# design 1

Figure 1. Power grid (design 1).
Pins as bars on the die edge.
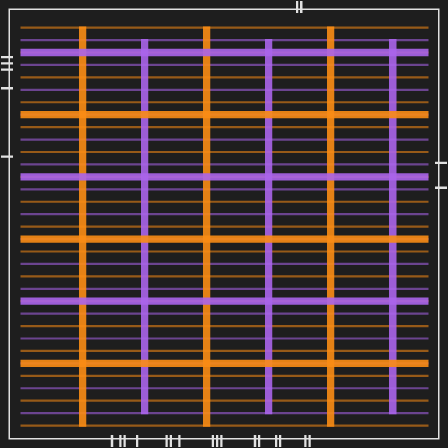

$ cat src/rtl/fifo_pkg.sv
// Shared definitions for the single-clock parametrised FIFO: read-mode enum,
// pointer/count width derivation and parameter legality helpers.
package fifo_pkg;

  // Read-side behaviour: registered read or first-word-fall-through.
  typedef enum logic {
    REG_READ = 1'b0,
    FWFT     = 1'b1
  } fifo_mode_e;

  // Address width for a given depth (pointer is one bit wider than this).
  function automatic int addr_w(input int depth);
    return $clog2(depth);
  endfunction

  // Occupancy counter width: must represent 0..depth inclusive.
  function automatic int cnt_w(input int depth);
    return $clog2(depth) + 1;
  endfunction

  // True when v is a power of two no smaller than 2.
  function automatic bit is_pow2(input int v);
    return (v >= 2) && ((v & (v - 1)) == 0);
  endfunction

  // Full legality check used at elaboration by the top level.
  function automatic bit params_legal(input int width, input int depth,
                                      input int af_thresh, input int ae_thresh);
    return (width >= 1) && is_pow2(depth) &&
           (af_thresh >= 1) && (af_thresh <= depth) &&
           (ae_thresh >= 0) && (ae_thresh <= depth - 1);
  endfunction

endpackage

$ cat src/rtl/fifo_mem.sv
// DEPTH x WIDTH storage: synchronous write port, combinational read port.
// Contents are deliberately not reset.
module fifo_mem #(
  parameter int WIDTH  = 4,
  parameter int DEPTH  = 16,
  parameter int ADDR_W = 4
) (
  input  logic              clk,
  input  logic              we,
  input  logic [ADDR_W-1:0] waddr,
  input  logic [WIDTH-1:0]  wdata,
  input  logic [ADDR_W-1:0] raddr,
  output logic [WIDTH-1:0]  rdata
);

  logic [WIDTH-1:0] mem_reg [DEPTH];

  // Store the incoming word on an accepted write.
  always_ff @(posedge clk) begin
    if (we) begin
      mem_reg[waddr] <= wdata;
    end
  end

  assign rdata = mem_reg[raddr];

endmodule

$ cat src/rtl/sync_fifo_param.sv
// Single-clock FIFO with occupancy count, programmable almost flags,
// registered-read or FWFT output, synchronous flush and sticky error flags.
module sync_fifo_param #(
  parameter int WIDTH     = 4,
  parameter int DEPTH     = 16,
  parameter int AF_THRESH = DEPTH - 2,
  parameter int AE_THRESH = 2,
  parameter int FWFT      = 0
) (
  input  logic                   clk,
  input  logic                   rst,
  input  logic                   winc,
  input  logic [WIDTH-1:0]       wdata,
  input  logic                   rinc,
  output logic [WIDTH-1:0]       rdata,
  output logic                   wfull,
  output logic                   rempty,
  output logic                   afull,
  output logic                   aempty,
  output logic [$clog2(DEPTH):0] count,
  input  logic                   flush,
  input  logic                   clr_err,
  output logic                   overflow,
  output logic                   underflow
);

  import fifo_pkg::*;

  localparam int ADDR_W = addr_w(DEPTH);
  localparam int CNT_W  = cnt_w(DEPTH);
  localparam logic [CNT_W-1:0] AF_LVL = CNT_W'(AF_THRESH);
  localparam logic [CNT_W-1:0] AE_LVL = CNT_W'(AE_THRESH);
  localparam fifo_mode_e MODE = (FWFT != 0) ? fifo_pkg::FWFT : REG_READ;

  // Refuse to elaborate with an unusable geometry or out-of-range thresholds.
  if (!params_legal(WIDTH, DEPTH, AF_THRESH, AE_THRESH)) begin : g_bad_params
    $error("sync_fifo_param: illegal DEPTH/WIDTH/threshold combination");
  end

  logic [ADDR_W:0]  wptr_reg, wptr_next;
  logic [ADDR_W:0]  rptr_reg, rptr_next;
  logic [CNT_W-1:0] count_reg, count_next;
  logic             wfull_reg, wfull_next;
  logic             rempty_reg, rempty_next;
  logic             afull_reg, afull_next;
  logic             aempty_reg, aempty_next;
  logic             overflow_reg, overflow_next;
  logic             underflow_reg, underflow_next;
  logic             wr_acc, rd_acc;
  logic [WIDTH-1:0] mem_rdata;

  // Accept decisions, next pointers and the flags derived from them.
  // Flags are computed from the post-edge pointers so they are registered
  // but describe the state after the edge with no look-ahead.
  always_comb begin
    wr_acc         = winc && !wfull_reg && !flush;
    rd_acc         = rinc && !rempty_reg && !flush;
    wptr_next      = wptr_reg;
    rptr_next      = rptr_reg;
    if (flush) begin
      wptr_next = '0;
      rptr_next = '0;
    end else begin
      wptr_next = wptr_reg + {{ADDR_W{1'b0}}, wr_acc};
      rptr_next = rptr_reg + {{ADDR_W{1'b0}}, rd_acc};
    end
    count_next     = wptr_next - rptr_next;
    wfull_next     = (wptr_next[ADDR_W] != rptr_next[ADDR_W]) &&
                     (wptr_next[ADDR_W-1:0] == rptr_next[ADDR_W-1:0]);
    rempty_next    = (wptr_next == rptr_next);
    afull_next     = (count_next >= AF_LVL);
    aempty_next    = (count_next <= AE_LVL);
    // A fresh error wins over a simultaneous clear; flush masks requests.
    overflow_next  = (overflow_reg && !clr_err) || (winc && wfull_reg && !flush);
    underflow_next = (underflow_reg && !clr_err) || (rinc && rempty_reg && !flush);
  end

  // Pointer, flag and error state.
  always_ff @(posedge clk or posedge rst) begin
    if (rst) begin
      wptr_reg      <= '0;
      rptr_reg      <= '0;
      count_reg     <= '0;
      wfull_reg     <= 1'b0;
      rempty_reg    <= 1'b1;
      afull_reg     <= 1'b0;
      aempty_reg    <= 1'b1;
      overflow_reg  <= 1'b0;
      underflow_reg <= 1'b0;
    end else begin
      wptr_reg      <= wptr_next;
      rptr_reg      <= rptr_next;
      count_reg     <= count_next;
      wfull_reg     <= wfull_next;
      rempty_reg    <= rempty_next;
      afull_reg     <= afull_next;
      aempty_reg    <= aempty_next;
      overflow_reg  <= overflow_next;
      underflow_reg <= underflow_next;
    end
  end

  fifo_mem #(
    .WIDTH  (WIDTH),
    .DEPTH  (DEPTH),
    .ADDR_W (ADDR_W)
  ) u_mem (
    .clk   (clk),
    .we    (wr_acc),
    .waddr (wptr_reg[ADDR_W-1:0]),
    .wdata (wdata),
    .raddr (rptr_reg[ADDR_W-1:0]),
    .rdata (mem_rdata)
  );

  if (MODE == REG_READ) begin : g_reg_read
    logic [WIDTH-1:0] rdata_reg;

    // Capture the head word on an accepted read; hold otherwise (also on flush).
    always_ff @(posedge clk or posedge rst) begin
      if (rst) begin
        rdata_reg <= '0;
      end else if (rd_acc) begin
        rdata_reg <= mem_rdata;
      end
    end

    assign rdata = rdata_reg;
  end else begin : g_fwft
    // Head word is visible whenever the FIFO holds data; zero when empty.
    assign rdata = rempty_reg ? '0 : mem_rdata;
  end

  assign wfull     = wfull_reg;
  assign rempty    = rempty_reg;
  assign afull     = afull_reg;
  assign aempty    = aempty_reg;
  assign count     = count_reg;
  assign overflow  = overflow_reg;
  assign underflow = underflow_reg;

endmodule

$ cat config.mk
export PLATFORM = sky130hd
export DESIGN_NAME = sync_fifo_param
export DESIGN_NICKNAME = d
export VERILOG_FILES = /design/src/rtl/fifo_pkg.sv /design/src/rtl/fifo_mem.sv /design/src/rtl/sync_fifo_param.sv
export SDC_FILE = /design/constraint.sdc
export NUM_CORES = 1
export LEC_CHECK = 0
export CAP_MARGIN = 20
export CELL_PAD_IN_SITES_DETAIL_PLACEMENT = 2
export CELL_PAD_IN_SITES_GLOBAL_PLACEMENT = 2
export CORE_MARGIN = 2
export CORE_UTILIZATION = 46
export CTS_BUF_LIST = sky130_fd_sc_hd__clkbuf_8
export DETAILED_ROUTE_END_ITERATION = 10
export PLACE_DENSITY = 0.84
export SETUP_SLACK_MARGIN = 0.4
export SYNTH_ARGS = -nofsm -noshare
export SYNTH_HDL_FRONTEND = slang
export SYNTH_SLANG_ARGS = --single-unit
$ cat constraint.sdc
create_clock -name clk -period 3.8 [get_ports clk]
set_clock_uncertainty 0.15 [all_clocks]
set_input_delay 0.76 -clock clk [delete_from_list [all_inputs] [get_ports clk]]
set_output_delay 0.76 -clock clk [all_outputs]
set_load 0.005 [all_outputs]
# design 2

--- config.mk ---
export PLATFORM = sky130hd
export DESIGN_NAME = fp_normalize96
export DESIGN_NICKNAME = d
export VERILOG_FILES = /design/src/rtl/fp_normalize96.sv
export SDC_FILE = /design/constraint.sdc
export NUM_CORES = 2
export LEC_CHECK = 0
export CAP_MARGIN = 20
export CORE_MARGIN = 4
export CORE_UTILIZATION = 45
export CTS_CLUSTER_DIAMETER = 40
export DETAILED_ROUTE_END_ITERATION = 10
export PLACE_DENSITY = 0.71
export REMOVE_ABC_BUFFERS = 1
export SETUP_SLACK_MARGIN = 0.1
export SLEW_MARGIN = 0
export SYNTH_ARGS = -nofsm -noshare
export SYNTH_HDL_FRONTEND = slang
export SYNTH_SLANG_ARGS = --single-unit
--- constraint.sdc ---
create_clock -name clk -period 6.7 [get_ports clk]
set_input_delay 1.005 -clock clk [delete_from_list [all_inputs] [get_ports clk]]
set_output_delay 1.005 -clock clk [all_outputs]
set_load 0.1 [all_outputs]
--- src/rtl/fp_normalize96.sv ---
// fp_normalize96: three-stage normalizer feeding the 96-bit rounding unit.
// Converts sign / biased exponent / wide raw mantissa into FP96N:
//   o[99] sign, o[98:84] exponent, o[83] hidden, o[82:3] fraction,
//   o[2] G, o[1] R, o[0] S.
// Ports:
//   clk, rst (sync, active-high), ce (stage enable for every register)
//   vld_i/tag_i      valid and tag carried alongside the data
//   sgn_i, xi, mi    sign, 17-bit signed exponent at weight of mi[MW-2], mantissa
//   zero_i/inf_i/nan_i  special-operand flags (nan > inf > zero > mi==0)
//   o, vld_o, tag_o  packed result, valid, tag
//   overflow_o/underflow_o/inexact_o  exception flags, meaningful with vld_o
module fp_normalize96 #(
  parameter int MW   = 168,
  parameter int TAGW = 8
) (
  input  logic            clk,
  input  logic            rst,
  input  logic            ce,
  input  logic            vld_i,
  input  logic [TAGW-1:0] tag_i,
  input  logic            sgn_i,
  input  logic [16:0]     xi,
  input  logic [MW-1:0]   mi,
  input  logic            zero_i,
  input  logic            inf_i,
  input  logic            nan_i,
  output logic [99:0]     o,
  output logic            vld_o,
  output logic [TAGW-1:0] tag_o,
  output logic            overflow_o,
  output logic            underflow_o,
  output logic            inexact_o
);
  localparam int LZW = $clog2(MW + 1);
  localparam logic [LZW:0] MW_L = (LZW+1)'(MW);
  localparam logic [14:0] EMAX = 15'h7FFF;

  typedef enum logic [1:0] {SP_NONE, SP_NAN, SP_INF, SP_ZERO} spec_t;

  // ---------------- stage 1: special decode, leading-zero count ----------------
  spec_t          sp_in;
  logic [LZW-1:0] lz_in;

  always_comb begin
    if (nan_i)                    sp_in = SP_NAN;
    else if (inf_i)               sp_in = SP_INF;
    else if (zero_i || mi == '0)  sp_in = SP_ZERO;
    else                          sp_in = SP_NONE;
    // Scan upward so the highest set bit below the carry wins.
    lz_in = LZW'(MW - 1);
    for (int unsigned i = 0; i < MW - 1; i++)
      if (mi[i]) lz_in = LZW'(MW - 2 - i);
  end

  logic            s1_vld, s1_sgn;
  logic [TAGW-1:0] s1_tag;
  logic [16:0]     s1_x;
  logic [MW-1:0]   s1_m;
  spec_t           s1_sp;
  logic [LZW-1:0]  s1_lz;

  // ---------------- stage 2: shift direction/amount, exponent ----------------
  logic signed [18:0] x19, lz19, rs, e_nxt;
  logic               right_nxt, ovf_nxt;
  logic [LZW-1:0]     sh_nxt, rsat;

  always_comb begin
    x19  = 19'($signed(s1_x));
    lz19 = 19'(s1_lz);
    rs   = 19'sd1 - x19;
    rsat = (rs >= 19'(MW)) ? LZW'(MW) : rs[LZW-1:0];
    // Default covers both "carry with tiny exponent" and "too small to
    // normalize": right shift to the exponent-1 weight, exponent field 0.
    right_nxt = 1'b1;
    sh_nxt    = rsat;
    e_nxt     = '0;
    if (s1_m[MW-1]) begin
      if (x19 >= 19'sd0) begin
        sh_nxt = LZW'(1);
        e_nxt  = x19 + 19'sd1;
      end
    end else if (x19 - lz19 >= 19'sd1) begin
      right_nxt = 1'b0;
      sh_nxt    = s1_lz;
      e_nxt     = x19 - lz19;
    end else if (x19 >= 19'sd1) begin
      right_nxt = 1'b0;
      sh_nxt    = LZW'(x19 - 19'sd1);
    end
    ovf_nxt = (e_nxt >= 19'sd32767);
  end

  logic            s2_vld, s2_sgn, s2_right, s2_ovf;
  logic [TAGW-1:0] s2_tag;
  logic [MW-1:0]   s2_m;
  spec_t           s2_sp;
  logic [LZW-1:0]  s2_sh;
  logic [14:0]     s2_e;

  // ---------------- stage 3: shift, sticky, pack ----------------
  logic [MW-2:0] r;
  logic [LZW:0]  inv_sh;
  logic          lost, sticky, inx;
  logic [99:0]   o_nxt;
  logic          ovf_o_nxt, unf_o_nxt, inx_o_nxt;

  always_comb begin
    // The carry bit is always clear after alignment, so it is dropped here.
    r      = s2_right ? (MW-1)'(s2_m >> s2_sh) : (MW-1)'(s2_m << s2_sh);
    // Bits pushed out on a right shift are exactly those a left shift by
    // MW-sh keeps; a shift of MW keeps nothing.
    inv_sh = MW_L - {1'b0, s2_sh};
    lost   = s2_right && ((s2_m << inv_sh) != '0);
    sticky = lost | (|r[MW-85:0]);
    inx    = r[MW-83] | r[MW-84] | sticky;

    o_nxt     = '0;
    ovf_o_nxt = 1'b0;
    unf_o_nxt = 1'b0;
    inx_o_nxt = 1'b0;
    case (s2_sp)
      SP_NAN:  o_nxt = {s2_sgn, EMAX, 2'b01, 82'b0};
      SP_INF:  o_nxt = {s2_sgn, EMAX, 84'b0};
      SP_ZERO: o_nxt = {s2_sgn, 99'b0};
      default: begin
        if (s2_ovf) begin
          o_nxt     = {s2_sgn, EMAX, 84'b0};
          ovf_o_nxt = 1'b1;
          inx_o_nxt = 1'b1;
        end else begin
          o_nxt     = {s2_sgn, s2_e, r[MW-2 -: 83], sticky};
          inx_o_nxt = inx;
          unf_o_nxt = (s2_e == '0) & inx;
        end
      end
    endcase
  end

  // ---------------- registers ----------------
  always_ff @(posedge clk) begin
    if (rst) begin
      s1_vld      <= 1'b0;
      s2_vld      <= 1'b0;
      vld_o       <= 1'b0;
      o           <= '0;
      tag_o       <= '0;
      overflow_o  <= 1'b0;
      underflow_o <= 1'b0;
      inexact_o   <= 1'b0;
    end else if (ce) begin
      s1_vld      <= vld_i;
      s2_vld      <= s1_vld;
      vld_o       <= s2_vld;
      o           <= o_nxt;
      tag_o       <= s2_tag;
      overflow_o  <= ovf_o_nxt;
      underflow_o <= unf_o_nxt;
      inexact_o   <= inx_o_nxt;
    end
  end

  always_ff @(posedge clk) begin
    if (ce) begin
      s1_tag   <= tag_i;
      s1_sgn   <= sgn_i;
      s1_x     <= xi;
      s1_m     <= mi;
      s1_sp    <= sp_in;
      s1_lz    <= lz_in;
      s2_tag   <= s1_tag;
      s2_sgn   <= s1_sgn;
      s2_m     <= s1_m;
      s2_sp    <= s1_sp;
      s2_right <= right_nxt;
      s2_sh    <= sh_nxt;
      s2_e     <= e_nxt[14:0];
      s2_ovf   <= ovf_nxt;
    end
  end

endmodule

# design 3

===== src/rtl/led_mmio_ctrl.sv =====
// Memory-mapped LED controller: 16-byte register window with a prescaled
// animator (static, blink, rotate-left, rotate-right) driving 8 LED pins.
module led_mmio_ctrl #(
    parameter logic [31:0] BASE_ADDR = 32'hFFFF_0000,
    parameter int unsigned DIV_W     = 24,
    parameter int unsigned DIV_RESET = 10
) (
    input  logic        clk,
    input  logic        rst,
    input  logic        mem_we,
    input  logic        mem_re,
    input  logic [31:0] mem_addr,
    input  logic [31:0] mem_wdata,
    output logic [31:0] mem_rdata,
    output logic        hit,
    output logic [7:0]  led
);

    typedef enum logic [1:0] {
        ModeStatic = 2'd0,
        ModeBlink  = 2'd1,
        ModeRotl   = 2'd2,
        ModeRotr   = 2'd3
    } mode_e;

    localparam logic [DIV_W-1:0] DIV_INIT = DIV_W'(DIV_RESET);

    logic [7:0]       data_q;
    mode_e            mode_q;
    logic [DIV_W-1:0] div_q;
    logic [15:0]      steps_q;
    logic [DIV_W-1:0] pcnt_q;
    logic [7:0]       shreg_q;
    logic             phase_q;
    logic [31:0]      rdata_q;

    logic [1:0]  reg_sel;
    logic        wr_data;
    logic        wr_mode;
    logic        wr_div;
    logic        wr_pat;
    logic        step;
    logic [31:0] rdata_sel;
    logic        unused_bits;

    assign hit     = (mem_addr[31:4] == BASE_ADDR[31:4]);
    assign reg_sel = mem_addr[3:2];

    assign wr_data = mem_we && hit && (reg_sel == 2'd0);
    assign wr_mode = mem_we && hit && (reg_sel == 2'd1);
    assign wr_div  = mem_we && hit && (reg_sel == 2'd2);
    assign wr_pat  = wr_data || wr_mode;

    // Any effective register write swallows a coincident prescaler step.
    assign step = (pcnt_q == div_q) && !(wr_pat || wr_div);

    assign unused_bits = ^{mem_addr[1:0], mem_wdata};

    always_comb begin
        rdata_sel = '0;
        case (reg_sel)
            2'd0:    rdata_sel = {24'b0, data_q};
            2'd1:    rdata_sel = {30'b0, mode_q};
            2'd2:    rdata_sel = 32'(div_q);
            default: rdata_sel = {16'b0, steps_q};
        endcase
    end

    always_ff @(posedge clk) begin
        if (rst) begin
            data_q  <= '0;
            mode_q  <= ModeStatic;
            div_q   <= DIV_INIT;
            steps_q <= '0;
            pcnt_q  <= '0;
            shreg_q <= '0;
            phase_q <= 1'b1;
            rdata_q <= '0;
        end else begin
            if (wr_data) data_q <= mem_wdata[7:0];
            if (wr_mode) mode_q <= mode_e'(mem_wdata[1:0]);
            if (wr_div)  div_q  <= mem_wdata[DIV_W-1:0];

            if (wr_pat || wr_div || step) begin
                pcnt_q <= '0;
            end else begin
                pcnt_q <= pcnt_q + DIV_W'(1);
            end

            if (wr_pat) begin
                // A MODE write reloads the pattern from the current DATA.
                shreg_q <= wr_data ? mem_wdata[7:0] : data_q;
                phase_q <= 1'b1;
                steps_q <= '0;
            end else if (step) begin
                steps_q <= steps_q + 16'd1;
                case (mode_q)
                    ModeBlink: phase_q <= ~phase_q;
                    ModeRotl:  shreg_q <= {shreg_q[6:0], shreg_q[7]};
                    ModeRotr:  shreg_q <= {shreg_q[0], shreg_q[7:1]};
                    default:   ;
                endcase
            end

            rdata_q <= (mem_re && hit) ? rdata_sel : '0;
        end
    end

    always_comb begin
        led = data_q;
        case (mode_q)
            ModeBlink:          led = phase_q ? data_q : 8'h00;
            ModeRotl, ModeRotr: led = shreg_q;
            default:            led = data_q;
        endcase
    end

    assign mem_rdata = rdata_q;

endmodule


===== config.mk =====
export PLATFORM = sky130hd
export DESIGN_NAME = led_mmio_ctrl
export DESIGN_NICKNAME = d
export VERILOG_FILES = /design/src/rtl/led_mmio_ctrl.sv
export SDC_FILE = /design/constraint.sdc
export NUM_CORES = 1
export LEC_CHECK = 0
export ABC_AREA = 1
export CORE_AREA = 4 4 100 112
export DETAILED_ROUTE_END_ITERATION = 16
export DIE_AREA = 0 0 104 116
export GPL_TIMING_DRIVEN = 1
export PLACE_DENSITY = 0.88
export SLEW_MARGIN = 20
export SYNTH_ARGS = -nofsm -noshare
export SYNTH_HDL_FRONTEND = slang
export SYNTH_SLANG_ARGS = --single-unit

===== constraint.sdc =====
create_clock -name clk -period 3.4 [get_ports clk]
set_clock_uncertainty 0.2 [all_clocks]
set_input_delay 0.34 -clock clk [delete_from_list [all_inputs] [get_ports clk]]
set_output_delay 0.34 -clock clk [all_outputs]
set_load 0.02 [all_outputs]

Figure 2. M1 wires (design 2).
Supply wires on this layer in gray.
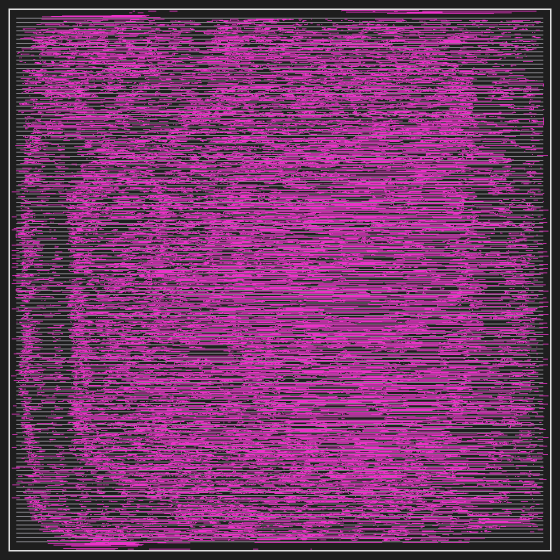
The layer carries 108 mm of wire. The longest straight run is 135 µm. The layer holds 39% of the routed length. 5686 nets have wire on it.
Vias: 54400
total wire length: 276000 µm
GRT met1 Usage: 0.604

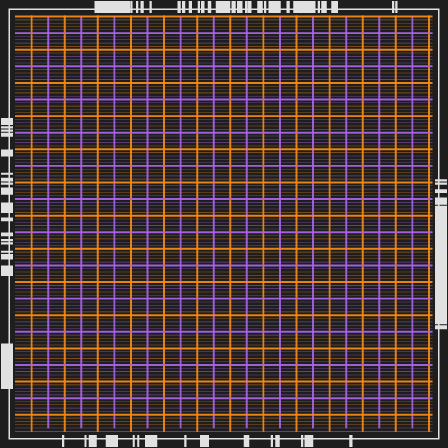
Figure 3: design 2, power grid.
Pins as bars on the die edge.
VSS: in orange. VDD: in purple.
25 straps on met5. 25 straps on met4.

==> metrics.yaml, design 2 <==
status:
  status: "complete, no violations"
clocking:
  cts_root_buf: "clkbuf_16"
  hold_buffers: 0
  clk_pin_slew_ns: 0.06
critical_path:
  r2r_cells: 17
  crit_end: "inexact_o$_SDFFE_PP0P_"
  max_stage_delay_ns: 0.64
  crit_buf_inv: 5
  cp-startpoint: "s2_sh[0]$_DFFE_PP_"
  crit_top_cell: "buf_4"
  cp.required_ns: 7.28
final_layout:
  n_antenna_cell: 11
  clkbuf_count: 79
  seq_area_frac: 0.241
  area_growth_pct: 14.2
  postLayoutCellArea_mm2: 0.0604
  layout_top_cell: "nor2_1"
  mi_logic_area_mm2: 0.0354
  sh_comb_area: 0.586
  buffer_area_frac: 0.0941
  ff_latch_area_mm2: 0.0145
synthesis:
  netlist_area_mm2: 0.0529
  top_cells_by_count: "nor2_1 (614), nand2_1 (558), mux2i_1 (411)"
  edf_count: 408
  xor_share: 0.00511
  synthFlopType: "edfxtp_1"
  top_area_frac: 0.232
  synthTopLogicFamily: "multiplexers"
  top_cell: "nor2_1"
die:
  die_area_mm2: 0.123
  fp.dieW_um: 351
  core_region_area_mm2: 0.116
  pin_count: 313
  core.rowCount: 125
pwr:
  comb_cell_power_mw: 7.15
  seqPwrFrac: 0.271
  powerDensity_mw_per_mm2: 251
  p_clk_mw: 3.91
  pg_seq_mw: 4.12
  p_sw_mw: 6.67
route:
  drtAntennaViolNets: 0
  wl_met2_um: 115000
  post-route-drc-count: 0
  drt_iter0_markers: 10000
  routed_via_density: 7.37
hold_path:
  hold_path_end: "s2_m[42]$_DFFE_PP_"
global_routing:
  antenna_found_initial: 18
  grt_pass1_wl_um: 384000
  grt_pass1_vias: 50100
placement:
  placed_cell_area_mm2: 0.0578
  gp_congestion: 1.05
  port_buffers: 312
timing:
  fmax_ghz: 0.157
  setup_viol: 0
  clock_skew_ns: 0.0214
==> design 2: timing repair <==
action,CTS,global route
setup buffers,0,1
setup endpoints to repair,0,3
gates resized,0,3
==> design 2: per-stage QoR <==
step                power, mW  TNS (ns)   util  worst slack [ns]
global placement         10.9         0  0.496             0.316
floorplan                8.43  -1585.49      -            -26.26
CTS                      14.9         0  0.518             0.192
finish                   15.2         0  0.519             0.343
global route             15.5         0  0.519             0.142
detailed placement       10.9         0  0.496             0.248
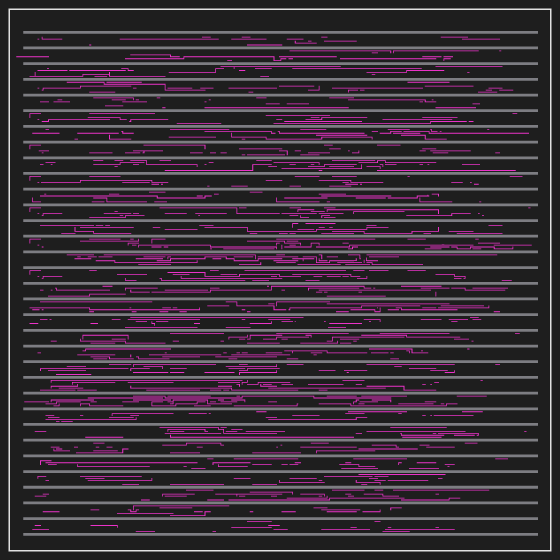
Figure 4: design 1, M1 wires.
Supply wires on this layer in gray.
The layer carries 3960 µm of wire. The longest straight run is 33.1 µm. 273 nets have wire on it. The layer holds 40% of the routed length.

## Picture notes: Figure 1
VSS: in orange. VDD: in purple.
6 straps on met4. The core has 32 rows. 25 signal pins sit on the boundary.
die width: 93.6 µm
die height: 93.6 µm

==> metrics.yaml, design 1 <==
placement:
  port_buffers: 24
  place_ws_ns: -0.101
pwr:
  p_sw_mw: 0.493
  intPower_mw: 1.52
  pg_seq_mw: 1.11
  power_frac_comb: 0.109
final_layout:
  largest_reg_flops: 64
  layout_top_cells: "edfxtp_1 (64), dfrtp_1 (23), clkdlybuf4s50_1 (21)"
  clkCellAreaFrac: 0.0464
  logic_gates: 110
timing:
  relSlewSlack: 0.504
critical_path:
  cp.required_ns: 3.92
  arrival_ns: 3.45
  end_kind: "flip-flop"
  r2r_start: "wfull$_DFF_PP0_"
synthesis:
  aoi_share: 0.0322
  top_cell: "edfxtp_1"
  synthFlopType: "edfxtp_1"
  xor_share: 0.0230
clocking:
  cts_tree: "yes"
  clock_latency_ns: 0.37
status:
  status: "complete, no violations"
die:
  core.rowCount: 32
[design 1: layer usage]
layer / global-route usage / part of all wire / routed length (µm)
met5: 0 / 0 / 0
met4: 0.0664 / 0.014 / 135
met3: 0.0508 / 0.027 / 262
met2: 0.434 / 0.55 / 5440
met1: 0.298 / 0.40 / 3960
[design 1: through the flow]
stage / power [mW] / cells
2_1_floorplan: 1.20 / 217
3_3_place_gp: 1.31 / 351
3_5_place_dp: 1.33 / 351
4_1_cts: 2.01 / 368
5_1_grt: 2.07 / 371
6_report: 2.01 / 371
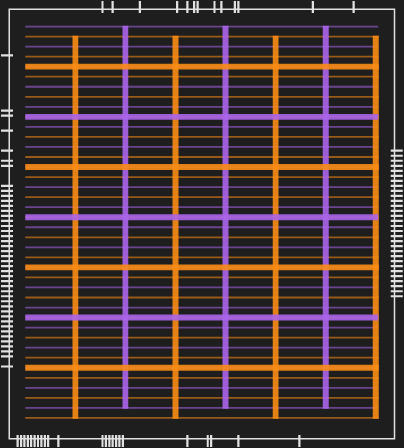
Figure 5: design 3, power grid.
Pins as bars on the die edge.
VDD: in purple. VSS: in orange.
40 met1 rails follow the rows. 7 straps on met4.

==> metrics.yaml, design 3 <==
clocking:
  h-tree-depth: 3
  cts_resized: 0
  hold_buffers: 0
  postCtsSetupRepairBufs: 0
  cts_buffer_depth: 2
  numCtsBuffers: 9
die:
  core.rowCount: 39
  fp_util: 0.537
  nWellTaps: 123
  die_area_mm2: 0.0121
synthesis:
  top_area_cell: "dfxtp_1"
  synth_cells: 813
  edf_count: 0
  top_area_frac: 0.393
  ys_cells: 813
  synth_seq_share: 0.393
  synth.area.top_cells: "dfxtp_1 (39%), nand2_1 (17%), inv_1 (6.5%)"
  synthFlopType: "dfxtp_1"
  yosysWarnings: 0
final_layout:
  logic_gates: 583
  fin_util: 0.666
  drive_gt1_frac: 0.0573
  nonClockBufferCount: 100
  fin_cells: 1030
  layout_top_cells: "nand2_1 (244), dfxtp_1 (107), inv_1 (94)"
  seq_area_frac: 0.317
  mi_logic_area_mm2: 0.00279
  n_antenna_cell: 0
route:
  drtAntennaViolNets: 0
  wl_um: 13800
  routed_via_density: 5.21
global_routing:
  grt_pass1_wl_um: 23200
  groute.usage.overall: 0.236
timing:
  post-route-min-period_ns: 2.83
  maxSlewViolCount: 0
  tns_ns: 0
  worst_slack_ns: 0.570
  holdWs_ns: 0.286
  hold_violations: 0
pwr:
  cellLeakagePower_nw: 2.51
  power_frac_comb: 0.059
  p_clk_mw: 1.14
critical_path:
  r2r_cells: 9
  crit_end: "led[1]"
  crit_buf_inv: 2
  path_max_fanout: 10
  crit_chain: "clkinv_1 > o21ai_1 > o22ai_1 > clkdlybuf4s50_1"
status:
  status: "complete, no violations"
placement:
  placed_cell_area_mm2: 0.00644
  port_buffers: 90
  dp_hpwl_um: 10100
  placedCellCount: 1014
job:
  maxCapViolCount: 0
  warnings: 36
## design 3: kinds of logic (layout without fill, tap and decap cells)
kind of cell,count (synthesis),after routing,synth area share
AND-OR/OR-AND,114,114,0.118
XOR/XNOR,29,29,0.0466
buffers and inverters,130,217,0.101
other,1,8,0.000688
AND/OR/NAND/NOR,430,430,0.337
adder cells (fa/ha/maj),2,2,0.00459
flip-flops,107,107,0.393
## design 3: routing by layer
layer / vias to the layer above / track usage / routed length, µm
li1: 2752 / - / -
met1: 2358 / 0.272 / 5660
met2: 213 / 0.411 / 6590
met3: 39 / 0.0630 / 1050
met4: 0 / 0.116 / 538
met5: - / 0 / 0

# design 4

Figure 6. M1 wires (design 4).
Supply wires on this layer in gray.
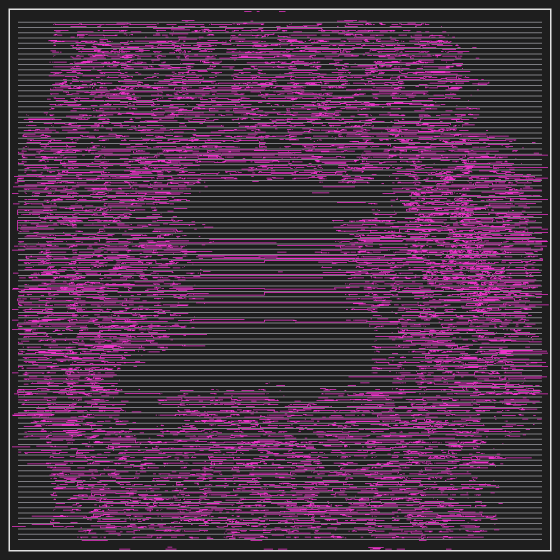

### src/rtl/perf_snapshot_fifo_apb.sv
// Snapshot FIFO of perf counters with a zero-wait APB read/pop port; a push is visible one cycle later.
// No backpressure: a push into a full FIFO is dropped and counted. Optional macro PERF_SNAP_TIMESTAMP_EN.
module perf_snapshot_fifo_apb #(
    parameter int Depth        = 4,
    parameter int CntWidth     = 64,
    parameter int DropCntWidth = 16
) (
    input  logic                clk_i,
    input  logic                rst_ni,
    input  logic                snap_valid_i,
    input  logic [CntWidth-1:0] snap_runtime_i,
    input  logic [CntWidth-1:0] snap_dcache_i,
    input  logic [CntWidth-1:0] snap_icache_i,
    input  logic [CntWidth-1:0] snap_sbfull_i,
    input  logic                psel_i,
    input  logic                penable_i,
    input  logic                pwrite_i,
    input  logic [31:0]         paddr_i,
    input  logic [31:0]         pwdata_i,
    output logic [31:0]         prdata_o,
    output logic                pready_o,
    output logic                pslverr_o,
    output logic                nonempty_o
);
    localparam int PtrW = $clog2(Depth);
    localparam int CntW = PtrW + 1;

    localparam logic [7:0] ADDR_STATUS  = 8'h00;
    localparam logic [7:0] ADDR_CTRL    = 8'h04;
    localparam logic [7:0] ADDR_RT_LO   = 8'h08;
    localparam logic [7:0] ADDR_RT_HI   = 8'h0C;
    localparam logic [7:0] ADDR_DC_LO   = 8'h10;
    localparam logic [7:0] ADDR_DC_HI   = 8'h14;
    localparam logic [7:0] ADDR_IC_LO   = 8'h18;
    localparam logic [7:0] ADDR_IC_HI   = 8'h1C;
    localparam logic [7:0] ADDR_SB_LO   = 8'h20;
    localparam logic [7:0] ADDR_SB_HI   = 8'h24;
    localparam logic [7:0] ADDR_DROPPED = 8'h28;
    localparam logic [7:0] ADDR_TS_LO   = 8'h30;
    localparam logic [7:0] ADDR_TS_HI   = 8'h34;

    logic [PtrW-1:0]         wr_ptr, rd_ptr;
    logic [CntW-1:0]         count, count_nxt;
    logic                    ovf_q;
    logic [DropCntWidth-1:0] drop_cnt;
    logic                    empty, full;

    logic [CntWidth-1:0] mem_rt [Depth];
    logic [CntWidth-1:0] mem_dc [Depth];
    logic [CntWidth-1:0] mem_ic [Depth];
    logic [CntWidth-1:0] mem_sb [Depth];

    logic        access, ctrl_wr, do_flush, do_pop, do_clr, push_ok, ovf_evt;
    logic [7:0]  addr;
    logic [31:0] rd_data;
    logic        dec_err;
    logic [63:0] head_rt, head_dc, head_ic, head_sb, head_ts;
    logic        unused_bits;

    assign unused_bits = ^{paddr_i[31:8], pwdata_i[31:3]};

    assign addr     = paddr_i[7:0];
    assign access   = psel_i & penable_i;
    assign empty    = (count == '0);
    assign full     = (count == CntW'(Depth));
    assign ctrl_wr  = access & pwrite_i & (addr == ADDR_CTRL);
    assign do_flush = ctrl_wr & pwdata_i[2];
    assign do_pop   = ctrl_wr & pwdata_i[0] & ~empty & ~do_flush;
    assign do_clr   = ctrl_wr & pwdata_i[1];
    // A pop in the same cycle frees the slot, so a push into a full FIFO still fits.
    assign push_ok  = snap_valid_i & ~do_flush & (~full | do_pop);
    assign ovf_evt  = snap_valid_i & ~do_flush & full & ~do_pop;

    always_comb begin
        count_nxt = count;
        if (do_flush) begin
            count_nxt = '0;
        end else if (push_ok && !do_pop) begin
            count_nxt = count + CntW'(1);
        end else if (do_pop && !push_ok) begin
            count_nxt = count - CntW'(1);
        end
    end

    always_ff @(posedge clk_i or negedge rst_ni) begin
        if (!rst_ni) begin
            wr_ptr     <= '0;
            rd_ptr     <= '0;
            count      <= '0;
            ovf_q      <= 1'b0;
            drop_cnt   <= '0;
            nonempty_o <= 1'b0;
        end else begin
            if (do_flush) begin
                wr_ptr <= '0;
                rd_ptr <= '0;
            end else begin
                if (push_ok) wr_ptr <= wr_ptr + PtrW'(1);
                if (do_pop)  rd_ptr <= rd_ptr + PtrW'(1);
            end
            count      <= count_nxt;
            nonempty_o <= (count_nxt != '0);
            // A same-cycle overflow outranks a software clear.
            if (ovf_evt)     ovf_q <= 1'b1;
            else if (do_clr) ovf_q <= 1'b0;
            if (ovf_evt && drop_cnt != '1) drop_cnt <= drop_cnt + DropCntWidth'(1);
        end
    end

    always_ff @(posedge clk_i) begin
        if (push_ok) begin
            mem_rt[wr_ptr] <= snap_runtime_i;
            mem_dc[wr_ptr] <= snap_dcache_i;
            mem_ic[wr_ptr] <= snap_icache_i;
            mem_sb[wr_ptr] <= snap_sbfull_i;
        end
    end

    assign head_rt = empty ? 64'd0 : 64'(mem_rt[rd_ptr]);
    assign head_dc = empty ? 64'd0 : 64'(mem_dc[rd_ptr]);
    assign head_ic = empty ? 64'd0 : 64'(mem_ic[rd_ptr]);
    assign head_sb = empty ? 64'd0 : 64'(mem_sb[rd_ptr]);

`ifdef PERF_SNAP_TIMESTAMP_EN
    logic [63:0] ts_q;
    logic [63:0] mem_ts [Depth];

    always_ff @(posedge clk_i or negedge rst_ni) begin
        if (!rst_ni) ts_q <= 64'd0;
        else         ts_q <= ts_q + 64'd1;
    end

    always_ff @(posedge clk_i) begin
        if (push_ok) mem_ts[wr_ptr] <= ts_q;
    end

    assign head_ts = empty ? 64'd0 : mem_ts[rd_ptr];
`else
    assign head_ts = 64'd0;
`endif

    always_comb begin
        rd_data = 32'd0;
        dec_err = pwrite_i;
        unique case (addr)
            ADDR_STATUS:  rd_data = 32'({ovf_q, full, empty, 8'(count)});
            ADDR_CTRL:    dec_err = 1'b0;
            ADDR_RT_LO:   rd_data = head_rt[31:0];
            ADDR_RT_HI:   rd_data = head_rt[63:32];
            ADDR_DC_LO:   rd_data = head_dc[31:0];
            ADDR_DC_HI:   rd_data = head_dc[63:32];
            ADDR_IC_LO:   rd_data = head_ic[31:0];
            ADDR_IC_HI:   rd_data = head_ic[63:32];
            ADDR_SB_LO:   rd_data = head_sb[31:0];
            ADDR_SB_HI:   rd_data = head_sb[63:32];
            ADDR_DROPPED: rd_data = 32'(drop_cnt);
            ADDR_TS_LO:   rd_data = head_ts[31:0];
            ADDR_TS_HI:   rd_data = head_ts[63:32];
            default:      dec_err = 1'b1;
        endcase
    end

    assign pready_o  = access;
    assign pslverr_o = access & dec_err;
    assign prdata_o  = (access && !pwrite_i) ? rd_data : 32'd0;

endmodule

### config.mk
export PLATFORM = sky130hd
export DESIGN_NAME = perf_snapshot_fifo_apb
export DESIGN_NICKNAME = d
export VERILOG_FILES = /design/src/rtl/perf_snapshot_fifo_apb.sv
export SDC_FILE = /design/constraint.sdc
export NUM_CORES = 1
export LEC_CHECK = 0
export ABC_CLOCK_PERIOD_IN_PS = 19700
export CAP_MARGIN = 20
export CORE_MARGIN = 4
export CORE_UTILIZATION = 55
export DETAILED_ROUTE_END_ITERATION = 12
export PLACE_DENSITY = 0.87
export REMOVE_ABC_BUFFERS = 1
export SYNTH_ARGS = -nofsm -noshare
export SYNTH_HDL_FRONTEND = slang
export SYNTH_SLANG_ARGS = --single-unit
### constraint.sdc
create_clock -name clk_i -period 19.7 [get_ports clk_i]
set_input_delay 1.97 -clock clk_i [delete_from_list [all_inputs] [get_ports clk_i]]
set_output_delay 1.97 -clock clk_i [all_outputs]
set_load 0.02 [all_outputs]
# design 5

**config.mk**
```make
export PLATFORM = sky130hd
export DESIGN_NAME = mac_seq_accum
export DESIGN_NICKNAME = d
export VERILOG_FILES = /design/src/rtl/mac_pkg.sv /design/src/rtl/mac_seq_accum_top.sv /design/src/rtl/mac_seq_accum.sv
export SDC_FILE = /design/constraint.sdc
export NUM_CORES = 1
export LEC_CHECK = 0
export ABC_AREA = 0
export CORE_MARGIN = 2
export CORE_UTILIZATION = 36
export CTS_CLUSTER_DIAMETER = 100
export DETAILED_ROUTE_END_ITERATION = 12
export GPL_TIMING_DRIVEN = 0
export PLACE_DENSITY_LB_ADDON = 0.3
export RECOVER_POWER = 100
export REMOVE_ABC_BUFFERS = 1
export SLEW_MARGIN = 20
export SYNTH_ARGS = -nofsm -noshare
export SYNTH_HDL_FRONTEND = slang
export SYNTH_SLANG_ARGS = --single-unit
```
**constraint.sdc**
```tcl
create_clock -name clk -period 5.44 [get_ports clk]
set_clock_uncertainty 0.1 [all_clocks]
set_input_delay 1.088 -clock clk [delete_from_list [all_inputs] [get_ports clk]]
set_output_delay 1.088 -clock clk [all_outputs]
set_load 0.02 [all_outputs]
```
**src/rtl/mac_pkg.sv**
```systemverilog
// mac_pkg: shared types and default sizes
// for the sequential MAC accumulator.
package mac_pkg;

  localparam int MAC_BIT_WIDTH  = 8;
  localparam int MAC_ACCUM_BITS = 32;
  localparam int MAC_LEN_BITS   = 16;

  typedef enum logic [1:0] {
    IDLE,
    ACCUM,
    DRAIN,
    DONE
  } mac_state_e;

endpackage

```
**src/rtl/mac_seq_accum_top.sv**
```systemverilog
// top: combinational unsigned MAC,
// partial_sum_out = partial_sum_in + weight*inp.
module top
  import mac_pkg::*;
#(
  parameter int BIT_WIDTH  = MAC_BIT_WIDTH,
  parameter int ACCUM_BITS = MAC_ACCUM_BITS
) (
  input  logic [BIT_WIDTH-1:0]  weight,
  input  logic [BIT_WIDTH-1:0]  inp,
  input  logic [ACCUM_BITS-1:0] partial_sum_in,
  output logic [ACCUM_BITS-1:0] partial_sum_out
);

  logic [2*BIT_WIDTH-1:0] prod;

  assign prod = {{BIT_WIDTH{1'b0}}, weight}
              * {{BIT_WIDTH{1'b0}}, inp};

  assign partial_sum_out =
    partial_sum_in + ACCUM_BITS'(prod);

endmodule

```
**src/rtl/mac_seq_accum.sv**
```systemverilog
// mac_seq_accum: streams a vector of operand pairs
// through the MAC and returns one dot product.
module mac_seq_accum
  import mac_pkg::*;
#(
  parameter int BIT_WIDTH  = MAC_BIT_WIDTH,
  parameter int ACCUM_BITS = MAC_ACCUM_BITS,
  parameter int LEN_BITS   = MAC_LEN_BITS
) (
  input  logic                  clk,
  input  logic                  rst_n,
  input  logic                  start,
  input  logic [LEN_BITS-1:0]   vec_len,
  input  logic [ACCUM_BITS-1:0] init_sum,
  input  logic                  in_valid,
  output logic                  in_ready,
  input  logic [BIT_WIDTH-1:0]  weight,
  input  logic [BIT_WIDTH-1:0]  inp,
  output logic                  out_valid,
  input  logic                  out_ready,
  output logic [ACCUM_BITS-1:0] out_sum,
  output logic                  busy
);

  mac_state_e state_q, state_d;

  logic [LEN_BITS-1:0]   cnt_q;
  logic [BIT_WIDTH-1:0]  w_q;
  logic [BIT_WIDTH-1:0]  i_q;
  logic                  v_q;
  logic [ACCUM_BITS-1:0] acc_q;
  logic [ACCUM_BITS-1:0] mac_out;
  logic                  out_valid_q;
  logic [ACCUM_BITS-1:0] out_sum_q;
  logic                  load;
  logic                  xfer;
  logic                  last;

  assign load = (state_q == IDLE) && start;
  assign xfer = in_valid && in_ready;
  assign last = (cnt_q == LEN_BITS'(1));

  top #(
    .BIT_WIDTH  (BIT_WIDTH),
    .ACCUM_BITS (ACCUM_BITS)
  ) u_mac (
    .weight          (w_q),
    .inp             (i_q),
    .partial_sum_in  (acc_q),
    .partial_sum_out (mac_out)
  );

  // State register.
  always_ff @(posedge clk or negedge rst_n) begin
    if (!rst_n) state_q <= IDLE;
    else        state_q <= state_d;
  end

  // Next-state and handshake outputs.
  always_comb begin
    state_d  = state_q;
    in_ready = 1'b0;
    busy     = 1'b1;
    unique case (state_q)
      IDLE: begin
        busy = 1'b0;
        if (start) begin
          if (vec_len == '0) state_d = DONE;
          else               state_d = ACCUM;
        end
      end
      ACCUM: begin
        in_ready = 1'b1;
        if (in_valid && last) state_d = DRAIN;
      end
      DRAIN: begin
        state_d = DONE;
      end
      DONE: begin
        if (out_valid_q && out_ready)
          state_d = IDLE;
      end
      default: state_d = IDLE;
    endcase
  end

  // Remaining-pair counter.
  always_ff @(posedge clk or negedge rst_n) begin
    if (!rst_n)    cnt_q <= '0;
    else if (load) cnt_q <= vec_len;
    else if (xfer) cnt_q <= cnt_q - LEN_BITS'(1);
  end

  // Operand stage: one pending pair feeds the MAC.
  always_ff @(posedge clk or negedge rst_n) begin
    if (!rst_n) begin
      w_q <= '0;
      i_q <= '0;
      v_q <= 1'b0;
    end else begin
      v_q <= xfer;
      if (xfer) begin
        w_q <= weight;
        i_q <= inp;
      end
    end
  end

  // Accumulator: seeded on start, absorbs pending pair.
  always_ff @(posedge clk or negedge rst_n) begin
    if (!rst_n)     acc_q <= '0;
    else if (load)  acc_q <= init_sum;
    else if (v_q)   acc_q <= mac_out;
  end

  // Result register, held until the consumer takes it.
  always_ff @(posedge clk or negedge rst_n) begin
    if (!rst_n) begin
      out_valid_q <= 1'b0;
      out_sum_q   <= '0;
    end else if (state_q == DONE) begin
      if (!out_valid_q) begin
        out_valid_q <= 1'b1;
        out_sum_q   <= acc_q;
      end else if (out_ready) begin
        out_valid_q <= 1'b0;
      end
    end
  end

  assign out_valid = out_valid_q;
  assign out_sum   = out_sum_q;

endmodule

```
# design 6

**config.mk**
```make
export PLATFORM = sky130hd
export DESIGN_NAME = rs_issue_arb
export DESIGN_NICKNAME = d
export VERILOG_FILES = /design/src/rtl/rs_issue_arb.sv
export SDC_FILE = /design/constraint.sdc
export NUM_CORES = 1
export LEC_CHECK = 0
export CAP_MARGIN = 0
export CORE_MARGIN = 2
export CORE_UTILIZATION = 40
export CTS_CLUSTER_SIZE = 20
export DETAILED_ROUTE_END_ITERATION = 7
export PLACE_DENSITY_LB_ADDON = 0.05
export SLEW_MARGIN = 20
export SYNTH_ARGS = -nofsm -noshare
export SYNTH_HDL_FRONTEND = slang
export SYNTH_SLANG_ARGS = --single-unit
```
**constraint.sdc**
```tcl
create_clock -name clock -period 4.95 [get_ports clock]
set_input_delay 0.7425 -clock clock [delete_from_list [all_inputs] [get_ports clock]]
set_output_delay 0.7425 -clock clock [all_outputs]
set_load 0.02 [all_outputs]
```
**src/rtl/rs_issue_arb.sv**
```systemverilog
// rs_issue_arb -- multi-grant issue arbiter for a reservation station.
// Each cycle up to REQS ready entries are picked from req. Grant slice j
// holds the (j+1)-th requesting entry found by scanning upward from the
// priority pointer and wrapping around. All grant outputs are registered.
//
// Configuration macro: RS_ISSUE_ARB_ROTATE_EN
//   defined   - ptr advances past the last granted entry (round-robin).
//   undefined - ptr is tied to 0, giving a fixed lowest-index-first scan.
module rs_issue_arb #(
    parameter int WIDTH = 16,
    parameter int REQS  = 2,
    localparam int IDX_W = $clog2(WIDTH),
    localparam int CNT_W = $clog2(REQS + 1)
) (
    input  logic                    clock,
    input  logic                    reset,
    input  logic                    en,
    input  logic                    stall,
    input  logic [WIDTH-1:0]        req,
    output logic [WIDTH*REQS-1:0]   gnt_bus,
    output logic [REQS-1:0]         gnt_valid,
    output logic [REQS*IDX_W-1:0]   gnt_idx,
    output logic [CNT_W-1:0]        num_gnt,
    output logic [IDX_W-1:0]        ptr
);

    // Entry count widened by one bit so the modulo-WIDTH wrap compare is exact
    // even when WIDTH is not a power of two.
    localparam logic [IDX_W:0] WIDTH_EXT = (IDX_W + 1)'(WIDTH);

    logic [WIDTH-1:0]        rot_req;   // req rotated so bit 0 is the entry at ptr
    logic [IDX_W:0]          pos;
    logic [WIDTH-1:0]        mask;
    logic                    found;
    logic [IDX_W-1:0]        off;
    logic [IDX_W:0]          sum;
    logic [WIDTH*REQS-1:0]   gnt_bus_n;
    logic [REQS-1:0]         gnt_valid_n;
    logic [REQS*IDX_W-1:0]   gnt_idx_n;
    logic [CNT_W-1:0]        num_n;

`ifdef RS_ISSUE_ARB_ROTATE_EN
    localparam logic [IDX_W-1:0] LAST_IDX = IDX_W'(WIDTH - 1);

    logic [IDX_W-1:0]        last_idx;
    logic [IDX_W-1:0]        ptr_next;
`endif

    // Rotate the request vector so that the scan always starts at bit 0.
    always_comb begin
        // NOTE: every variable written here gets a value on every path first;
        // otherwise synthesis infers a latch to hold the old value.
        rot_req = '0;
        pos     = '0;
        for (int i = 0; i < WIDTH; i++) begin
            pos = {1'b0, ptr} + (IDX_W + 1)'(i);
            if (pos >= WIDTH_EXT) begin
                pos = pos - WIDTH_EXT;
            end
            rot_req[i] = req[pos[IDX_W-1:0]];
        end
    end

    // Peel off the lowest remaining request once per slice and map the
    // rotated offset back to an absolute entry index.
    always_comb begin
        mask        = rot_req;
        found       = 1'b0;
        off         = '0;
        sum         = '0;
        gnt_bus_n   = '0;
        gnt_valid_n = '0;
        gnt_idx_n   = '0;
        num_n       = '0;
`ifdef RS_ISSUE_ARB_ROTATE_EN
        last_idx    = ptr;
`endif
        for (int j = 0; j < REQS; j++) begin
            found = 1'b0;
            off   = '0;
            for (int i = 0; i < WIDTH; i++) begin
                if (!found && mask[i]) begin
                    found = 1'b1;
                    off   = IDX_W'(i);
                end
            end
            if (found) begin
                mask[off] = 1'b0;
                sum = {1'b0, ptr} + {1'b0, off};
                if (sum >= WIDTH_EXT) begin
                    sum = sum - WIDTH_EXT;
                end
                gnt_bus_n[j*WIDTH +: WIDTH]   = WIDTH'(1) << sum[IDX_W-1:0];
                gnt_valid_n[j]                = 1'b1;
                gnt_idx_n[j*IDX_W +: IDX_W]   = sum[IDX_W-1:0];
                num_n                         = num_n + CNT_W'(1);
`ifdef RS_ISSUE_ARB_ROTATE_EN
                last_idx                      = sum[IDX_W-1:0];
`endif
            end
        end
    end

`ifdef RS_ISSUE_ARB_ROTATE_EN
    // Next pointer is one past the last granted entry, wrapping to 0.
    always_comb begin
        ptr_next = (last_idx == LAST_IDX) ? '0 : last_idx + IDX_W'(1);
    end

    // Priority pointer: advances only on a real grant; stall freezes it.
    always_ff @(posedge clock) begin
        if (reset) begin
            ptr <= '0;
        end else if (!stall && en && (num_n != '0)) begin
            ptr <= ptr_next;
        end
    end
`else
    // Fixed priority: the scan always starts at entry 0.
    assign ptr = '0;
`endif

    // Grant output registers: stall holds, en=0 clears, otherwise load.
    always_ff @(posedge clock) begin
        // NOTE: state registers use non-blocking assignments so every flop
        // samples pre-edge values regardless of statement order.
        if (reset) begin
            gnt_bus   <= '0;
            gnt_valid <= '0;
            gnt_idx   <= '0;
            num_gnt   <= '0;
        end else if (!stall) begin
            if (en) begin
                gnt_bus   <= gnt_bus_n;
                gnt_valid <= gnt_valid_n;
                gnt_idx   <= gnt_idx_n;
                num_gnt   <= num_n;
            end else begin
                gnt_bus   <= '0;
                gnt_valid <= '0;
                gnt_idx   <= '0;
                num_gnt   <= '0;
            end
        end
    end

endmodule

```
# design 7

### config.mk
export PLATFORM = sky130hd
export DESIGN_NAME = branch_logic
export DESIGN_NICKNAME = d
export VERILOG_FILES = /design/src/rtl/branch_logic.sv
export SDC_FILE = /design/constraint.sdc
export NUM_CORES = 1
export LEC_CHECK = 0
export CAP_MARGIN = 5
export CORE_AREA = 2 2 39 41
export CTS_CLUSTER_DIAMETER = 30
export DETAILED_ROUTE_END_ITERATION = 6
export DIE_AREA = 0 0 41 43
export GPL_TIMING_DRIVEN = 0
export PLACE_DENSITY = 0.55
export SYNTH_ARGS = -nofsm -noshare
export SYNTH_HDL_FRONTEND = slang
export SYNTH_SLANG_ARGS = --single-unit
### constraint.sdc
create_clock -name clk -period 1.03 [get_ports clk]
set_input_delay 0.103 -clock clk [delete_from_list [all_inputs] [get_ports clk]]
set_output_delay 0.103 -clock clk [all_outputs]
set_load 0.005 [all_outputs]
### src/rtl/branch_logic.sv
// branch_logic: evaluates a 3-bit branch condition against C/Z/N/V flags, with a registered copy.
// Define BRANCH_LOGIC_STATS_EN to add saturating taken/evaluated counters.
module branch_logic #(
    parameter int CNT_W = 16
) (
    input  logic             clk,
    input  logic             reset,
    input  logic [3:0]       status,
    input  logic [2:0]       branch_cond,
    input  logic             eval_en,
    output logic             result,
    output logic [7:0]       cond_onehot,
    output logic             result_q,
`ifdef BRANCH_LOGIC_STATS_EN
    output logic             result_valid,
    output logic [CNT_W-1:0] taken_count,
    output logic [CNT_W-1:0] eval_count
`else
    output logic             result_valid
`endif
);
    logic valid_q;
    logic result_d;

    always_comb begin
        result = 1'b1;
        case (branch_cond)
            3'd0:    result = status[1];
            3'd1:    result = !status[1];
            3'd2:    result = status[0];
            3'd3:    result = !status[0];
            3'd4:    result = status[2];
            3'd5:    result = status[2] == status[3];
            3'd6:    result = status[2] != status[3];
            default: result = 1'b1;
        endcase
    end

    assign cond_onehot  = 8'b1 << branch_cond;
    assign result_d     = eval_en ? result : result_q;
    assign result_valid = valid_q;

    always_ff @(posedge clk or negedge reset) begin
        if (!reset) begin
            result_q <= 1'b0;
            valid_q  <= 1'b0;
        end else begin
            result_q <= result_d;
            valid_q  <= eval_en;
        end
    end

`ifdef BRANCH_LOGIC_STATS_EN
    logic [CNT_W-1:0] eval_q, eval_d, taken_q, taken_d;

    // each counter saturates independently at all-ones
    assign eval_d  = (eval_en && eval_q != '1) ? eval_q + CNT_W'(1) : eval_q;
    assign taken_d = (eval_en && result && taken_q != '1) ? taken_q + CNT_W'(1) : taken_q;

    always_ff @(posedge clk or negedge reset) begin
        if (!reset) begin
            eval_q  <= '0;
            taken_q <= '0;
        end else begin
            eval_q  <= eval_d;
            taken_q <= taken_d;
        end
    end

    assign eval_count  = eval_q;
    assign taken_count = taken_q;
`endif
endmodule

# design 8

<file path="src/rtl/alu_multicycle.sv">
// Multi-cycle integer ALU: single-cycle add/sub/slt, iterative 1-bit/cycle left shifter.
// Results and flags are registered and only change on the edge that enters DONE.
module alu_multicycle #(
  parameter int unsigned WIDTH   = 32,
  parameter int unsigned SHAMT_W = 5
) (
  input  logic               clk,
  input  logic               rst,
  input  logic               start,
  input  logic [5:0]         funct,
  input  logic [WIDTH-1:0]   src1,
  input  logic [WIDTH-1:0]   src2,
  input  logic [SHAMT_W-1:0] shamt,
  output logic               busy,
  output logic               done,
  output logic [WIDTH-1:0]   result,
  output logic               zero,
  output logic               overflow,
  output logic               illegal
);

  localparam logic [5:0] FUNCT_ADD  = 6'b001001;
  localparam logic [5:0] FUNCT_SUB  = 6'b001010;
  localparam logic [5:0] FUNCT_SLT  = 6'b101010;
  localparam logic [5:0] FUNCT_SLL  = 6'b100001;
  localparam logic [5:0] FUNCT_SLLV = 6'b110101;

  typedef enum logic [1:0] {
    IDLE  = 2'd0,
    SHIFT = 2'd1,
    DONE  = 2'd2
  } state_t;

  state_t             state, state_d;
  logic [WIDTH-1:0]   acc, acc_d;
  logic [SHAMT_W-1:0] cnt, cnt_d;
  logic [WIDTH-1:0]   result_d;
  logic               zero_d, overflow_d, illegal_d;
  logic               busy_d, done_d;

  // Single-cycle arithmetic, evaluated on the live operands at accept time
  logic [WIDTH-1:0]   sum, diff, slt_val, acc_shl;
  logic               add_ovf, sub_ovf;
  logic               is_shift;
  logic [SHAMT_W-1:0] shift_amt;

  // Combinational operand evaluation for the accept edge
  always_comb begin
    sum       = src1 + src2;
    diff      = src1 - src2;
    slt_val   = WIDTH'(($signed(src1) < $signed(src2)) ? 1'b1 : 1'b0);
    add_ovf   = (src1[WIDTH-1] == src2[WIDTH-1]) && (sum[WIDTH-1]  != src1[WIDTH-1]);
    sub_ovf   = (src1[WIDTH-1] != src2[WIDTH-1]) && (diff[WIDTH-1] != src1[WIDTH-1]);
    acc_shl   = acc << 1;
    is_shift  = (funct == FUNCT_SLL) || (funct == FUNCT_SLLV);
    shift_amt = (funct == FUNCT_SLLV) ? src1[SHAMT_W-1:0] : shamt;
  end

  // Next-state and next-output logic
  always_comb begin
    state_d    = state;
    acc_d      = acc;
    cnt_d      = cnt;
    result_d   = result;
    zero_d     = zero;
    overflow_d = overflow;
    illegal_d  = illegal;

    case (state)
      IDLE, DONE: begin
        state_d = IDLE;
        if (start) begin
          if (is_shift && (shift_amt != '0)) begin
            state_d = SHIFT;
            acc_d   = src2;
            cnt_d   = shift_amt;
          end else begin
            state_d    = DONE;
            overflow_d = 1'b0;
            illegal_d  = 1'b0;
            case (funct)
              FUNCT_ADD: begin
                result_d   = sum;
                overflow_d = add_ovf;
              end
              FUNCT_SUB: begin
                result_d   = diff;
                overflow_d = sub_ovf;
              end
              FUNCT_SLT:  result_d = slt_val;
              FUNCT_SLL,
              FUNCT_SLLV: result_d = src2;
              default: begin
                result_d  = '0;
                illegal_d = 1'b1;
              end
            endcase
            zero_d = (result_d == '0);
          end
        end
      end
      SHIFT: begin
        acc_d = acc_shl;
        cnt_d = cnt - SHAMT_W'(1);
        if (cnt == SHAMT_W'(1)) begin
          state_d    = DONE;
          result_d   = acc_shl;
          zero_d     = (acc_shl == '0);
          overflow_d = 1'b0;
          illegal_d  = 1'b0;
        end
      end
      default: state_d = IDLE;
    endcase

    busy_d = (state_d == SHIFT);
    done_d = (state_d == DONE);
  end

  // State register
  always_ff @(posedge clk) begin
    if (rst) begin
      state <= IDLE;
    end else begin
      state <= state_d;
    end
  end

  // Datapath and output registers
  always_ff @(posedge clk) begin
    if (rst) begin
      acc      <= '0;
      cnt      <= '0;
      result   <= '0;
      zero     <= 1'b1;
      overflow <= 1'b0;
      illegal  <= 1'b0;
      busy     <= 1'b0;
      done     <= 1'b0;
    end else begin
      acc      <= acc_d;
      cnt      <= cnt_d;
      result   <= result_d;
      zero     <= zero_d;
      overflow <= overflow_d;
      illegal  <= illegal_d;
      busy     <= busy_d;
      done     <= done_d;
    end
  end

endmodule
</file>
<file path="config.mk">
export PLATFORM = sky130hd
export DESIGN_NAME = alu_multicycle
export DESIGN_NICKNAME = d
export VERILOG_FILES = /design/src/rtl/alu_multicycle.sv
export SDC_FILE = /design/constraint.sdc
export NUM_CORES = 1
export LEC_CHECK = 0
export ABC_AREA = 1
export CORE_UTILIZATION = 50
export CTS_BUF_LIST = sky130_fd_sc_hd__clkbuf_2
export CTS_CLUSTER_SIZE = 8
export DETAILED_ROUTE_END_ITERATION = 10
export PLACE_DENSITY = 0.79
export SYNTH_ARGS = -nofsm -noshare
export SYNTH_HDL_FRONTEND = slang
export SYNTH_SLANG_ARGS = --single-unit
</file>
<file path="constraint.sdc">
create_clock -name clk -period 2.65 [get_ports clk]
set_input_delay 0.53 -clock clk [delete_from_list [all_inputs] [get_ports clk]]
set_output_delay 0.53 -clock clk [all_outputs]
set_load 0.05 [all_outputs]
</file>
Figure 7. Power grid (design 5).
Pins as bars on the die edge.
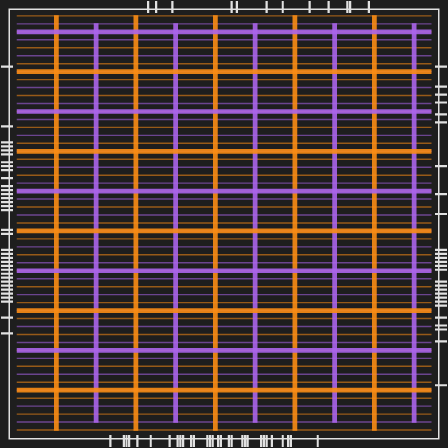
VDD: in purple. VSS: in orange.
53 met1 rails follow the rows. 104 signal pins sit on the boundary. The core has 52 rows.

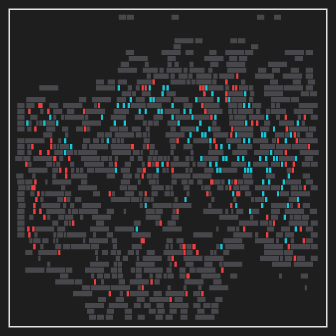
Figure 8: design 5, gate families picked out.
NAND gates: in red, cells 112, most used nand2_1. inverters: in cyan, cells 109, most used inv_1.

==> metrics.yaml, design 5 <==
status:
  status: "complete, but fails checks"
  violations: "capacitance limit, slew limit"
critical_path:
  cp_slowest_cell: "fa_1"
  reg2reg_to: "acc_q[25]$_DFFE_PN0P_"
  regToRegSetupSlack_ns: 0.30
  cp-startpoint: "w_q[4]$_DFFE_PN0P_"
  crit_chain: "and2_1 > fa_1 > fa_1 > inv_1 > fa_1 > fa_1 > inv_1 > ha_1 > nand3_1 > nor2_1 > o211ai_1 > a211oi_4 > o21ai_0 > xor2_1 > o21ai_0"
  crit_type: "reg2reg"
  r2r_cells: 15
  crit_family: "adder cells"
placement:
  place_ws_ns: 0.0613
  gp_congestion: 0.786
  dp_hpwl_um: 12600
  placed_cell_area_mm2: 0.00859
synthesis:
  synthSimpleGateAreaFrac: 0.142
  netlist_area_mm2: 0.00728
  top_cells_by_count: "inv_1 (109), dfrtp_1 (100), nand2_1 (98)"
  ys_chip_area_mm2: 0.00728
  ys_types: 46
  top_cell: "inv_1"
  async_reset_ff_frac: 1.00
  synth_cells: 764
  syn_area_per_cell_um2: 9.52
  xor_share: 0.0433
  aoi_share: 0.104
route:
  routed_via_density: 4.85
  dr.max_layer_used: "met4"
  routedWlPerCell_um: 14.8
  vias: 5449
  drt_iter0_markers: 213
  first_pass_iters: 4
job:
  maxCapViolCount: 2
  warnings: 30
die:
  die_area_mm2: 0.0214
  fp.dieH_um: 146
  pin_count: 104
  fp_util: 0.363
  core_region_area_mm2: 0.0200
final_layout:
  fin_util: 0.441
  ff_latch_area_mm2: 0.00250
  top_area_cell_class: "logic gates"
  final_net_count: 1016
  mi_logic_area_mm2: 0.00425
  nonClockBufferCount: 105
  fin_cells: 1124
  clkbuf_count: 10
  nNonClkInverters: 109
  drive_gt1_frac: 0.0761
  n_antenna_cell: 0
global_routing:
  met3_usage: 0.0500
  grt_pass1_vias: 5877
  grt_util_met1: 0.205
  groute.usage.overall: 0.167
  overflow: 0
  grt_use_met2: 0.289
clocking:
  postCtsSetupRepairBufs: 0
  hold_buffers: 0
  cts_resized: 0
  clock_latency_ns: 0.36
  cts_tree: "yes"
hold_path:
  hold_path_end: "out_sum[4]$_DFFE_PN0P_"
  hp-class: "reg2reg"
timing:
  fin_crit_sh: 0.946
  setup_viol: 0
  maxSlewViolCount: 154
  fmax_ghz: 0.194
-- design 5: flip-flops by register name, summed over array words and instances, names as in the netlist --
name / cells
v_q: 1
w_q: 8
state_q: 2
acc_q: 32
out_sum: 32
i_q: 8
cnt_q: 16
out_valid: 1
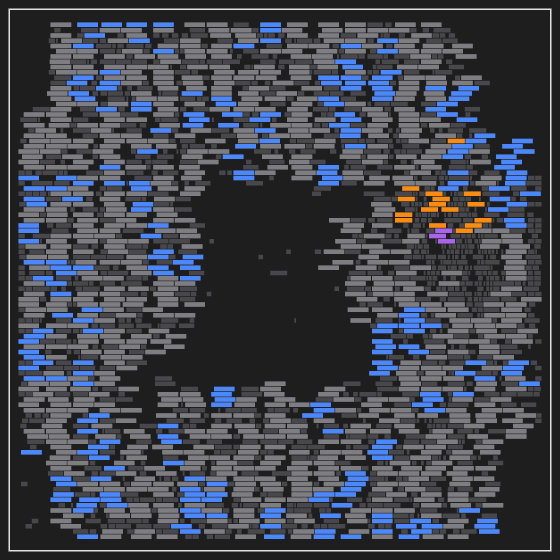
Figure 9: design 4, sequential cells colored by netlist name.
drop_cnt: in orange, placed flops 16. count: in purple, placed flops 3. mem_sb: in blue, placed flops 256, where spread over the die.
Another 774 sequential cells are not colored.

Notes on Figure 6 above:
2313 nets have wire on it. The layer carries 33.7 mm of wire.
GRT met1 Usage: 0.322
total wire length: 92100 µm
Vias: 20200

==> metrics.yaml, design 4 <==
status:
  status: "complete, no violations"
route:
  post-route-drc-count: 0
  dr_wl_met3_um: 8830
  wl_met1_um: 33700
  routed_via_density: 6.37
  first_pass_iters: 6
clocking:
  cts_resized: 0
  clock_latency_ns: 0.66
  hold_buffers: 0
timing:
  grt_setup_unrepaired: "false"
  maxSlewViolCount: 0
  clock_skew_ns: 0.0283
  hold_violations: 0
  tightest_slew_ns: 1.10
final_layout:
  nonClockBufferCount: 348
  postLayoutCellArea_mm2: 0.0479
  seq_area_frac: 0.655
  logic_gates: 610
  fillers: 4263
  layout_top_cells: "edfxtp_1 (1024), clkdlybuf4s50_1 (307), mux4_2 (256)"
  fin_cells: 3172
synthesis:
  top_cell: "edfxtp_1"
  synthSimpleGateAreaFrac: 0.0197
  synth.area.top_cells: "edfxtp_1 (77%), mux4_2 (14%), dfrtp_1 (1.6%)"
  fa_ha_area_frac: 0.00249
  synth_cells: 1762
job:
  warnings: 87
  maxCapViolCount: 0
die:
  die_area_mm2: 0.0775
  fp.dieH_um: 278
  fp.dieW_um: 278
  core_region_area_mm2: 0.0720
placement:
  place_ws_ns: 11.63
  placed_cell_area_mm2: 0.0443
global_routing:
  met3_usage: 0.0549
  antenna_found_initial: 18
  busiest_layer: "met2"
hold_path:
  holdPathStages: 1
  hold_path_end: "drop_cnt[6]$_DFFE_PN0P_"
critical_path:
  cp-startpoint: "rd_ptr[0]$_DFFE_PN0P_"
  r2r_cells: 9
  crit_end: "prdata_o[1]"
==> design 4: worst max-delay path: stages (launching register included) <==
cell             delay, ns
dfrtp_4               0.82
buf_4                 0.84
buf_4                 0.85
buf_4                 0.82
mux4_2                0.59
a22o_1                0.24
a221oi_1              0.26
and3_1                0.34
o22ai_1               0.16
clkdlybuf4s50_1       0.59
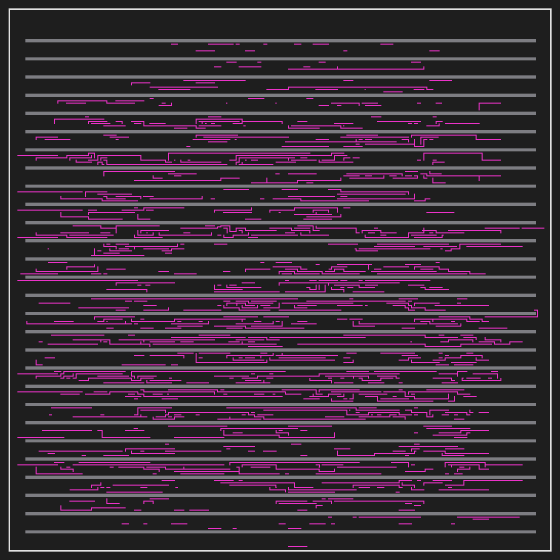
Figure 10: design 6, M1 wires.
Supply wires on this layer in gray.
315 nets have wire on it. The layer carries 3150 µm of wire. The wires run mostly horizontal. The longest straight run is 30.8 µm.
Vias: 2328
total wire length: 6370 µm
GRT met1 Usage: 0.293

==> metrics.yaml, design 6 <==
timing:
  maxSlewViolCount: 0
  holdWs_ns: 0.442
  hold_violations: 0
  fmax_ghz: 0.283
  relSlewSlack: 0.554
synthesis:
  mux_area_frac: 0
  ys_types: 57
  async_reset_ff_frac: 0
  ys.flops: 44
  top_area_cell: "dfxtp_1"
  synthSimpleGateAreaFrac: 0.227
  ys_chip_area_mm2: 0.00236
  ys_cells: 280
  synth.area.top_cells: "dfxtp_1 (37%), nor2_1 (6.4%), a21oi_1 (4.2%)"
  edf_count: 0
  synthTopLogicFamily: "AND-OR/OR-AND gates"
  synth_seq_share: 0.374
  fa_ha_area_frac: 0.0181
  top_cells_by_count: "dfxtp_1 (44), nor2_1 (40), a21oi_1 (20)"
critical_path:
  arrival_ns: 3.73
  cp_slowest_cell: "or4_1"
  r2r_start: "gnt_bus[4]$_SDFFE_PP0N_"
  crit_buf_inv: 1
  end_kind: "flip-flop"
  reg2reg_to: "gnt_bus[4]$_SDFFE_PP0N_"
  r2r_cells: 2
  path_max_fanout: 12
  critPathLaunchType: "input port"
  max_stage_delay_ns: 0.76
global_routing:
  grt_pass1_vias: 2154
  busiest_layer: "met2"
final_layout:
  n_antenna_cell: 0
  final_net_count: 354
  area_growth_pct: 31.7
  fin_cells: 406
  layout_top_cell: "clkdlybuf4s50_1"
  largest_reg_flops: 32
  postLayoutCellArea_mm2: 0.00310
clocking:
  clk_pin_slew_ns: 0.09
  postCtsSetupRepairBufs: 0
die:
  fp.dieW_um: 80.7
  core_region_area_mm2: 0.00561
  fp.dieH_um: 80.7
  die_area_mm2: 0.00652
status:
  status: "complete, no violations"
placement:
  dp_hpwl_um: 4690
  place_ws_ns: 1.11
route:
  wl_met2_um: 2890
  wl_met1_um: 3150
hold_path:
  holdPathStages: 2
[design 6: area by class of cell]
cell class	instances	area, µm²
clock buffer	5	68.8
clock inverter	3	46.3
fill	546	2510
inverter	10	37.5
multi-input combinational	203	1300
sequential	44	881
tap	72	90.1
timing repair buffer	69	676
[design 6: kinds of logic after synthesis]
| family | count (synthesis) |
|---|---|
| flip-flops | 44 |
| AND/OR/NAND/NOR | 101 |
| buffers and inverters | 36 |
| XOR/XNOR | 1 |
| adder cells (fa/ha/maj) | 4 |
| AND-OR/OR-AND | 93 |
| other | 1 |
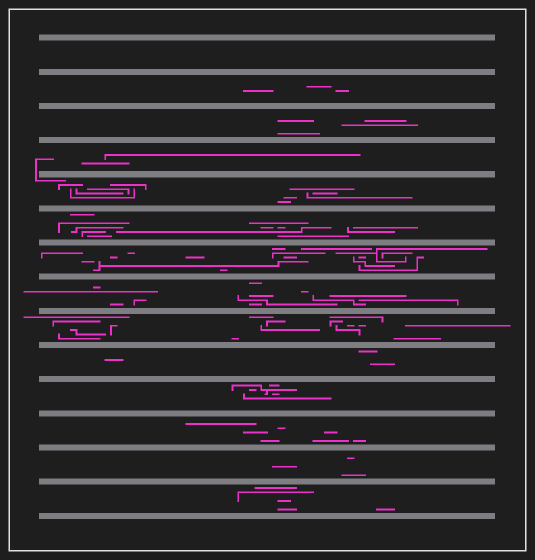
Figure 11: design 7, M1 wires.
Supply wires on this layer in gray.
The layer carries 353 µm of wire. 57 nets have wire on it. The wires run mostly horizontal. The longest straight run is 20.2 µm. The layer holds 44% of the routed length.
Vias: 325
total wire length: 800 µm
GRT met1 Usage: 0.141

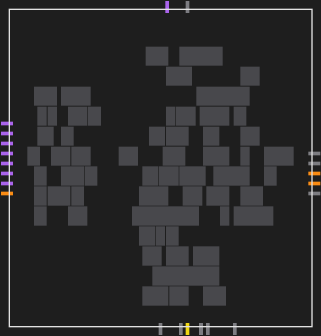
Figure 12: design 7, I/O pins on the die edge.
Pins as bars across the die edge, other pins in gray.
eval_en: in yellow, pins 1, direction input, edge bottom. cond_onehot: in purple, pins 8, direction output, edge 7 left, 1 top. branch_cond: in orange, pins 3, direction input, edge 2 right, 1 left.

==> metrics.yaml, design 7 <==
status:
  status: "complete, but fails checks"
  violations: "setup timing"
critical_path:
  crit_family: "simple AND/OR/NAND/NOR gates"
  end_kind: "output pin"
  cp_slowest_cell: "or3_1"
  cp.required_ns: 0.93
  crit_chain: "clkdlybuf4s15_2 > a32oi_2 > a21oi_2 > or3_1 > buf_2"
die:
  fp.dieW_um: 41
  die_area_mm2: 0.00176
  fp.dieH_um: 43
  fp_util: 0.165
synthesis:
  edf_count: 0
  synth.area.top_cells: "dfrtp_1 (22%), nor3b_1 (9.8%), and3b_1 (7.7%)"
  ys.flops: 2
  synth_cells: 30
  top_area_frac: 0.219
  synthSimpleGateAreaFrac: 0.432
  fa_ha_area_frac: 0
  synth_seq_share: 0.219
  netlist_area_um2: 229
  syn-num-nets: 40
  async_reset_ff_frac: 1.00
clocking:
  hold_buffers: 0
  h-tree-depth: 1
  clk_pin_slew_ns: 0.03
  cts_resized: 49
  numCtsBuffers: 3
  cts_root_buf: "clkbuf_4"
placement:
  dp_hpwl_um: 506
  port_buffers: 19
  place_ws_ns: -0.960
  placedCellCount: 65
  placed_cell_area_um2: 439
final_layout:
  logic_gates: 23
  layout_top_cell: "buf_2"
  mi_logic_area_um2: 173
  flops: 2
  n_antenna_cell: 0
timing:
  fin_crit_sh: 1.21
  grt_setup_unrepaired: "true"
  worst_slack_ns: -0.218
  holdWs_ns: 0.0462
  hold_violations: 0
  setup_viol: 4
route:
  drtAntennaViolNets: 0
  routed_via_density: 4.33
hold_path:
  hp-class: "in2async"
global_routing:
  grt_start_max_net_pins: 11
  grt_use_met2: 0.125
==> design 7: final timing paths <==
| path | from | cells past startpoint | endpoint |
|---|---|---|---|
| min reg2reg | result_q$_DFFE_PN0P_ | 2 | result_q$_DFFE_PN0P_ |
| min in group clk | eval_en | 1 | result_valid$_DFF_PN0_ |
| max reg2reg | result_q$_DFFE_PN0P_ | 2 | result_q$_DFFE_PN0P_ |
| max | status[3] | 5 | result |
| min | reset | 1 | result_valid$_DFF_PN0_ |
| max in group asynchronous | reset | 1 | result_q$_DFFE_PN0P_ |
==> design 7: registers in the layout, summed over array words and instances (netlist names) <==
name / cells
result_q: 1
result_valid: 1
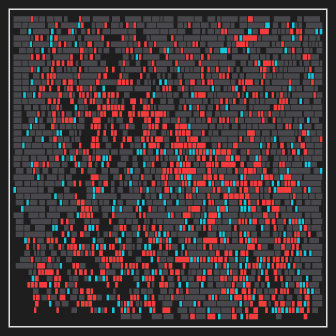
Figure 13: design 8, gate families picked out.
inverters: in cyan, cells 261, most used inv_1, where spread over the die. NAND gates: in red, cells 752, most used nand2_1, where spread over the die.
logic share of the area: 0.523
most frequent logic cell in the layout: nand2_1
non-filler cells, final: 2264

==> metrics.yaml, design 8 <==
synthesis:
  synthFlopType: "dfxtp_1"
  top_area_cell: "nand2_1"
critical_path:
  r2r_cells: 9
  crit_chain: "dlygate4sd2_1 > inv_1 > ha_4 > buf_4 > nand2_2 > inv_1 > nand2_1 > nand2_1 > inv_1 > nand2_2 > nand2_1 > nand3_1 > nand3_2 > nor2_2 > nand2_1 > nor2_1 > nand2_1 > nor2_1 > nand3_1 > nand2_1 > nand2_1 > nand2_1"
timing:
  tightest_slew_ns: 0.579
  maxSlewViolCount: 0
  relSlewSlack: 0.612
  setup_viol: 1
  worst_slack_ns: -0.0807
status:
  status: "complete, but fails checks"
  violations: "setup timing"
global_routing:
  met3_usage: 0.0808
  overflow: 0
  grt_start_max_net_pins: 39
  antenna_found_initial: 1
  busiest_layer: "met2"
clocking:
  postCtsSetupRepairBufs: 3
  clock_latency_ns: 0.56
  cts_tree: "yes"
  h-tree-depth: 3
placement:
  port_buffers: 114
die:
  fp.dieH_um: 136
route:
  wl_met2_um: 19000
design 8: sequential cells by signal (all words and copies together) (netlist names):
signal	count
result	32
acc	31
cnt	5
state	2
busy	1
done	1
illegal	1
overflow	1
zero	1
design 8: final cells by class:
type | instances | share of cell area
flip-flops and latches | 75 | 0.107
diodes | 1 | 0.000179
well taps | 225 | 0.0201
inverters | 261 | 0.0708
clock inverters | 3 | 0.00107
clock buffers | 13 | 0.00465
multi-input cells | 1241 | 0.523
repair buffers | 445 | 0.273

# design 9

Figure 14. Sequential cells colored by netlist name (design 9).
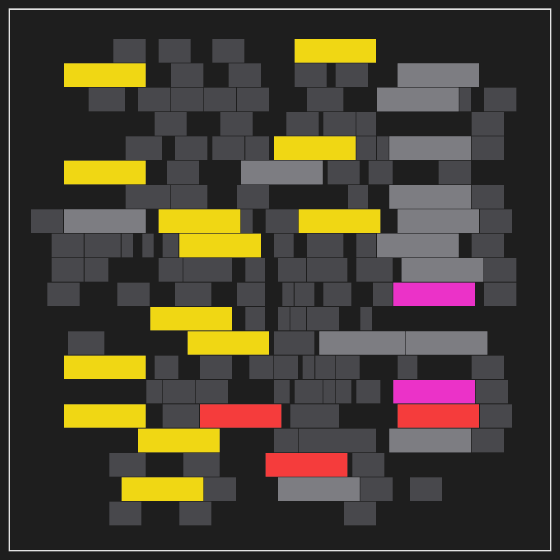

[config.mk]
export PLATFORM = sky130hd
export DESIGN_NAME = alu_sequencer
export DESIGN_NICKNAME = d
export VERILOG_FILES = /design/src/rtl/alu_sequencer.sv
export SDC_FILE = /design/constraint.sdc
export NUM_CORES = 1
export LEC_CHECK = 0
export CORE_UTILIZATION = 40
export DETAILED_ROUTE_END_ITERATION = 10
export PLACE_DENSITY = 0.74
export SYNTH_ARGS = -nofsm -noshare
export SYNTH_HDL_FRONTEND = slang
export SYNTH_SLANG_ARGS = --single-unit
[constraint.sdc]
create_clock -name clk -period 4.83 [get_ports clk]
set_input_delay 0.483 -clock clk [delete_from_list [all_inputs] [get_ports clk]]
set_output_delay 0.483 -clock clk [all_outputs]
set_load 0.005 [all_outputs]
[src/rtl/alu_sequencer.sv]
// Multi-cycle control FSM for the 16-bit register-file/ALU datapath.
// Captures one instruction per start handshake and sequences read, execute and write-back.
module alu_sequencer #(
  parameter int DATA_W = 16
) (
  input  logic              clk,
  input  logic              reset,
  input  logic              s,
  input  logic [15:0]       in,
  output logic              w,
  output logic              err,
  output logic [2:0]        nsel,
  output logic              vsel,
  output logic              write,
  output logic              loada,
  output logic              loadb,
  output logic              loadc,
  output logic              loads,
  output logic              asel,
  output logic [1:0]        ALUop,
  output logic [1:0]        shift,
  output logic [DATA_W-1:0] sximm8
);

  typedef enum logic [2:0] {
    WAIT,
    DECODE,
    WR_IMM,
    GET_A,
    GET_B,
    EXEC,
    WR_REG
  } state_t;

  typedef struct packed {
    logic       w;
    logic       err;
    logic [2:0] nsel;
    logic       vsel;
    logic       write;
    logic       loada;
    logic       loadb;
    logic       loadc;
    logic       loads;
    logic       asel;
    logic [1:0] aluop;
    logic [1:0] shift;
  } ctl_t;

  state_t      state, state_nx;
  logic [15:0] ir, ir_nx;
  ctl_t        ctl_q, ctl_nx;

  function automatic logic is_movimm(input logic [15:0] i);
    return (i[15:13] == 3'b110) && (i[12:11] == 2'b10);
  endfunction

  function automatic logic is_movreg(input logic [15:0] i);
    return (i[15:13] == 3'b110) && (i[12:11] == 2'b00);
  endfunction

  function automatic logic is_alu(input logic [15:0] i);
    return i[15:13] == 3'b101;
  endfunction

  assign ir_nx = (state == WAIT && s) ? in : ir;

  always_comb begin
    state_nx = WAIT;
    case (state)
      WAIT:    state_nx = s ? DECODE : WAIT;
      DECODE: begin
        if (is_movimm(ir))
          state_nx = WR_IMM;
        else if (is_alu(ir) && ir[12:11] != 2'b11)
          state_nx = GET_A;
        else if (is_movreg(ir) || is_alu(ir))
          state_nx = GET_B;
        else
          state_nx = WAIT;
      end
      WR_IMM:  state_nx = WAIT;
      GET_A:   state_nx = GET_B;
      GET_B:   state_nx = EXEC;
      EXEC:    state_nx = (is_alu(ir) && ir[12:11] == 2'b01) ? WAIT : WR_REG;
      WR_REG:  state_nx = WAIT;
      default: state_nx = WAIT;
    endcase
  end

  // Controls are the Moore decode of the state being entered, so registering
  // them here gives exactly the decode of (state, ir) with no path from s/in.
  always_comb begin
    ctl_nx = '0;
    case (state_nx)
      WAIT:   ctl_nx.w = 1'b1;
      DECODE: ctl_nx.err = ~(is_movimm(ir_nx) | is_movreg(ir_nx) | is_alu(ir_nx));
      WR_IMM: begin
        ctl_nx.nsel  = 3'b001;
        ctl_nx.vsel  = 1'b1;
        ctl_nx.write = 1'b1;
      end
      GET_A: begin
        ctl_nx.nsel  = 3'b001;
        ctl_nx.loada = 1'b1;
      end
      GET_B: begin
        ctl_nx.nsel  = 3'b100;
        ctl_nx.loadb = 1'b1;
      end
      EXEC: begin
        ctl_nx.shift = ir_nx[4:3];
        if (is_movreg(ir_nx)) begin
          ctl_nx.asel  = 1'b1;
          ctl_nx.loadc = 1'b1;
        end else if (ir_nx[12:11] == 2'b01) begin
          ctl_nx.aluop = 2'b01;
          ctl_nx.loads = 1'b1;
        end else begin
          ctl_nx.aluop = ir_nx[12:11];
          ctl_nx.loadc = 1'b1;
        end
      end
      WR_REG: begin
        ctl_nx.nsel  = 3'b010;
        ctl_nx.write = 1'b1;
      end
      default: ctl_nx = '0;
    endcase
  end

  always_ff @(posedge clk or posedge reset) begin
    if (reset) begin
      state   <= WAIT;
      ir      <= '0;
      ctl_q   <= '0;
      ctl_q.w <= 1'b1;
    end else begin
      state <= state_nx;
      ir    <= ir_nx;
      ctl_q <= ctl_nx;
    end
  end

  assign w      = ctl_q.w;
  assign err    = ctl_q.err;
  assign nsel   = ctl_q.nsel;
  assign vsel   = ctl_q.vsel;
  assign write  = ctl_q.write;
  assign loada  = ctl_q.loada;
  assign loadb  = ctl_q.loadb;
  assign loadc  = ctl_q.loadc;
  assign loads  = ctl_q.loads;
  assign asel   = ctl_q.asel;
  assign ALUop  = ctl_q.aluop;
  assign shift  = ctl_q.shift;
  assign sximm8 = DATA_W'($signed(ir[7:0]));

  // Register-number fields steer the datapath muxes, not this sequencer.
  logic unused_rn;
  assign unused_rn = ^ir[10:8];

endmodule

# design 10

[config.mk]
export PLATFORM = sky130hd
export DESIGN_NAME = rom_read_arbiter
export DESIGN_NICKNAME = d
export VERILOG_FILES = /design/src/rtl/rom_read_arbiter.sv
export SDC_FILE = /design/constraint.sdc
export NUM_CORES = 1
export LEC_CHECK = 0
export CAP_MARGIN = 10
export CORE_ASPECT_RATIO = 1.75
export CORE_MARGIN = 2
export CORE_UTILIZATION = 38
export DETAILED_ROUTE_END_ITERATION = 8
export GPL_ROUTABILITY_DRIVEN = 0
export PLACE_DENSITY = 0.81
export SLEW_MARGIN = 20
export SYNTH_ARGS = -nofsm -noshare
export SYNTH_HDL_FRONTEND = slang
export SYNTH_SLANG_ARGS = --single-unit
[constraint.sdc]
create_clock -name Clk -period 3.26 [get_ports Clk]
set_clock_uncertainty 0.2 [all_clocks]
set_input_delay 0.326 -clock Clk [delete_from_list [all_inputs] [get_ports Clk]]
set_output_delay 0.326 -clock Clk [all_outputs]
set_load 0.05 [all_outputs]
[src/rtl/rom_read_arbiter.sv]
// -----------------------------------------------------------------------------
// rom_read_arbiter
//
// Purpose:
//   Shares one synchronous single-port sprite/background ROM among NUM_REQ
//   pixel-pipeline requesters (wall tiler, fireboy, icegirl, door/diamond
//   sprites). A round-robin arbiter produces a combinational one-hot grant.
//   The winning address is registered into the ROM. A one-hot tag travels
//   alongside the read, so rd_valid tells which requester owns rom_data.
//
// Build option:
//   ARB_BG_PRIORITY_EN - when defined, requester 0 (background) always wins
//                        while it requests. Requesters 1..NUM_REQ-1 share
//                        round-robin only while req[0] is low.
//
// Ports:
//   Clk       in   system clock, rising edge
//   Reset     in   synchronous active-high reset
//   req       in   per-requester read request, held until granted
//   req_addr  in   packed addresses, requester i at [i*ADDR_W +: ADDR_W]
//   grant     out  one-hot (or zero) combinational grant
//   rom_addr  out  registered ROM address
//   rom_data  in   ROM read data
//   rd_valid  out  registered one-hot tag, valid ROM_LAT+1 clocks after accept
//   rd_data   out  rom_data pass-through
//   busy      out  a read is in the issue stage or the latency pipeline
// -----------------------------------------------------------------------------
module rom_read_arbiter #(
    parameter int NUM_REQ = 4,
    parameter int ADDR_W  = 19,
    parameter int DATA_W  = 8,
    parameter int ROM_LAT = 1
) (
    input  logic                      Clk,
    input  logic                      Reset,
    input  logic [NUM_REQ-1:0]        req,
    input  logic [NUM_REQ*ADDR_W-1:0] req_addr,
    output logic [NUM_REQ-1:0]        grant,
    output logic [ADDR_W-1:0]         rom_addr,
    input  logic [DATA_W-1:0]         rom_data,
    output logic [NUM_REQ-1:0]        rd_valid,
    output logic [DATA_W-1:0]         rd_data,
    output logic                      busy
);

    localparam int PTR_W = $clog2(NUM_REQ);

`ifdef ARB_BG_PRIORITY_EN
    // Requester 0 bypasses the rotation, so the pointer only covers 1..N-1.
    localparam logic [PTR_W-1:0] RST_PTR = PTR_W'(1);
`else
    localparam logic [PTR_W-1:0] RST_PTR = PTR_W'(0);
`endif

    logic [PTR_W-1:0]   r_rr_ptr;
    logic [PTR_W-1:0]   w_ptr_nxt;
    logic [PTR_W-1:0]   w_win_idx;
    logic               w_win_v;
    logic               w_accept;
    logic [ADDR_W-1:0]  w_win_addr;
    logic [NUM_REQ-1:0] w_grant;
    int                 w_start;
    int                 w_cand;

    logic [ADDR_W-1:0]  r_rom_addr;
    logic               r_issue_v;
    logic [PTR_W-1:0]   r_issue_id;
    logic [NUM_REQ-1:0] r_pipe_tag [ROM_LAT];
    logic [NUM_REQ-1:0] r_rd_valid;
    logic               w_pipe_busy;

    // Decode a requester index into its one-hot tag.
    function automatic logic [NUM_REQ-1:0] f_onehot(input logic [PTR_W-1:0] id);
        logic [NUM_REQ-1:0] v_tag;
        v_tag     = '0;
        v_tag[id] = 1'b1;
        return v_tag;
    endfunction

    // Winner search: first requesting index at or after the rotating pointer.
    always_comb begin
        w_win_v   = 1'b0;
        w_win_idx = '0;
        w_start   = 0;
        w_cand    = 0;
`ifdef ARB_BG_PRIORITY_EN
        if (req[0]) begin
            w_win_v   = 1'b1;
            w_win_idx = '0;
        end else begin
            // A zero pointer can only be a corrupted state; restart at 1.
            if (r_rr_ptr == '0) begin
                w_start = 1;
            end else begin
                w_start = int'(r_rr_ptr);
            end
            for (int k = 0; k < NUM_REQ - 1; k++) begin
                w_cand = w_start + k;
                // Wrap N-1 -> 1, skipping requester 0.
                if (w_cand >= NUM_REQ) begin
                    w_cand = w_cand - (NUM_REQ - 1);
                end else begin
                    w_cand = w_cand;
                end
                if (!w_win_v && req[PTR_W'(w_cand)]) begin
                    w_win_v   = 1'b1;
                    w_win_idx = PTR_W'(w_cand);
                end else begin
                    w_win_v   = w_win_v;
                end
            end
        end
`else
        w_start = int'(r_rr_ptr);
        for (int k = 0; k < NUM_REQ; k++) begin
            w_cand = w_start + k;
            if (w_cand >= NUM_REQ) begin
                w_cand = w_cand - NUM_REQ;
            end else begin
                w_cand = w_cand;
            end
            if (!w_win_v && req[PTR_W'(w_cand)]) begin
                w_win_v   = 1'b1;
                w_win_idx = PTR_W'(w_cand);
            end else begin
                w_win_v   = w_win_v;
            end
        end
`endif
    end

    // Grant vector, winning address mux and pointer advance for the accept edge.
    always_comb begin
        w_grant    = '0;
        w_win_addr = '0;
        w_ptr_nxt  = r_rr_ptr;
        if (w_win_v) begin
            w_grant[w_win_idx] = 1'b1;
            w_win_addr         = req_addr[int'(w_win_idx)*ADDR_W +: ADDR_W];
        end else begin
            w_grant    = '0;
        end
`ifdef ARB_BG_PRIORITY_EN
        // Background grants leave the rotation among the sprites untouched.
        if (w_win_idx == '0) begin
            w_ptr_nxt = r_rr_ptr;
        end else if (w_win_idx == PTR_W'(NUM_REQ - 1)) begin
            w_ptr_nxt = PTR_W'(1);
        end else begin
            w_ptr_nxt = w_win_idx + PTR_W'(1);
        end
`else
        if (w_win_idx == PTR_W'(NUM_REQ - 1)) begin
            w_ptr_nxt = '0;
        end else begin
            w_ptr_nxt = w_win_idx + PTR_W'(1);
        end
`endif
    end

    assign w_accept = |(req & w_grant);

    // Issue stage, latency tag pipeline and rd_valid register.
    always_ff @(posedge Clk) begin
        if (Reset) begin
            r_rr_ptr   <= RST_PTR;
            r_rom_addr <= '0;
            r_issue_v  <= 1'b0;
            r_issue_id <= '0;
            for (int s = 0; s < ROM_LAT; s++) begin
                r_pipe_tag[s] <= '0;
            end
            r_rd_valid <= '0;
        end else begin
            if (w_accept) begin
                r_rom_addr <= w_win_addr;
                r_issue_v  <= 1'b1;
                r_issue_id <= w_win_idx;
                r_rr_ptr   <= w_ptr_nxt;
            end else begin
                r_issue_v  <= 1'b0;
            end
            r_pipe_tag[0] <= r_issue_v ? f_onehot(r_issue_id) : '0;
            for (int s = 1; s < ROM_LAT; s++) begin
                r_pipe_tag[s] <= r_pipe_tag[s-1];
            end
            r_rd_valid <= r_pipe_tag[ROM_LAT-1];
        end
    end

    // Any tag still travelling through the latency pipeline.
    always_comb begin
        w_pipe_busy = 1'b0;
        for (int s = 0; s < ROM_LAT; s++) begin
            w_pipe_busy = w_pipe_busy | (|r_pipe_tag[s]);
        end
    end

    assign grant    = w_grant;
    assign rom_addr = r_rom_addr;
    assign rd_valid = r_rd_valid;
    assign rd_data  = rom_data;
    assign busy     = r_issue_v | w_pipe_busy;

endmodule

# design 11

===== src/rtl/tdm_slot_scheduler.sv =====
// tdm_slot_scheduler: slot-table TDM arbiter for one shared output register.
// Unused slots idle, or in work-conserving mode go round-robin to another valid lane.
module tdm_slot_scheduler #(
  parameter int NUM_CH = 4,
  parameter int DATA_W = 1,
  parameter int SLOTS  = 8,
  localparam int CW = $clog2(NUM_CH),
  localparam int SW = $clog2(SLOTS)
) (
  input  logic                     clk,
  input  logic                     rst,
  input  logic                     cfg_en,
  input  logic                     work_conserve,
  input  logic                     cfg_we,
  input  logic [SW-1:0]            cfg_addr,
  input  logic [CW-1:0]            cfg_lane,
  input  logic [NUM_CH-1:0]        in_valid,
  input  logic [NUM_CH*DATA_W-1:0] in_data,
  output logic [NUM_CH-1:0]        in_ready,
  output logic                     out_valid,
  output logic [DATA_W-1:0]        out_data,
  output logic [CW-1:0]            out_lane,
  output logic [SW-1:0]            slot_idx,
  output logic                     frame_start
);
  typedef enum logic {IDLE, RUN} state_t;
  localparam logic [CW:0] LNC = (CW+1)'(NUM_CH);
  state_t              r_state, w_state_nxt;
  logic [CW-1:0]       r_table [SLOTS];
  logic [SW-1:0]       r_slot;
  logic [CW-1:0]       r_rr;
  logic                r_out_valid, r_frame_start;
  logic [DATA_W-1:0]   r_out_data;
  logic [CW-1:0]       r_out_lane;
  logic [CW-1:0]       w_owner, w_rr_sel, w_gnt;
  logic                w_rr_hit, w_own_hit, w_active, w_xfer;
  always_comb begin
    w_state_nxt = cfg_en ? RUN : IDLE;
  end
  // downward scan so the lane nearest rr_ptr is the one left selected
  always_comb begin
    w_rr_sel = '0;
    w_rr_hit = 1'b0;
    for (int k = NUM_CH-1; k >= 0; k--) begin
      if (in_valid[CW'((int'(r_rr) + k) % NUM_CH)]) begin
        w_rr_sel = CW'((int'(r_rr) + k) % NUM_CH);
        w_rr_hit = 1'b1;
      end
    end
  end
  always_comb begin
    w_active  = (r_state == RUN) && cfg_en && !rst;
    w_owner   = r_table[r_slot];
    w_own_hit = in_valid[w_owner];
    w_gnt     = w_own_hit ? w_owner : w_rr_sel;
    w_xfer    = w_active && (w_own_hit || (work_conserve && w_rr_hit));
    in_ready  = w_xfer ? (NUM_CH'(1) << w_gnt) : '0;
  end
  always_ff @(posedge clk) begin
    if (rst) begin
      r_state       <= IDLE;
      r_slot        <= '0;
      r_rr          <= '0;
      r_out_valid   <= 1'b0;
      r_out_data    <= '0;
      r_out_lane    <= '0;
      r_frame_start <= 1'b0;
      for (int i = 0; i < SLOTS; i++) r_table[i] <= CW'(i % NUM_CH);
    end else begin
      r_state       <= w_state_nxt;
      r_slot        <= w_active ? r_slot + 1'b1 : '0;
      r_out_valid   <= w_xfer;
      r_frame_start <= w_active && (r_slot == '0);
      if (w_xfer) begin
        r_out_data <= in_data[w_gnt*DATA_W +: DATA_W];
        r_out_lane <= w_gnt;
      end
      if (w_xfer && !w_own_hit) r_rr <= (w_rr_sel == CW'(NUM_CH-1)) ? '0 : w_rr_sel + 1'b1;
      if (cfg_we && ({1'b0, cfg_lane} < LNC)) r_table[cfg_addr] <= cfg_lane;
    end
  end
  assign out_valid   = r_out_valid;
  assign out_data    = r_out_data;
  assign out_lane    = r_out_lane;
  assign slot_idx    = r_slot;
  assign frame_start = r_frame_start;
endmodule


===== config.mk =====
export PLATFORM = sky130hd
export DESIGN_NAME = tdm_slot_scheduler
export DESIGN_NICKNAME = d
export VERILOG_FILES = /design/src/rtl/tdm_slot_scheduler.sv
export SDC_FILE = /design/constraint.sdc
export NUM_CORES = 1
export LEC_CHECK = 0
export ABC_AREA = 1
export ABC_CLOCK_PERIOD_IN_PS = 2400
export CORE_MARGIN = 2
export CORE_UTILIZATION = 40
export DETAILED_ROUTE_END_ITERATION = 8
export REMOVE_ABC_BUFFERS = 1
export SLEW_MARGIN = 20
export SYNTH_ARGS = -nofsm -noshare
export SYNTH_HDL_FRONTEND = slang
export SYNTH_SLANG_ARGS = --single-unit

===== constraint.sdc =====
create_clock -name clk -period 2.4 [get_ports clk]
set_input_delay 0.48 -clock clk [delete_from_list [all_inputs] [get_ports clk]]
set_output_delay 0.48 -clock clk [all_outputs]
set_load 0.02 [all_outputs]

# design 12

<file path="config.mk">
export PLATFORM = sky130hd
export DESIGN_NAME = mult_rs
export DESIGN_NICKNAME = d
export VERILOG_FILES = /design/src/rtl/mult_rs_pkg.sv /design/src/rtl/rs_oldest_pick.sv /design/src/rtl/mult_rs.sv
export SDC_FILE = /design/constraint.sdc
export NUM_CORES = 1
export LEC_CHECK = 0
export ABC_AREA = 1
export ABC_CLOCK_PERIOD_IN_PS = 10800
export CORE_ASPECT_RATIO = 1.4
export CORE_MARGIN = 2
export CORE_UTILIZATION = 36
export CTS_BUF_LIST = sky130_fd_sc_hd__clkbuf_4
export DETAILED_ROUTE_END_ITERATION = 10
export PLACE_DENSITY = 0.53
export SLEW_MARGIN = 20
export SYNTH_ARGS = -nofsm -noshare
export SYNTH_HDL_FRONTEND = slang
export SYNTH_SLANG_ARGS = --single-unit
</file>
<file path="constraint.sdc">
create_clock -name clk -period 10.8 [get_ports clk]
set_input_delay 1.08 -clock clk [delete_from_list [all_inputs] [get_ports clk]]
set_output_delay 1.08 -clock clk [all_outputs]
set_load 0.02 [all_outputs]
</file>
<file path="src/rtl/mult_rs_pkg.sv">
`default_nettype none
// ============================================================================
//  Module      : mult_rs_pkg
//  Description : Shared defaults and entry layout for the multiply reservation
//                station.
//  Revision    : 1.0  initial release
// ============================================================================
package mult_rs_pkg;

    localparam int RS_ENTRIES = 4;
    localparam int RS_TAGW    = 4;
    localparam int RS_DW      = 8;

    typedef struct packed {
        logic [7:0]                   operand;
        logic [1:0][RS_TAGW-1:0]      tag;
        logic [1:0]                   rdy;
        logic [1:0][RS_DW-1:0]        val;
        logic [7:0]                   wbs;
        logic [7:0]                   flags;
        logic [RS_TAGW-1:0]           robid;
    } rs_entry_t;

endpackage
`default_nettype wire

</file>
<file path="src/rtl/rs_oldest_pick.sv">
`default_nettype none
// ============================================================================
//  Module      : rs_oldest_pick
//  Description : Grants the candidate that has no older candidate, using an
//                age matrix where age[i][j]=1 means entry i is older than j.
//  Revision    : 1.0  initial release
// ============================================================================
module rs_oldest_pick #(
    parameter int N = 4
) (
    input  logic [N-1:0]        i_cand,
    input  logic [N-1:0][N-1:0] i_age,
    output logic [N-1:0]        o_grant,
    output logic                o_valid
);

    logic [N-1:0] w_older;

    always_comb begin
        w_older = '0;
        for (int i = 0; i < N; i++) begin
            for (int j = 0; j < N; j++) begin
                if (i_cand[j] && i_age[j][i]) w_older[i] = 1'b1;
            end
        end
    end

    assign o_grant = i_cand & ~w_older;
    assign o_valid = |o_grant;

endmodule
`default_nettype wire

</file>
<file path="src/rtl/mult_rs.sv">
`default_nettype none
// ============================================================================
//  Module      : mult_rs
//  Description : Multiply reservation station: dispatch, CDB wakeup/bypass and
//                oldest-ready issue to a single multiplier.
//  Revision    : 1.0  initial release
// ============================================================================
module mult_rs
    import mult_rs_pkg::*;
#(
    parameter int ENTRIES = RS_ENTRIES,
    parameter int TAGW    = RS_TAGW,
    parameter int DW      = RS_DW
) (
    input  logic                         clk,
    input  logic                         rst,
    input  logic                         disp_valid,
    input  logic [7:0]                   disp_operand,
    input  logic [1:0][TAGW-1:0]         disp_tags,
    input  logic [1:0]                   disp_rdy,
    input  logic [1:0][DW-1:0]           disp_vals,
    input  logic [7:0]                   disp_wbs,
    input  logic [7:0]                   disp_flags,
    input  logic [TAGW-1:0]              disp_robid,
    input  logic                         cdb_valid,
    input  logic [TAGW-1:0]              cdb_id,
    input  logic [DW-1:0]                cdb_val,
    input  logic                         flush,
    input  logic                         fu_busy,
    output logic                         full,
    output logic [$clog2(ENTRIES+1)-1:0] count,
    output logic                         issue_transmit,
    output logic [7:0]                   issue_operand,
    output logic [1:0][DW-1:0]           issue_depvals,
    output logic [7:0]                   issue_wbs,
    output logic [7:0]                   issue_flags,
    output logic [TAGW-1:0]              issue_robid
);

    localparam int IW = $clog2(ENTRIES);
    localparam int CW = $clog2(ENTRIES+1);

    logic [ENTRIES-1:0]              r_valid;
    rs_entry_t                       r_ent [ENTRIES];
    logic [ENTRIES-1:0][ENTRIES-1:0] r_age;
    logic [ENTRIES-1:0][ENTRIES-1:0] w_age_nxt;

    logic [ENTRIES-1:0] w_cand;
    logic [ENTRIES-1:0] w_grant;
    logic               w_pick_valid;
    logic               w_issue;
    logic               w_alloc;
    logic [IW-1:0]      w_issue_idx;
    logic [IW-1:0]      w_free_idx;
    logic [CW-1:0]      w_count;
    rs_entry_t          w_new_ent;

    always_comb begin
        w_cand = '0;
        for (int i = 0; i < ENTRIES; i++) begin
            w_cand[i] = r_valid[i] & (&r_ent[i].rdy);
        end
    end

    rs_oldest_pick #(
        .N (ENTRIES)
    ) u_pick (
        .i_cand  (w_cand),
        .i_age   (r_age),
        .o_grant (w_grant),
        .o_valid (w_pick_valid)
    );

    always_comb begin
        w_count     = '0;
        w_free_idx  = '0;
        w_issue_idx = '0;
        for (int i = ENTRIES-1; i >= 0; i--) begin
            if (!r_valid[i]) w_free_idx = IW'(i);
            if (w_grant[i])  w_issue_idx = IW'(i);
            w_count = w_count + CW'(r_valid[i]);
        end
    end

    assign full    = &r_valid;
    assign count   = w_count;
    assign w_alloc = disp_valid & ~full & ~flush;
    // The issue_transmit term covers the cycle before fu_busy rises.
    assign w_issue = w_pick_valid & ~fu_busy & ~issue_transmit & ~flush;

    // New entry, with any source that matches the same-cycle broadcast captured.
    always_comb begin
        w_new_ent.operand = disp_operand;
        w_new_ent.tag     = disp_tags;
        w_new_ent.rdy     = disp_rdy;
        w_new_ent.val     = disp_vals;
        w_new_ent.wbs     = disp_wbs;
        w_new_ent.flags   = disp_flags;
        w_new_ent.robid   = disp_robid;
        for (int k = 0; k < 2; k++) begin
            if (cdb_valid && !disp_rdy[k] && disp_tags[k] == cdb_id) begin
                w_new_ent.val[k] = cdb_val;
                w_new_ent.rdy[k] = 1'b1;
            end
        end
    end

    always_comb begin
        w_age_nxt = r_age;
        for (int j = 0; j < ENTRIES; j++) begin
            for (int c = 0; c < ENTRIES; c++) begin
                if (w_alloc && c == int'(w_free_idx)) w_age_nxt[j][c] = r_valid[j];
                if (w_alloc && j == int'(w_free_idx)) w_age_nxt[j][c] = 1'b0;
                if (w_issue && (j == int'(w_issue_idx) || c == int'(w_issue_idx)))
                    w_age_nxt[j][c] = 1'b0;
            end
        end
    end

    always_ff @(posedge clk or posedge rst) begin
        if (rst) begin
            r_valid        <= '0;
            r_age          <= '0;
            issue_transmit <= 1'b0;
            issue_operand  <= '0;
            issue_depvals  <= '0;
            issue_wbs      <= '0;
            issue_flags    <= '0;
            issue_robid    <= '0;
            for (int i = 0; i < ENTRIES; i++) r_ent[i] <= '0;
        end else if (flush) begin
            r_valid        <= '0;
            r_age          <= '0;
            issue_transmit <= 1'b0;
        end else begin
            r_age          <= w_age_nxt;
            issue_transmit <= w_issue;
            for (int i = 0; i < ENTRIES; i++) begin
                for (int k = 0; k < 2; k++) begin
                    if (r_valid[i] && cdb_valid && !r_ent[i].rdy[k] &&
                        r_ent[i].tag[k] == cdb_id) begin
                        r_ent[i].val[k] <= cdb_val;
                        r_ent[i].rdy[k] <= 1'b1;
                    end
                end
            end
            if (w_issue) begin
                issue_operand        <= r_ent[w_issue_idx].operand;
                issue_depvals        <= r_ent[w_issue_idx].val;
                issue_wbs            <= r_ent[w_issue_idx].wbs;
                issue_flags          <= r_ent[w_issue_idx].flags;
                issue_robid          <= r_ent[w_issue_idx].robid;
                r_valid[w_issue_idx] <= 1'b0;
            end
            // The allocated slot is never the issuing one, so the writes don't collide.
            if (w_alloc) begin
                r_valid[w_free_idx] <= 1'b1;
                r_ent[w_free_idx]   <= w_new_ent;
            end
        end
    end

endmodule
`default_nettype wire

</file>

==> screenshots <==
Sequential cells colored by netlist name.
panel A
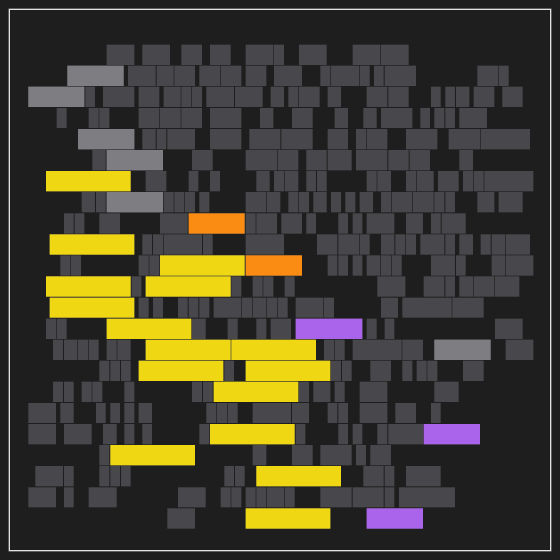
panel B
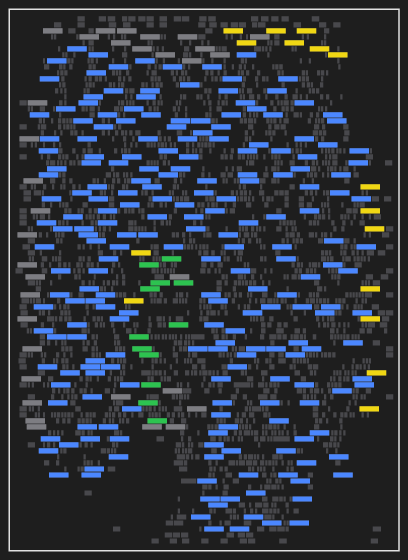
panel C
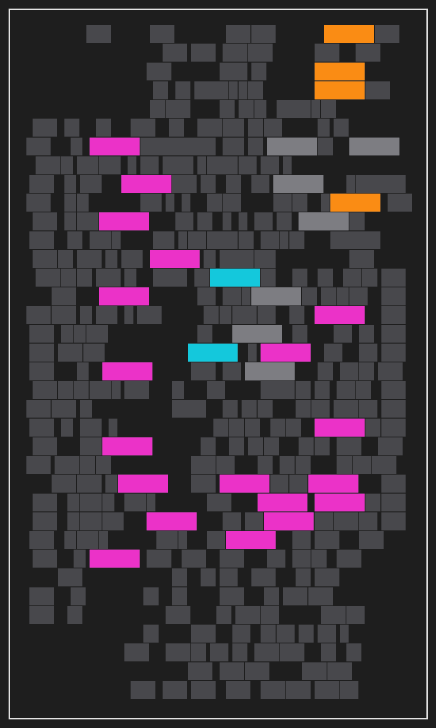
panel A -> design 11
panel B -> design 12
panel C -> design 10
- fewest cells: panel A
- most sequential cells: panel B

Key to panel A:
slot_idx: in purple, placed flops 3. r_table: in yellow, placed flops 16. r_rr: in orange, placed flops 2.
Another 6 sequential cells are not colored.

Figure 15. M1 wires (design 12).
Supply wires on this layer in gray.
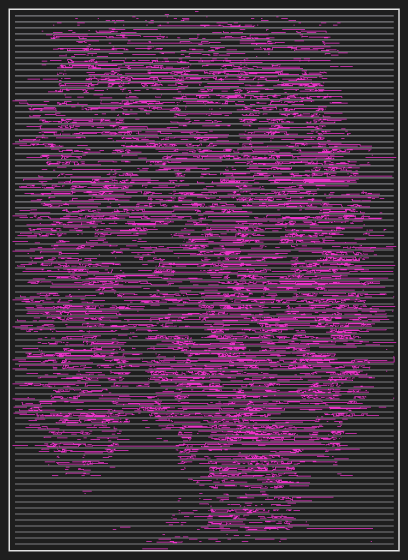
2014 nets have wire on it. The layer holds 40% of the routed length. The longest straight run is 63.9 µm. The wires run mostly horizontal.
total wire length: 50300 µm
Vias: 14100
GRT met1 Usage: 0.285

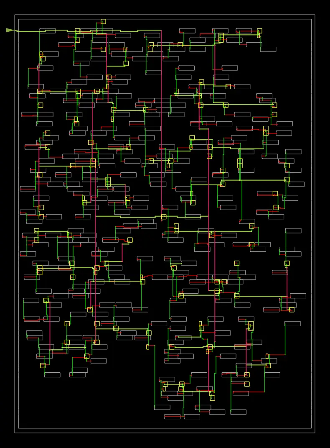
Figure 16: design 12, clock routing.
clock buffer count: 107
flip-flops: 277

==> metrics.yaml, design 12 <==
placement:
  placed_cell_area_mm2: 0.0164
  port_buffers: 120
  place_ws_ns: 6.48
  dp_hpwl_um: 30600
synthesis:
  synth_seq_share: 0.465
  ys_cells: 2037
  edf_count: 0
  async_reset_ff_frac: 1.00
  syn-num-nets: 2116
  synthSimpleGateAreaFrac: 0.301
  synthTopLogicFamily: "simple AND/OR/NAND/NOR gates"
  ys_types: 35
route:
  routed_via_density: 5.19
  post-route-drc-count: 0
clocking:
  numCtsBuffers: 76
  postCtsSetupRepairBufs: 0
  h-tree-depth: 3
final_layout:
  clkCellAreaFrac: 0.0509
  fillers: 4307
  postLayoutCellArea_mm2: 0.0173
  buffer_area_frac: 0.0766
  final_net_count: 2214
  area_growth_pct: 16.0
die:
  fp.dieW_um: 176
  fp.dieH_um: 245
  pin_count: 121
critical_path:
  crit_cells: 6
  arrival_ns: 3.12
  crit_chain: "inv_1 > fa_1 > inv_1 > ha_1 > ha_1 > clkdlybuf4s50_1"
  r2r_start: "r_valid[1]$_DFF_PP0_"
global_routing:
  grt_pass1_wl_um: 78900
timing:
  maxSlewViolCount: 0
  setup_viol: 0
  relSlewSlack: 0.300
job:
  maxCapViolCount: 0
status:
  status: "complete, no violations"
[design 12: power breakdown]
group / switching (mW) / internal [mW] / total, mW
clock network: 0.463 / 0.452 / 0.915
registers: 0.138 / 1.27 / 1.41
logic: 0.487 / 0.353 / 0.840
total: 1.09 / 2.08 / 3.16
[design 12: registers in the layout, indices dropped and copies added, names as in the netlist]
| register | cells |
|---|---|
| r_ent | 216 |
| issue_depvals | 16 |
| r_age | 12 |
| issue_flags | 8 |
| issue_operand | 8 |
| issue_wbs | 8 |
| issue_robid | 4 |
| r_valid | 4 |
| issue_transmit | 1 |
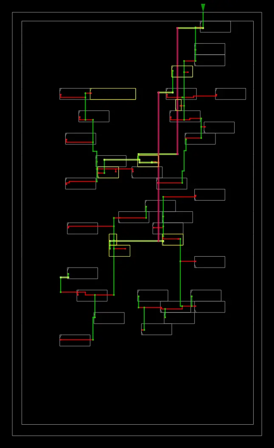
Figure 17: design 10, clock routing.
flip-flops: 32
clk sinks: 32
Late-Pin Clk Latency: 0.28 ns

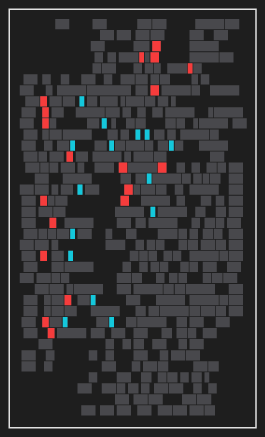
Figure 18: design 10, gate families picked out.
inverters: in cyan, cells 15, most used inv_1. NAND gates: in red, cells 19, most used nand3_1.
non-filler cells, final: 434
most frequent logic cell in the layout: clkdlybuf4s50_1
logic share of the area: 0.374

==> metrics.yaml, design 10 <==
global_routing:
  busiest_layer: "met2"
  grt_pass1_wl_um: 10500
  grt_pass1_vias: 2295
  met3_usage: 0.0364
  groute.usage.overall: 0.220
synthesis:
  synthFlopType: "dfxtp_1"
  synthTopLogicFamily: "AND-OR/OR-AND gates"
  fa_ha_area_frac: 0.00591
  ys_chip_area_mm2: 0.00212
  ys_cells: 264
  synth.area.top_cells: "dfxtp_1 (30%), and3_1 (8.9%), a211oi_1 (6.4%)"
clocking:
  clk_pin_slew_ns: 0.07
  numCtsBuffers: 5
  cts_root_buf: "clkbuf_8"
route:
  vias: 2322
  post-route-drc-count: 0
  drtAntennaViolNets: 0
die:
  core.rowCount: 36
  die_area_mm2: 0.00621
  core_region_area_mm2: 0.00550
timing:
  hold_violations: 0
  relSlewSlack: 0.624
  maxSlewViolCount: 0
  tightest_slew_ns: 0.562
pwr:
  swShare: 0.464
  total_power_mw: 2.45
  pg_seq_mw: 0.586
placement:
  placed_cell_area_mm2: 0.00321
final_layout:
  ff_latch_area_um2: 641
  clkbuf_count: 6
  area_growth_pct: 56.8
status:
  status: "complete, no violations"
critical_path:
  crit_type: "in2reg"
  path_max_fanout: 12
  cp.required_ns: 3.22
design 10: worst paths after layout:
path / startpoint / end / slack (ns) / cells after the start
worst max-delay path: req[2] / rom_addr[0]$_SDFFE_PP0P_ / 0.34 / 11
worst min-delay path: r_issue_id[0]$_SDFFE_PP0P_ / r_pipe_tag[0][0]$_SDFF_PP0_ / 0.26 / 1
worst max register to register: r_rr_ptr[0]$_SDFFE_PP0P_ / rom_addr[0]$_SDFFE_PP0P_ / 0.53 / 10
worst min register to register: r_issue_id[0]$_SDFFE_PP0P_ / r_pipe_tag[0][0]$_SDFF_PP0_ / 0.26 / 1
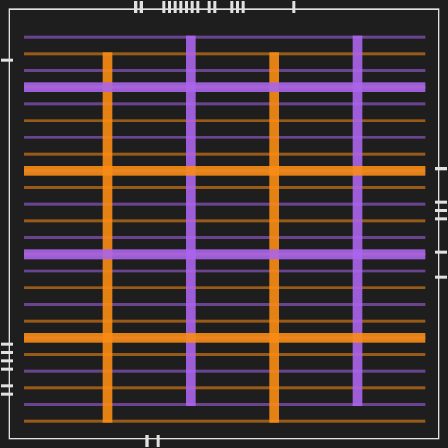
Figure 19: design 11, power grid.
Pins as bars on the die edge.
VDD: in purple. VSS: in orange.
24 met1 rails follow the rows. 4 straps on met4.
CORE AREA: 0.00409 mm²
highest ir drop seen on vdd: 0.348 mV

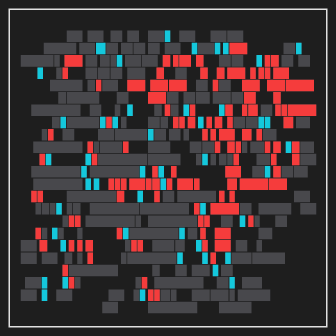
Figure 20: design 11, gate families picked out.
inverters: in cyan, cells 48, most used inv_1, where spread over the die. NAND gates: in red, cells 111, most used nand2_1.
most frequent logic cell in the layout: nand2_1
logic share of the area: 0.366

==> metrics.yaml, design 11 <==
status:
  status: "complete, but fails checks"
  violations: "setup timing"
placement:
  gp_congestion: 0.869
  port_buffers: 29
  dp_hpwl_um: 3040
  place_ws_ns: -0.768
global_routing:
  grt_util_met1: 0.240
  grt_use_met2: 0.272
  grt_pass1_wl_um: 6710
  met3_usage: 0.0276
  grt_pass1_vias: 1496
die:
  nWellTaps: 50
  die_area_mm2: 0.00486
  core.rowCount: 23
  pin_count: 30
synthesis:
  fa_ha_area_frac: 0.0145
  ys_types: 26
  synth.area.top_cells: "edfxtp_1 (28%), nand2_1 (15%), dfxtp_1 (13%)"
  edf_count: 16
  top_cells_by_count: "nand2_1 (70), inv_1 (42), nor2_1 (33)"
  top_area_cell: "edfxtp_1"
  xor_share: 0.0101
  synthFlopType: "edfxtp_1"
  yosysWarnings: 0
  ys.flops: 27
final_layout:
  mi_logic_area_um2: 931
  buffer_area_frac: 0.242
  nonClockBufferCount: 71
  drive_gt1_frac: 0.301
  fin_util: 0.622
  postLayoutCellArea_mm2: 0.00254
  seq_area_frac: 0.277
  ff_latch_area_um2: 704
  top_area_cell_class: "logic gates"
  n_antenna_cell: 0
timing:
  relSlewSlack: 0.814
  clock_skew_ns: 0.00474
  setup_viol: 4
  worst_slack_ns: -0.0516
  grt_setup_unrepaired: "true"
  post-route-min-period_ns: 2.45
  tns_ns: -0.139
hold_path:
  hp-start: "out_lane[1]$_SDFFE_PP0P_"
  hp-class: "reg2reg"
route:
  first_pass_iters: 4
  wl_um: 3950
  wl_met2_um: 1820
  dr.max_layer_used: "met4"
  drt_iter0_markers: 76
  dr_wl_met3_um: 142
  drtAntennaViolNets: 0
critical_path:
  r2r_start: "slot_idx[0]$_SDFF_PP0_"
  reg2reg_to: "r_rr[0]$_SDFFE_PP0P_"
  cp.required_ns: 1.92
  path_max_fanout: 8
pwr:
  power_frac_comb: 0.275
  pg_seq_mw: 0.518
  intPower_mw: 0.767
  power_frac_clock: 0.241
  p_sw_mw: 0.303
  p_clk_mw: 0.258
  powerDensity_mw_per_mm2: 421
  comb_cell_power_mw: 0.294
job:
  warnings: 28
clocking:
  hold_buffers: 0
  clock_latency_ns: 0.27
  cts_tree: "yes"
[design 11: worst max-delay path by stage]
stage,endpoint,depth (start not counted)
2_1_floorplan,in_ready[0],12
6_report,in_ready[0],15
3_3_place_gp,in_ready[1],14
4_1_cts,in_ready[1],15
5_1_grt,in_ready[3],16
3_5_place_dp,in_ready[0],14
[design 11: state kept, by name, indices dropped and copies added (netlist names)]
register,flops
out_valid,1
r_state,1
out_lane,2
out_data,1
r_rr,2
frame_start,1
r_table,16
slot_idx,3
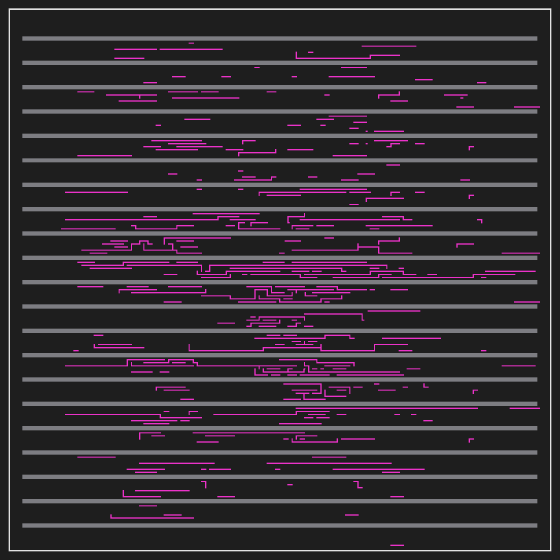
Figure 21: design 9, M1 wires.
Supply wires on this layer in gray.
The longest straight run is 20.2 µm. The layer carries 1010 µm of wire. 129 nets have wire on it.
Vias: 864
total wire length: 2410 µm

## Picture notes: Figure 14
nsel: in magenta, placed flops 2. state: in red, placed flops 3. ir: in yellow, placed flops 13.
Another 13 sequential cells are not colored.
register area: 777 µm²
seq pwr: 0.459 mW
Finished Core Util: 0.576
Seq area share: 0.431

==> metrics.yaml, design 9 <==
critical_path:
  crit_chain: "clkdlybuf4s50_1 > nor4b_4 > mux2_2 > nor3b_2"
  crit_family: "simple AND/OR/NAND/NOR gates"
  regToRegSetupSlack_ns: 2.70
  cp_slowest_cell: "nor4b_4"
  cp.required_ns: 5.08
  reg2reg_to: "asel$_DFF_PP0_"
  r2r_start: "state[2]$_DFF_PP0_"
  critPathLaunchType: "input port"
  crit_buf_inv: 1
die:
  core_region_area_mm2: 0.00313
  fp.dieW_um: 60.3
  pin_count: 51
  nWellTaps: 44
pwr:
  intPower_mw: 0.734
  ir_worst_vdd_mv: 0.245
  seqPwrFrac: 0.430
  power_frac_clock: 0.144
  p_sw_mw: 0.335
  power_frac_comb: 0.426
timing:
  holdWs_ns: 0.513
  grt_setup_unrepaired: "false"
  fin_crit_sh: 0.444
  tns_ns: 0
  relSlewSlack: 0.246
  tightest_slew_ns: 1.13
  worst_slack_ns: 2.68
  clock_skew_ns: 0.00238
clocking:
  cts_root_buf: "clkbuf_4"
  cts_buffer_depth: 2
final_layout:
  area_growth_pct: 32.5
  logic_gates: 50
  layout_top_cell: "clkdlybuf4s50_1"
  mi_logic_area_um2: 428
  top_area_cell_class: "flip-flops and latches"
  largest_reg_flops: 13
  drive_gt1_frac: 0.209
  top_register: "ir"
  postLayoutCellArea_mm2: 0.00180
  sh_comb_area: 0.237
  clkCellAreaFrac: 0.0333
  layout_top_cells: "clkdlybuf4s50_1 (47), dfrtp_1 (30), mux2_2 (12)"
global_routing:
  grt_util_met1: 0.164
  antenna_found_initial: 0
  busiest_layer: "met2"
  groute.usage.overall: 0.151
  grt_start_max_net_pins: 32
hold_path:
  hp-start: "ir[5]$_DFFE_PP0N_"
  hp-class: "reg2reg"
  holdPathStages: 1
synthesis:
  syn_area_per_cell_um2: 13.1
  synthTopLogicFamily: "simple AND/OR/NAND/NOR gates"
  yosysWarnings: 0
  mux_area_frac: 0.110
  ys_types: 33
  synth_cells: 104
placement:
  port_buffers: 47
  placedCellCount: 175
  dp_hpwl_um: 1750
status:
  status: "complete, no violations"
route:
  wl_met2_um: 1240
  drtAntennaViolNets: 0
design 9: Yosys cell counts, drive strengths merged (2+ instances only):
library cell | count | area share
nor2b | 2 | 0.0092
nor4b | 2 | 0.024
o21ai | 3 | 0.011
nand2 | 3 | 0.0083
or2 | 2 | 0.0092
nor3b | 2 | 0.015
inv | 3 | 0.0083
mux2 | 13 | 0.11
dfrtp | 30 | 0.55
nor2 | 3 | 0.0083
buf | 18 | 0.099
and3 | 4 | 0.018
nand3b | 2 | 0.011
clkbuf | 2 | 0.0064


==> gallery <==
Gate families picked out.
(a)
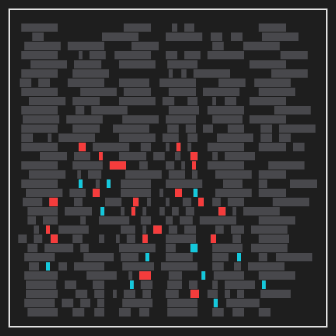
(b)
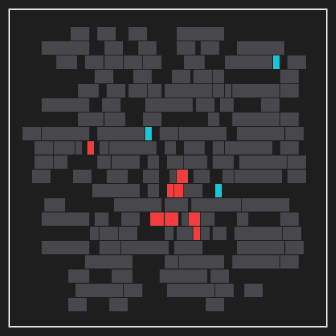
(c)
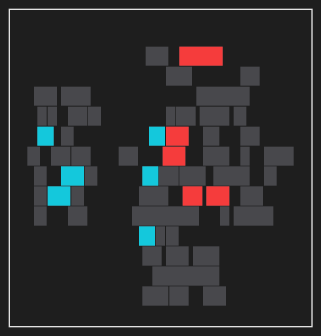
(d)
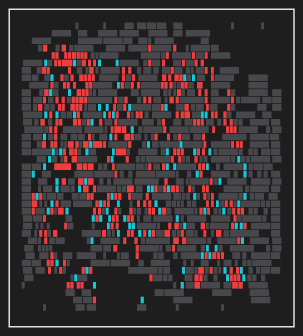
(e)
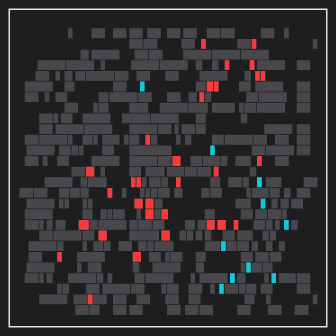
(e) -> design 6
(a) -> design 1
(d) -> design 3
(b) -> design 9
(c) -> design 7
The one with the most cells is (d).
The one with the fewest cells is (c).

Key to (a):
inverters: in cyan, cells 12, most used inv_1. NAND gates: in red, cells 20.


==> screenshots <==
Power grid.
Pins as bars on the die edge.
image #1
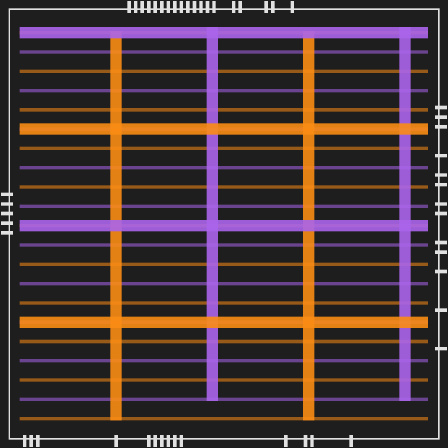
image #2
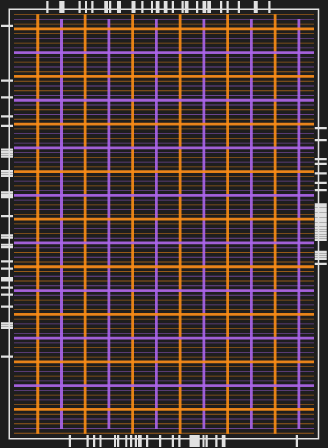
image #3
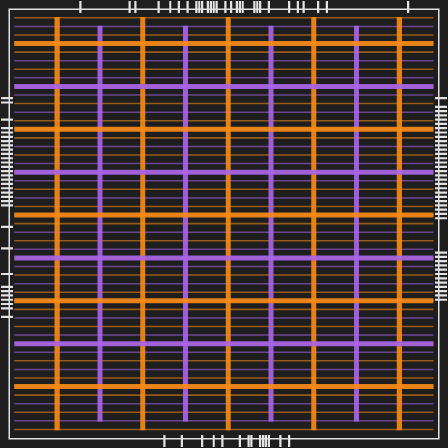
image #4
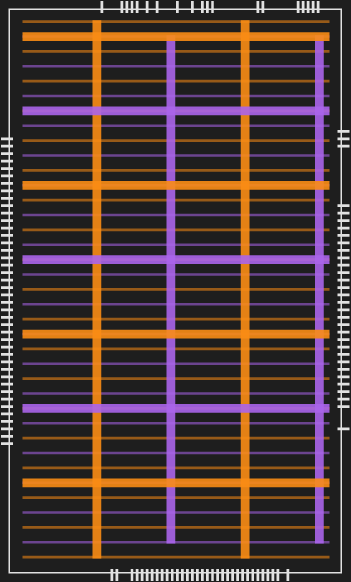
image #5
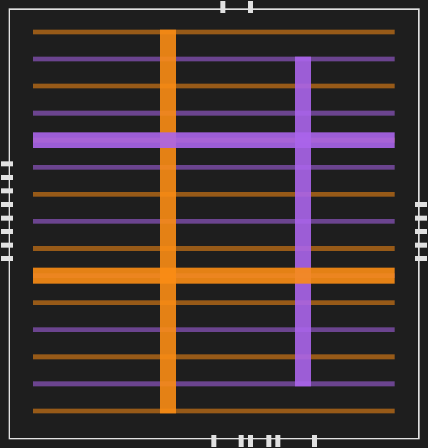
image #6
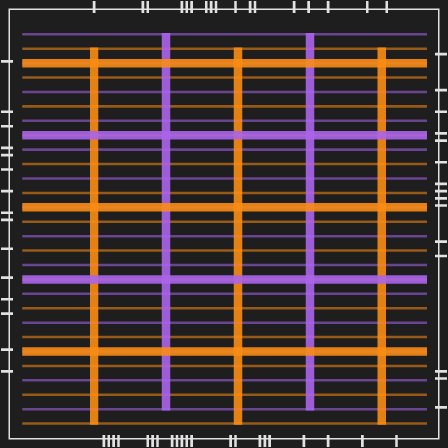
image #5 -> design 7
image #4 -> design 10
image #2 -> design 12
image #1 -> design 9
image #3 -> design 8
image #6 -> design 6

Key to image #3:
VDD: in purple. VSS: in orange.
115 signal pins sit on the boundary. The core has 48 rows. 9 straps on met4. 9 straps on met5. 49 met1 rails follow the rows.

Power and IR drop assume default switching activity.
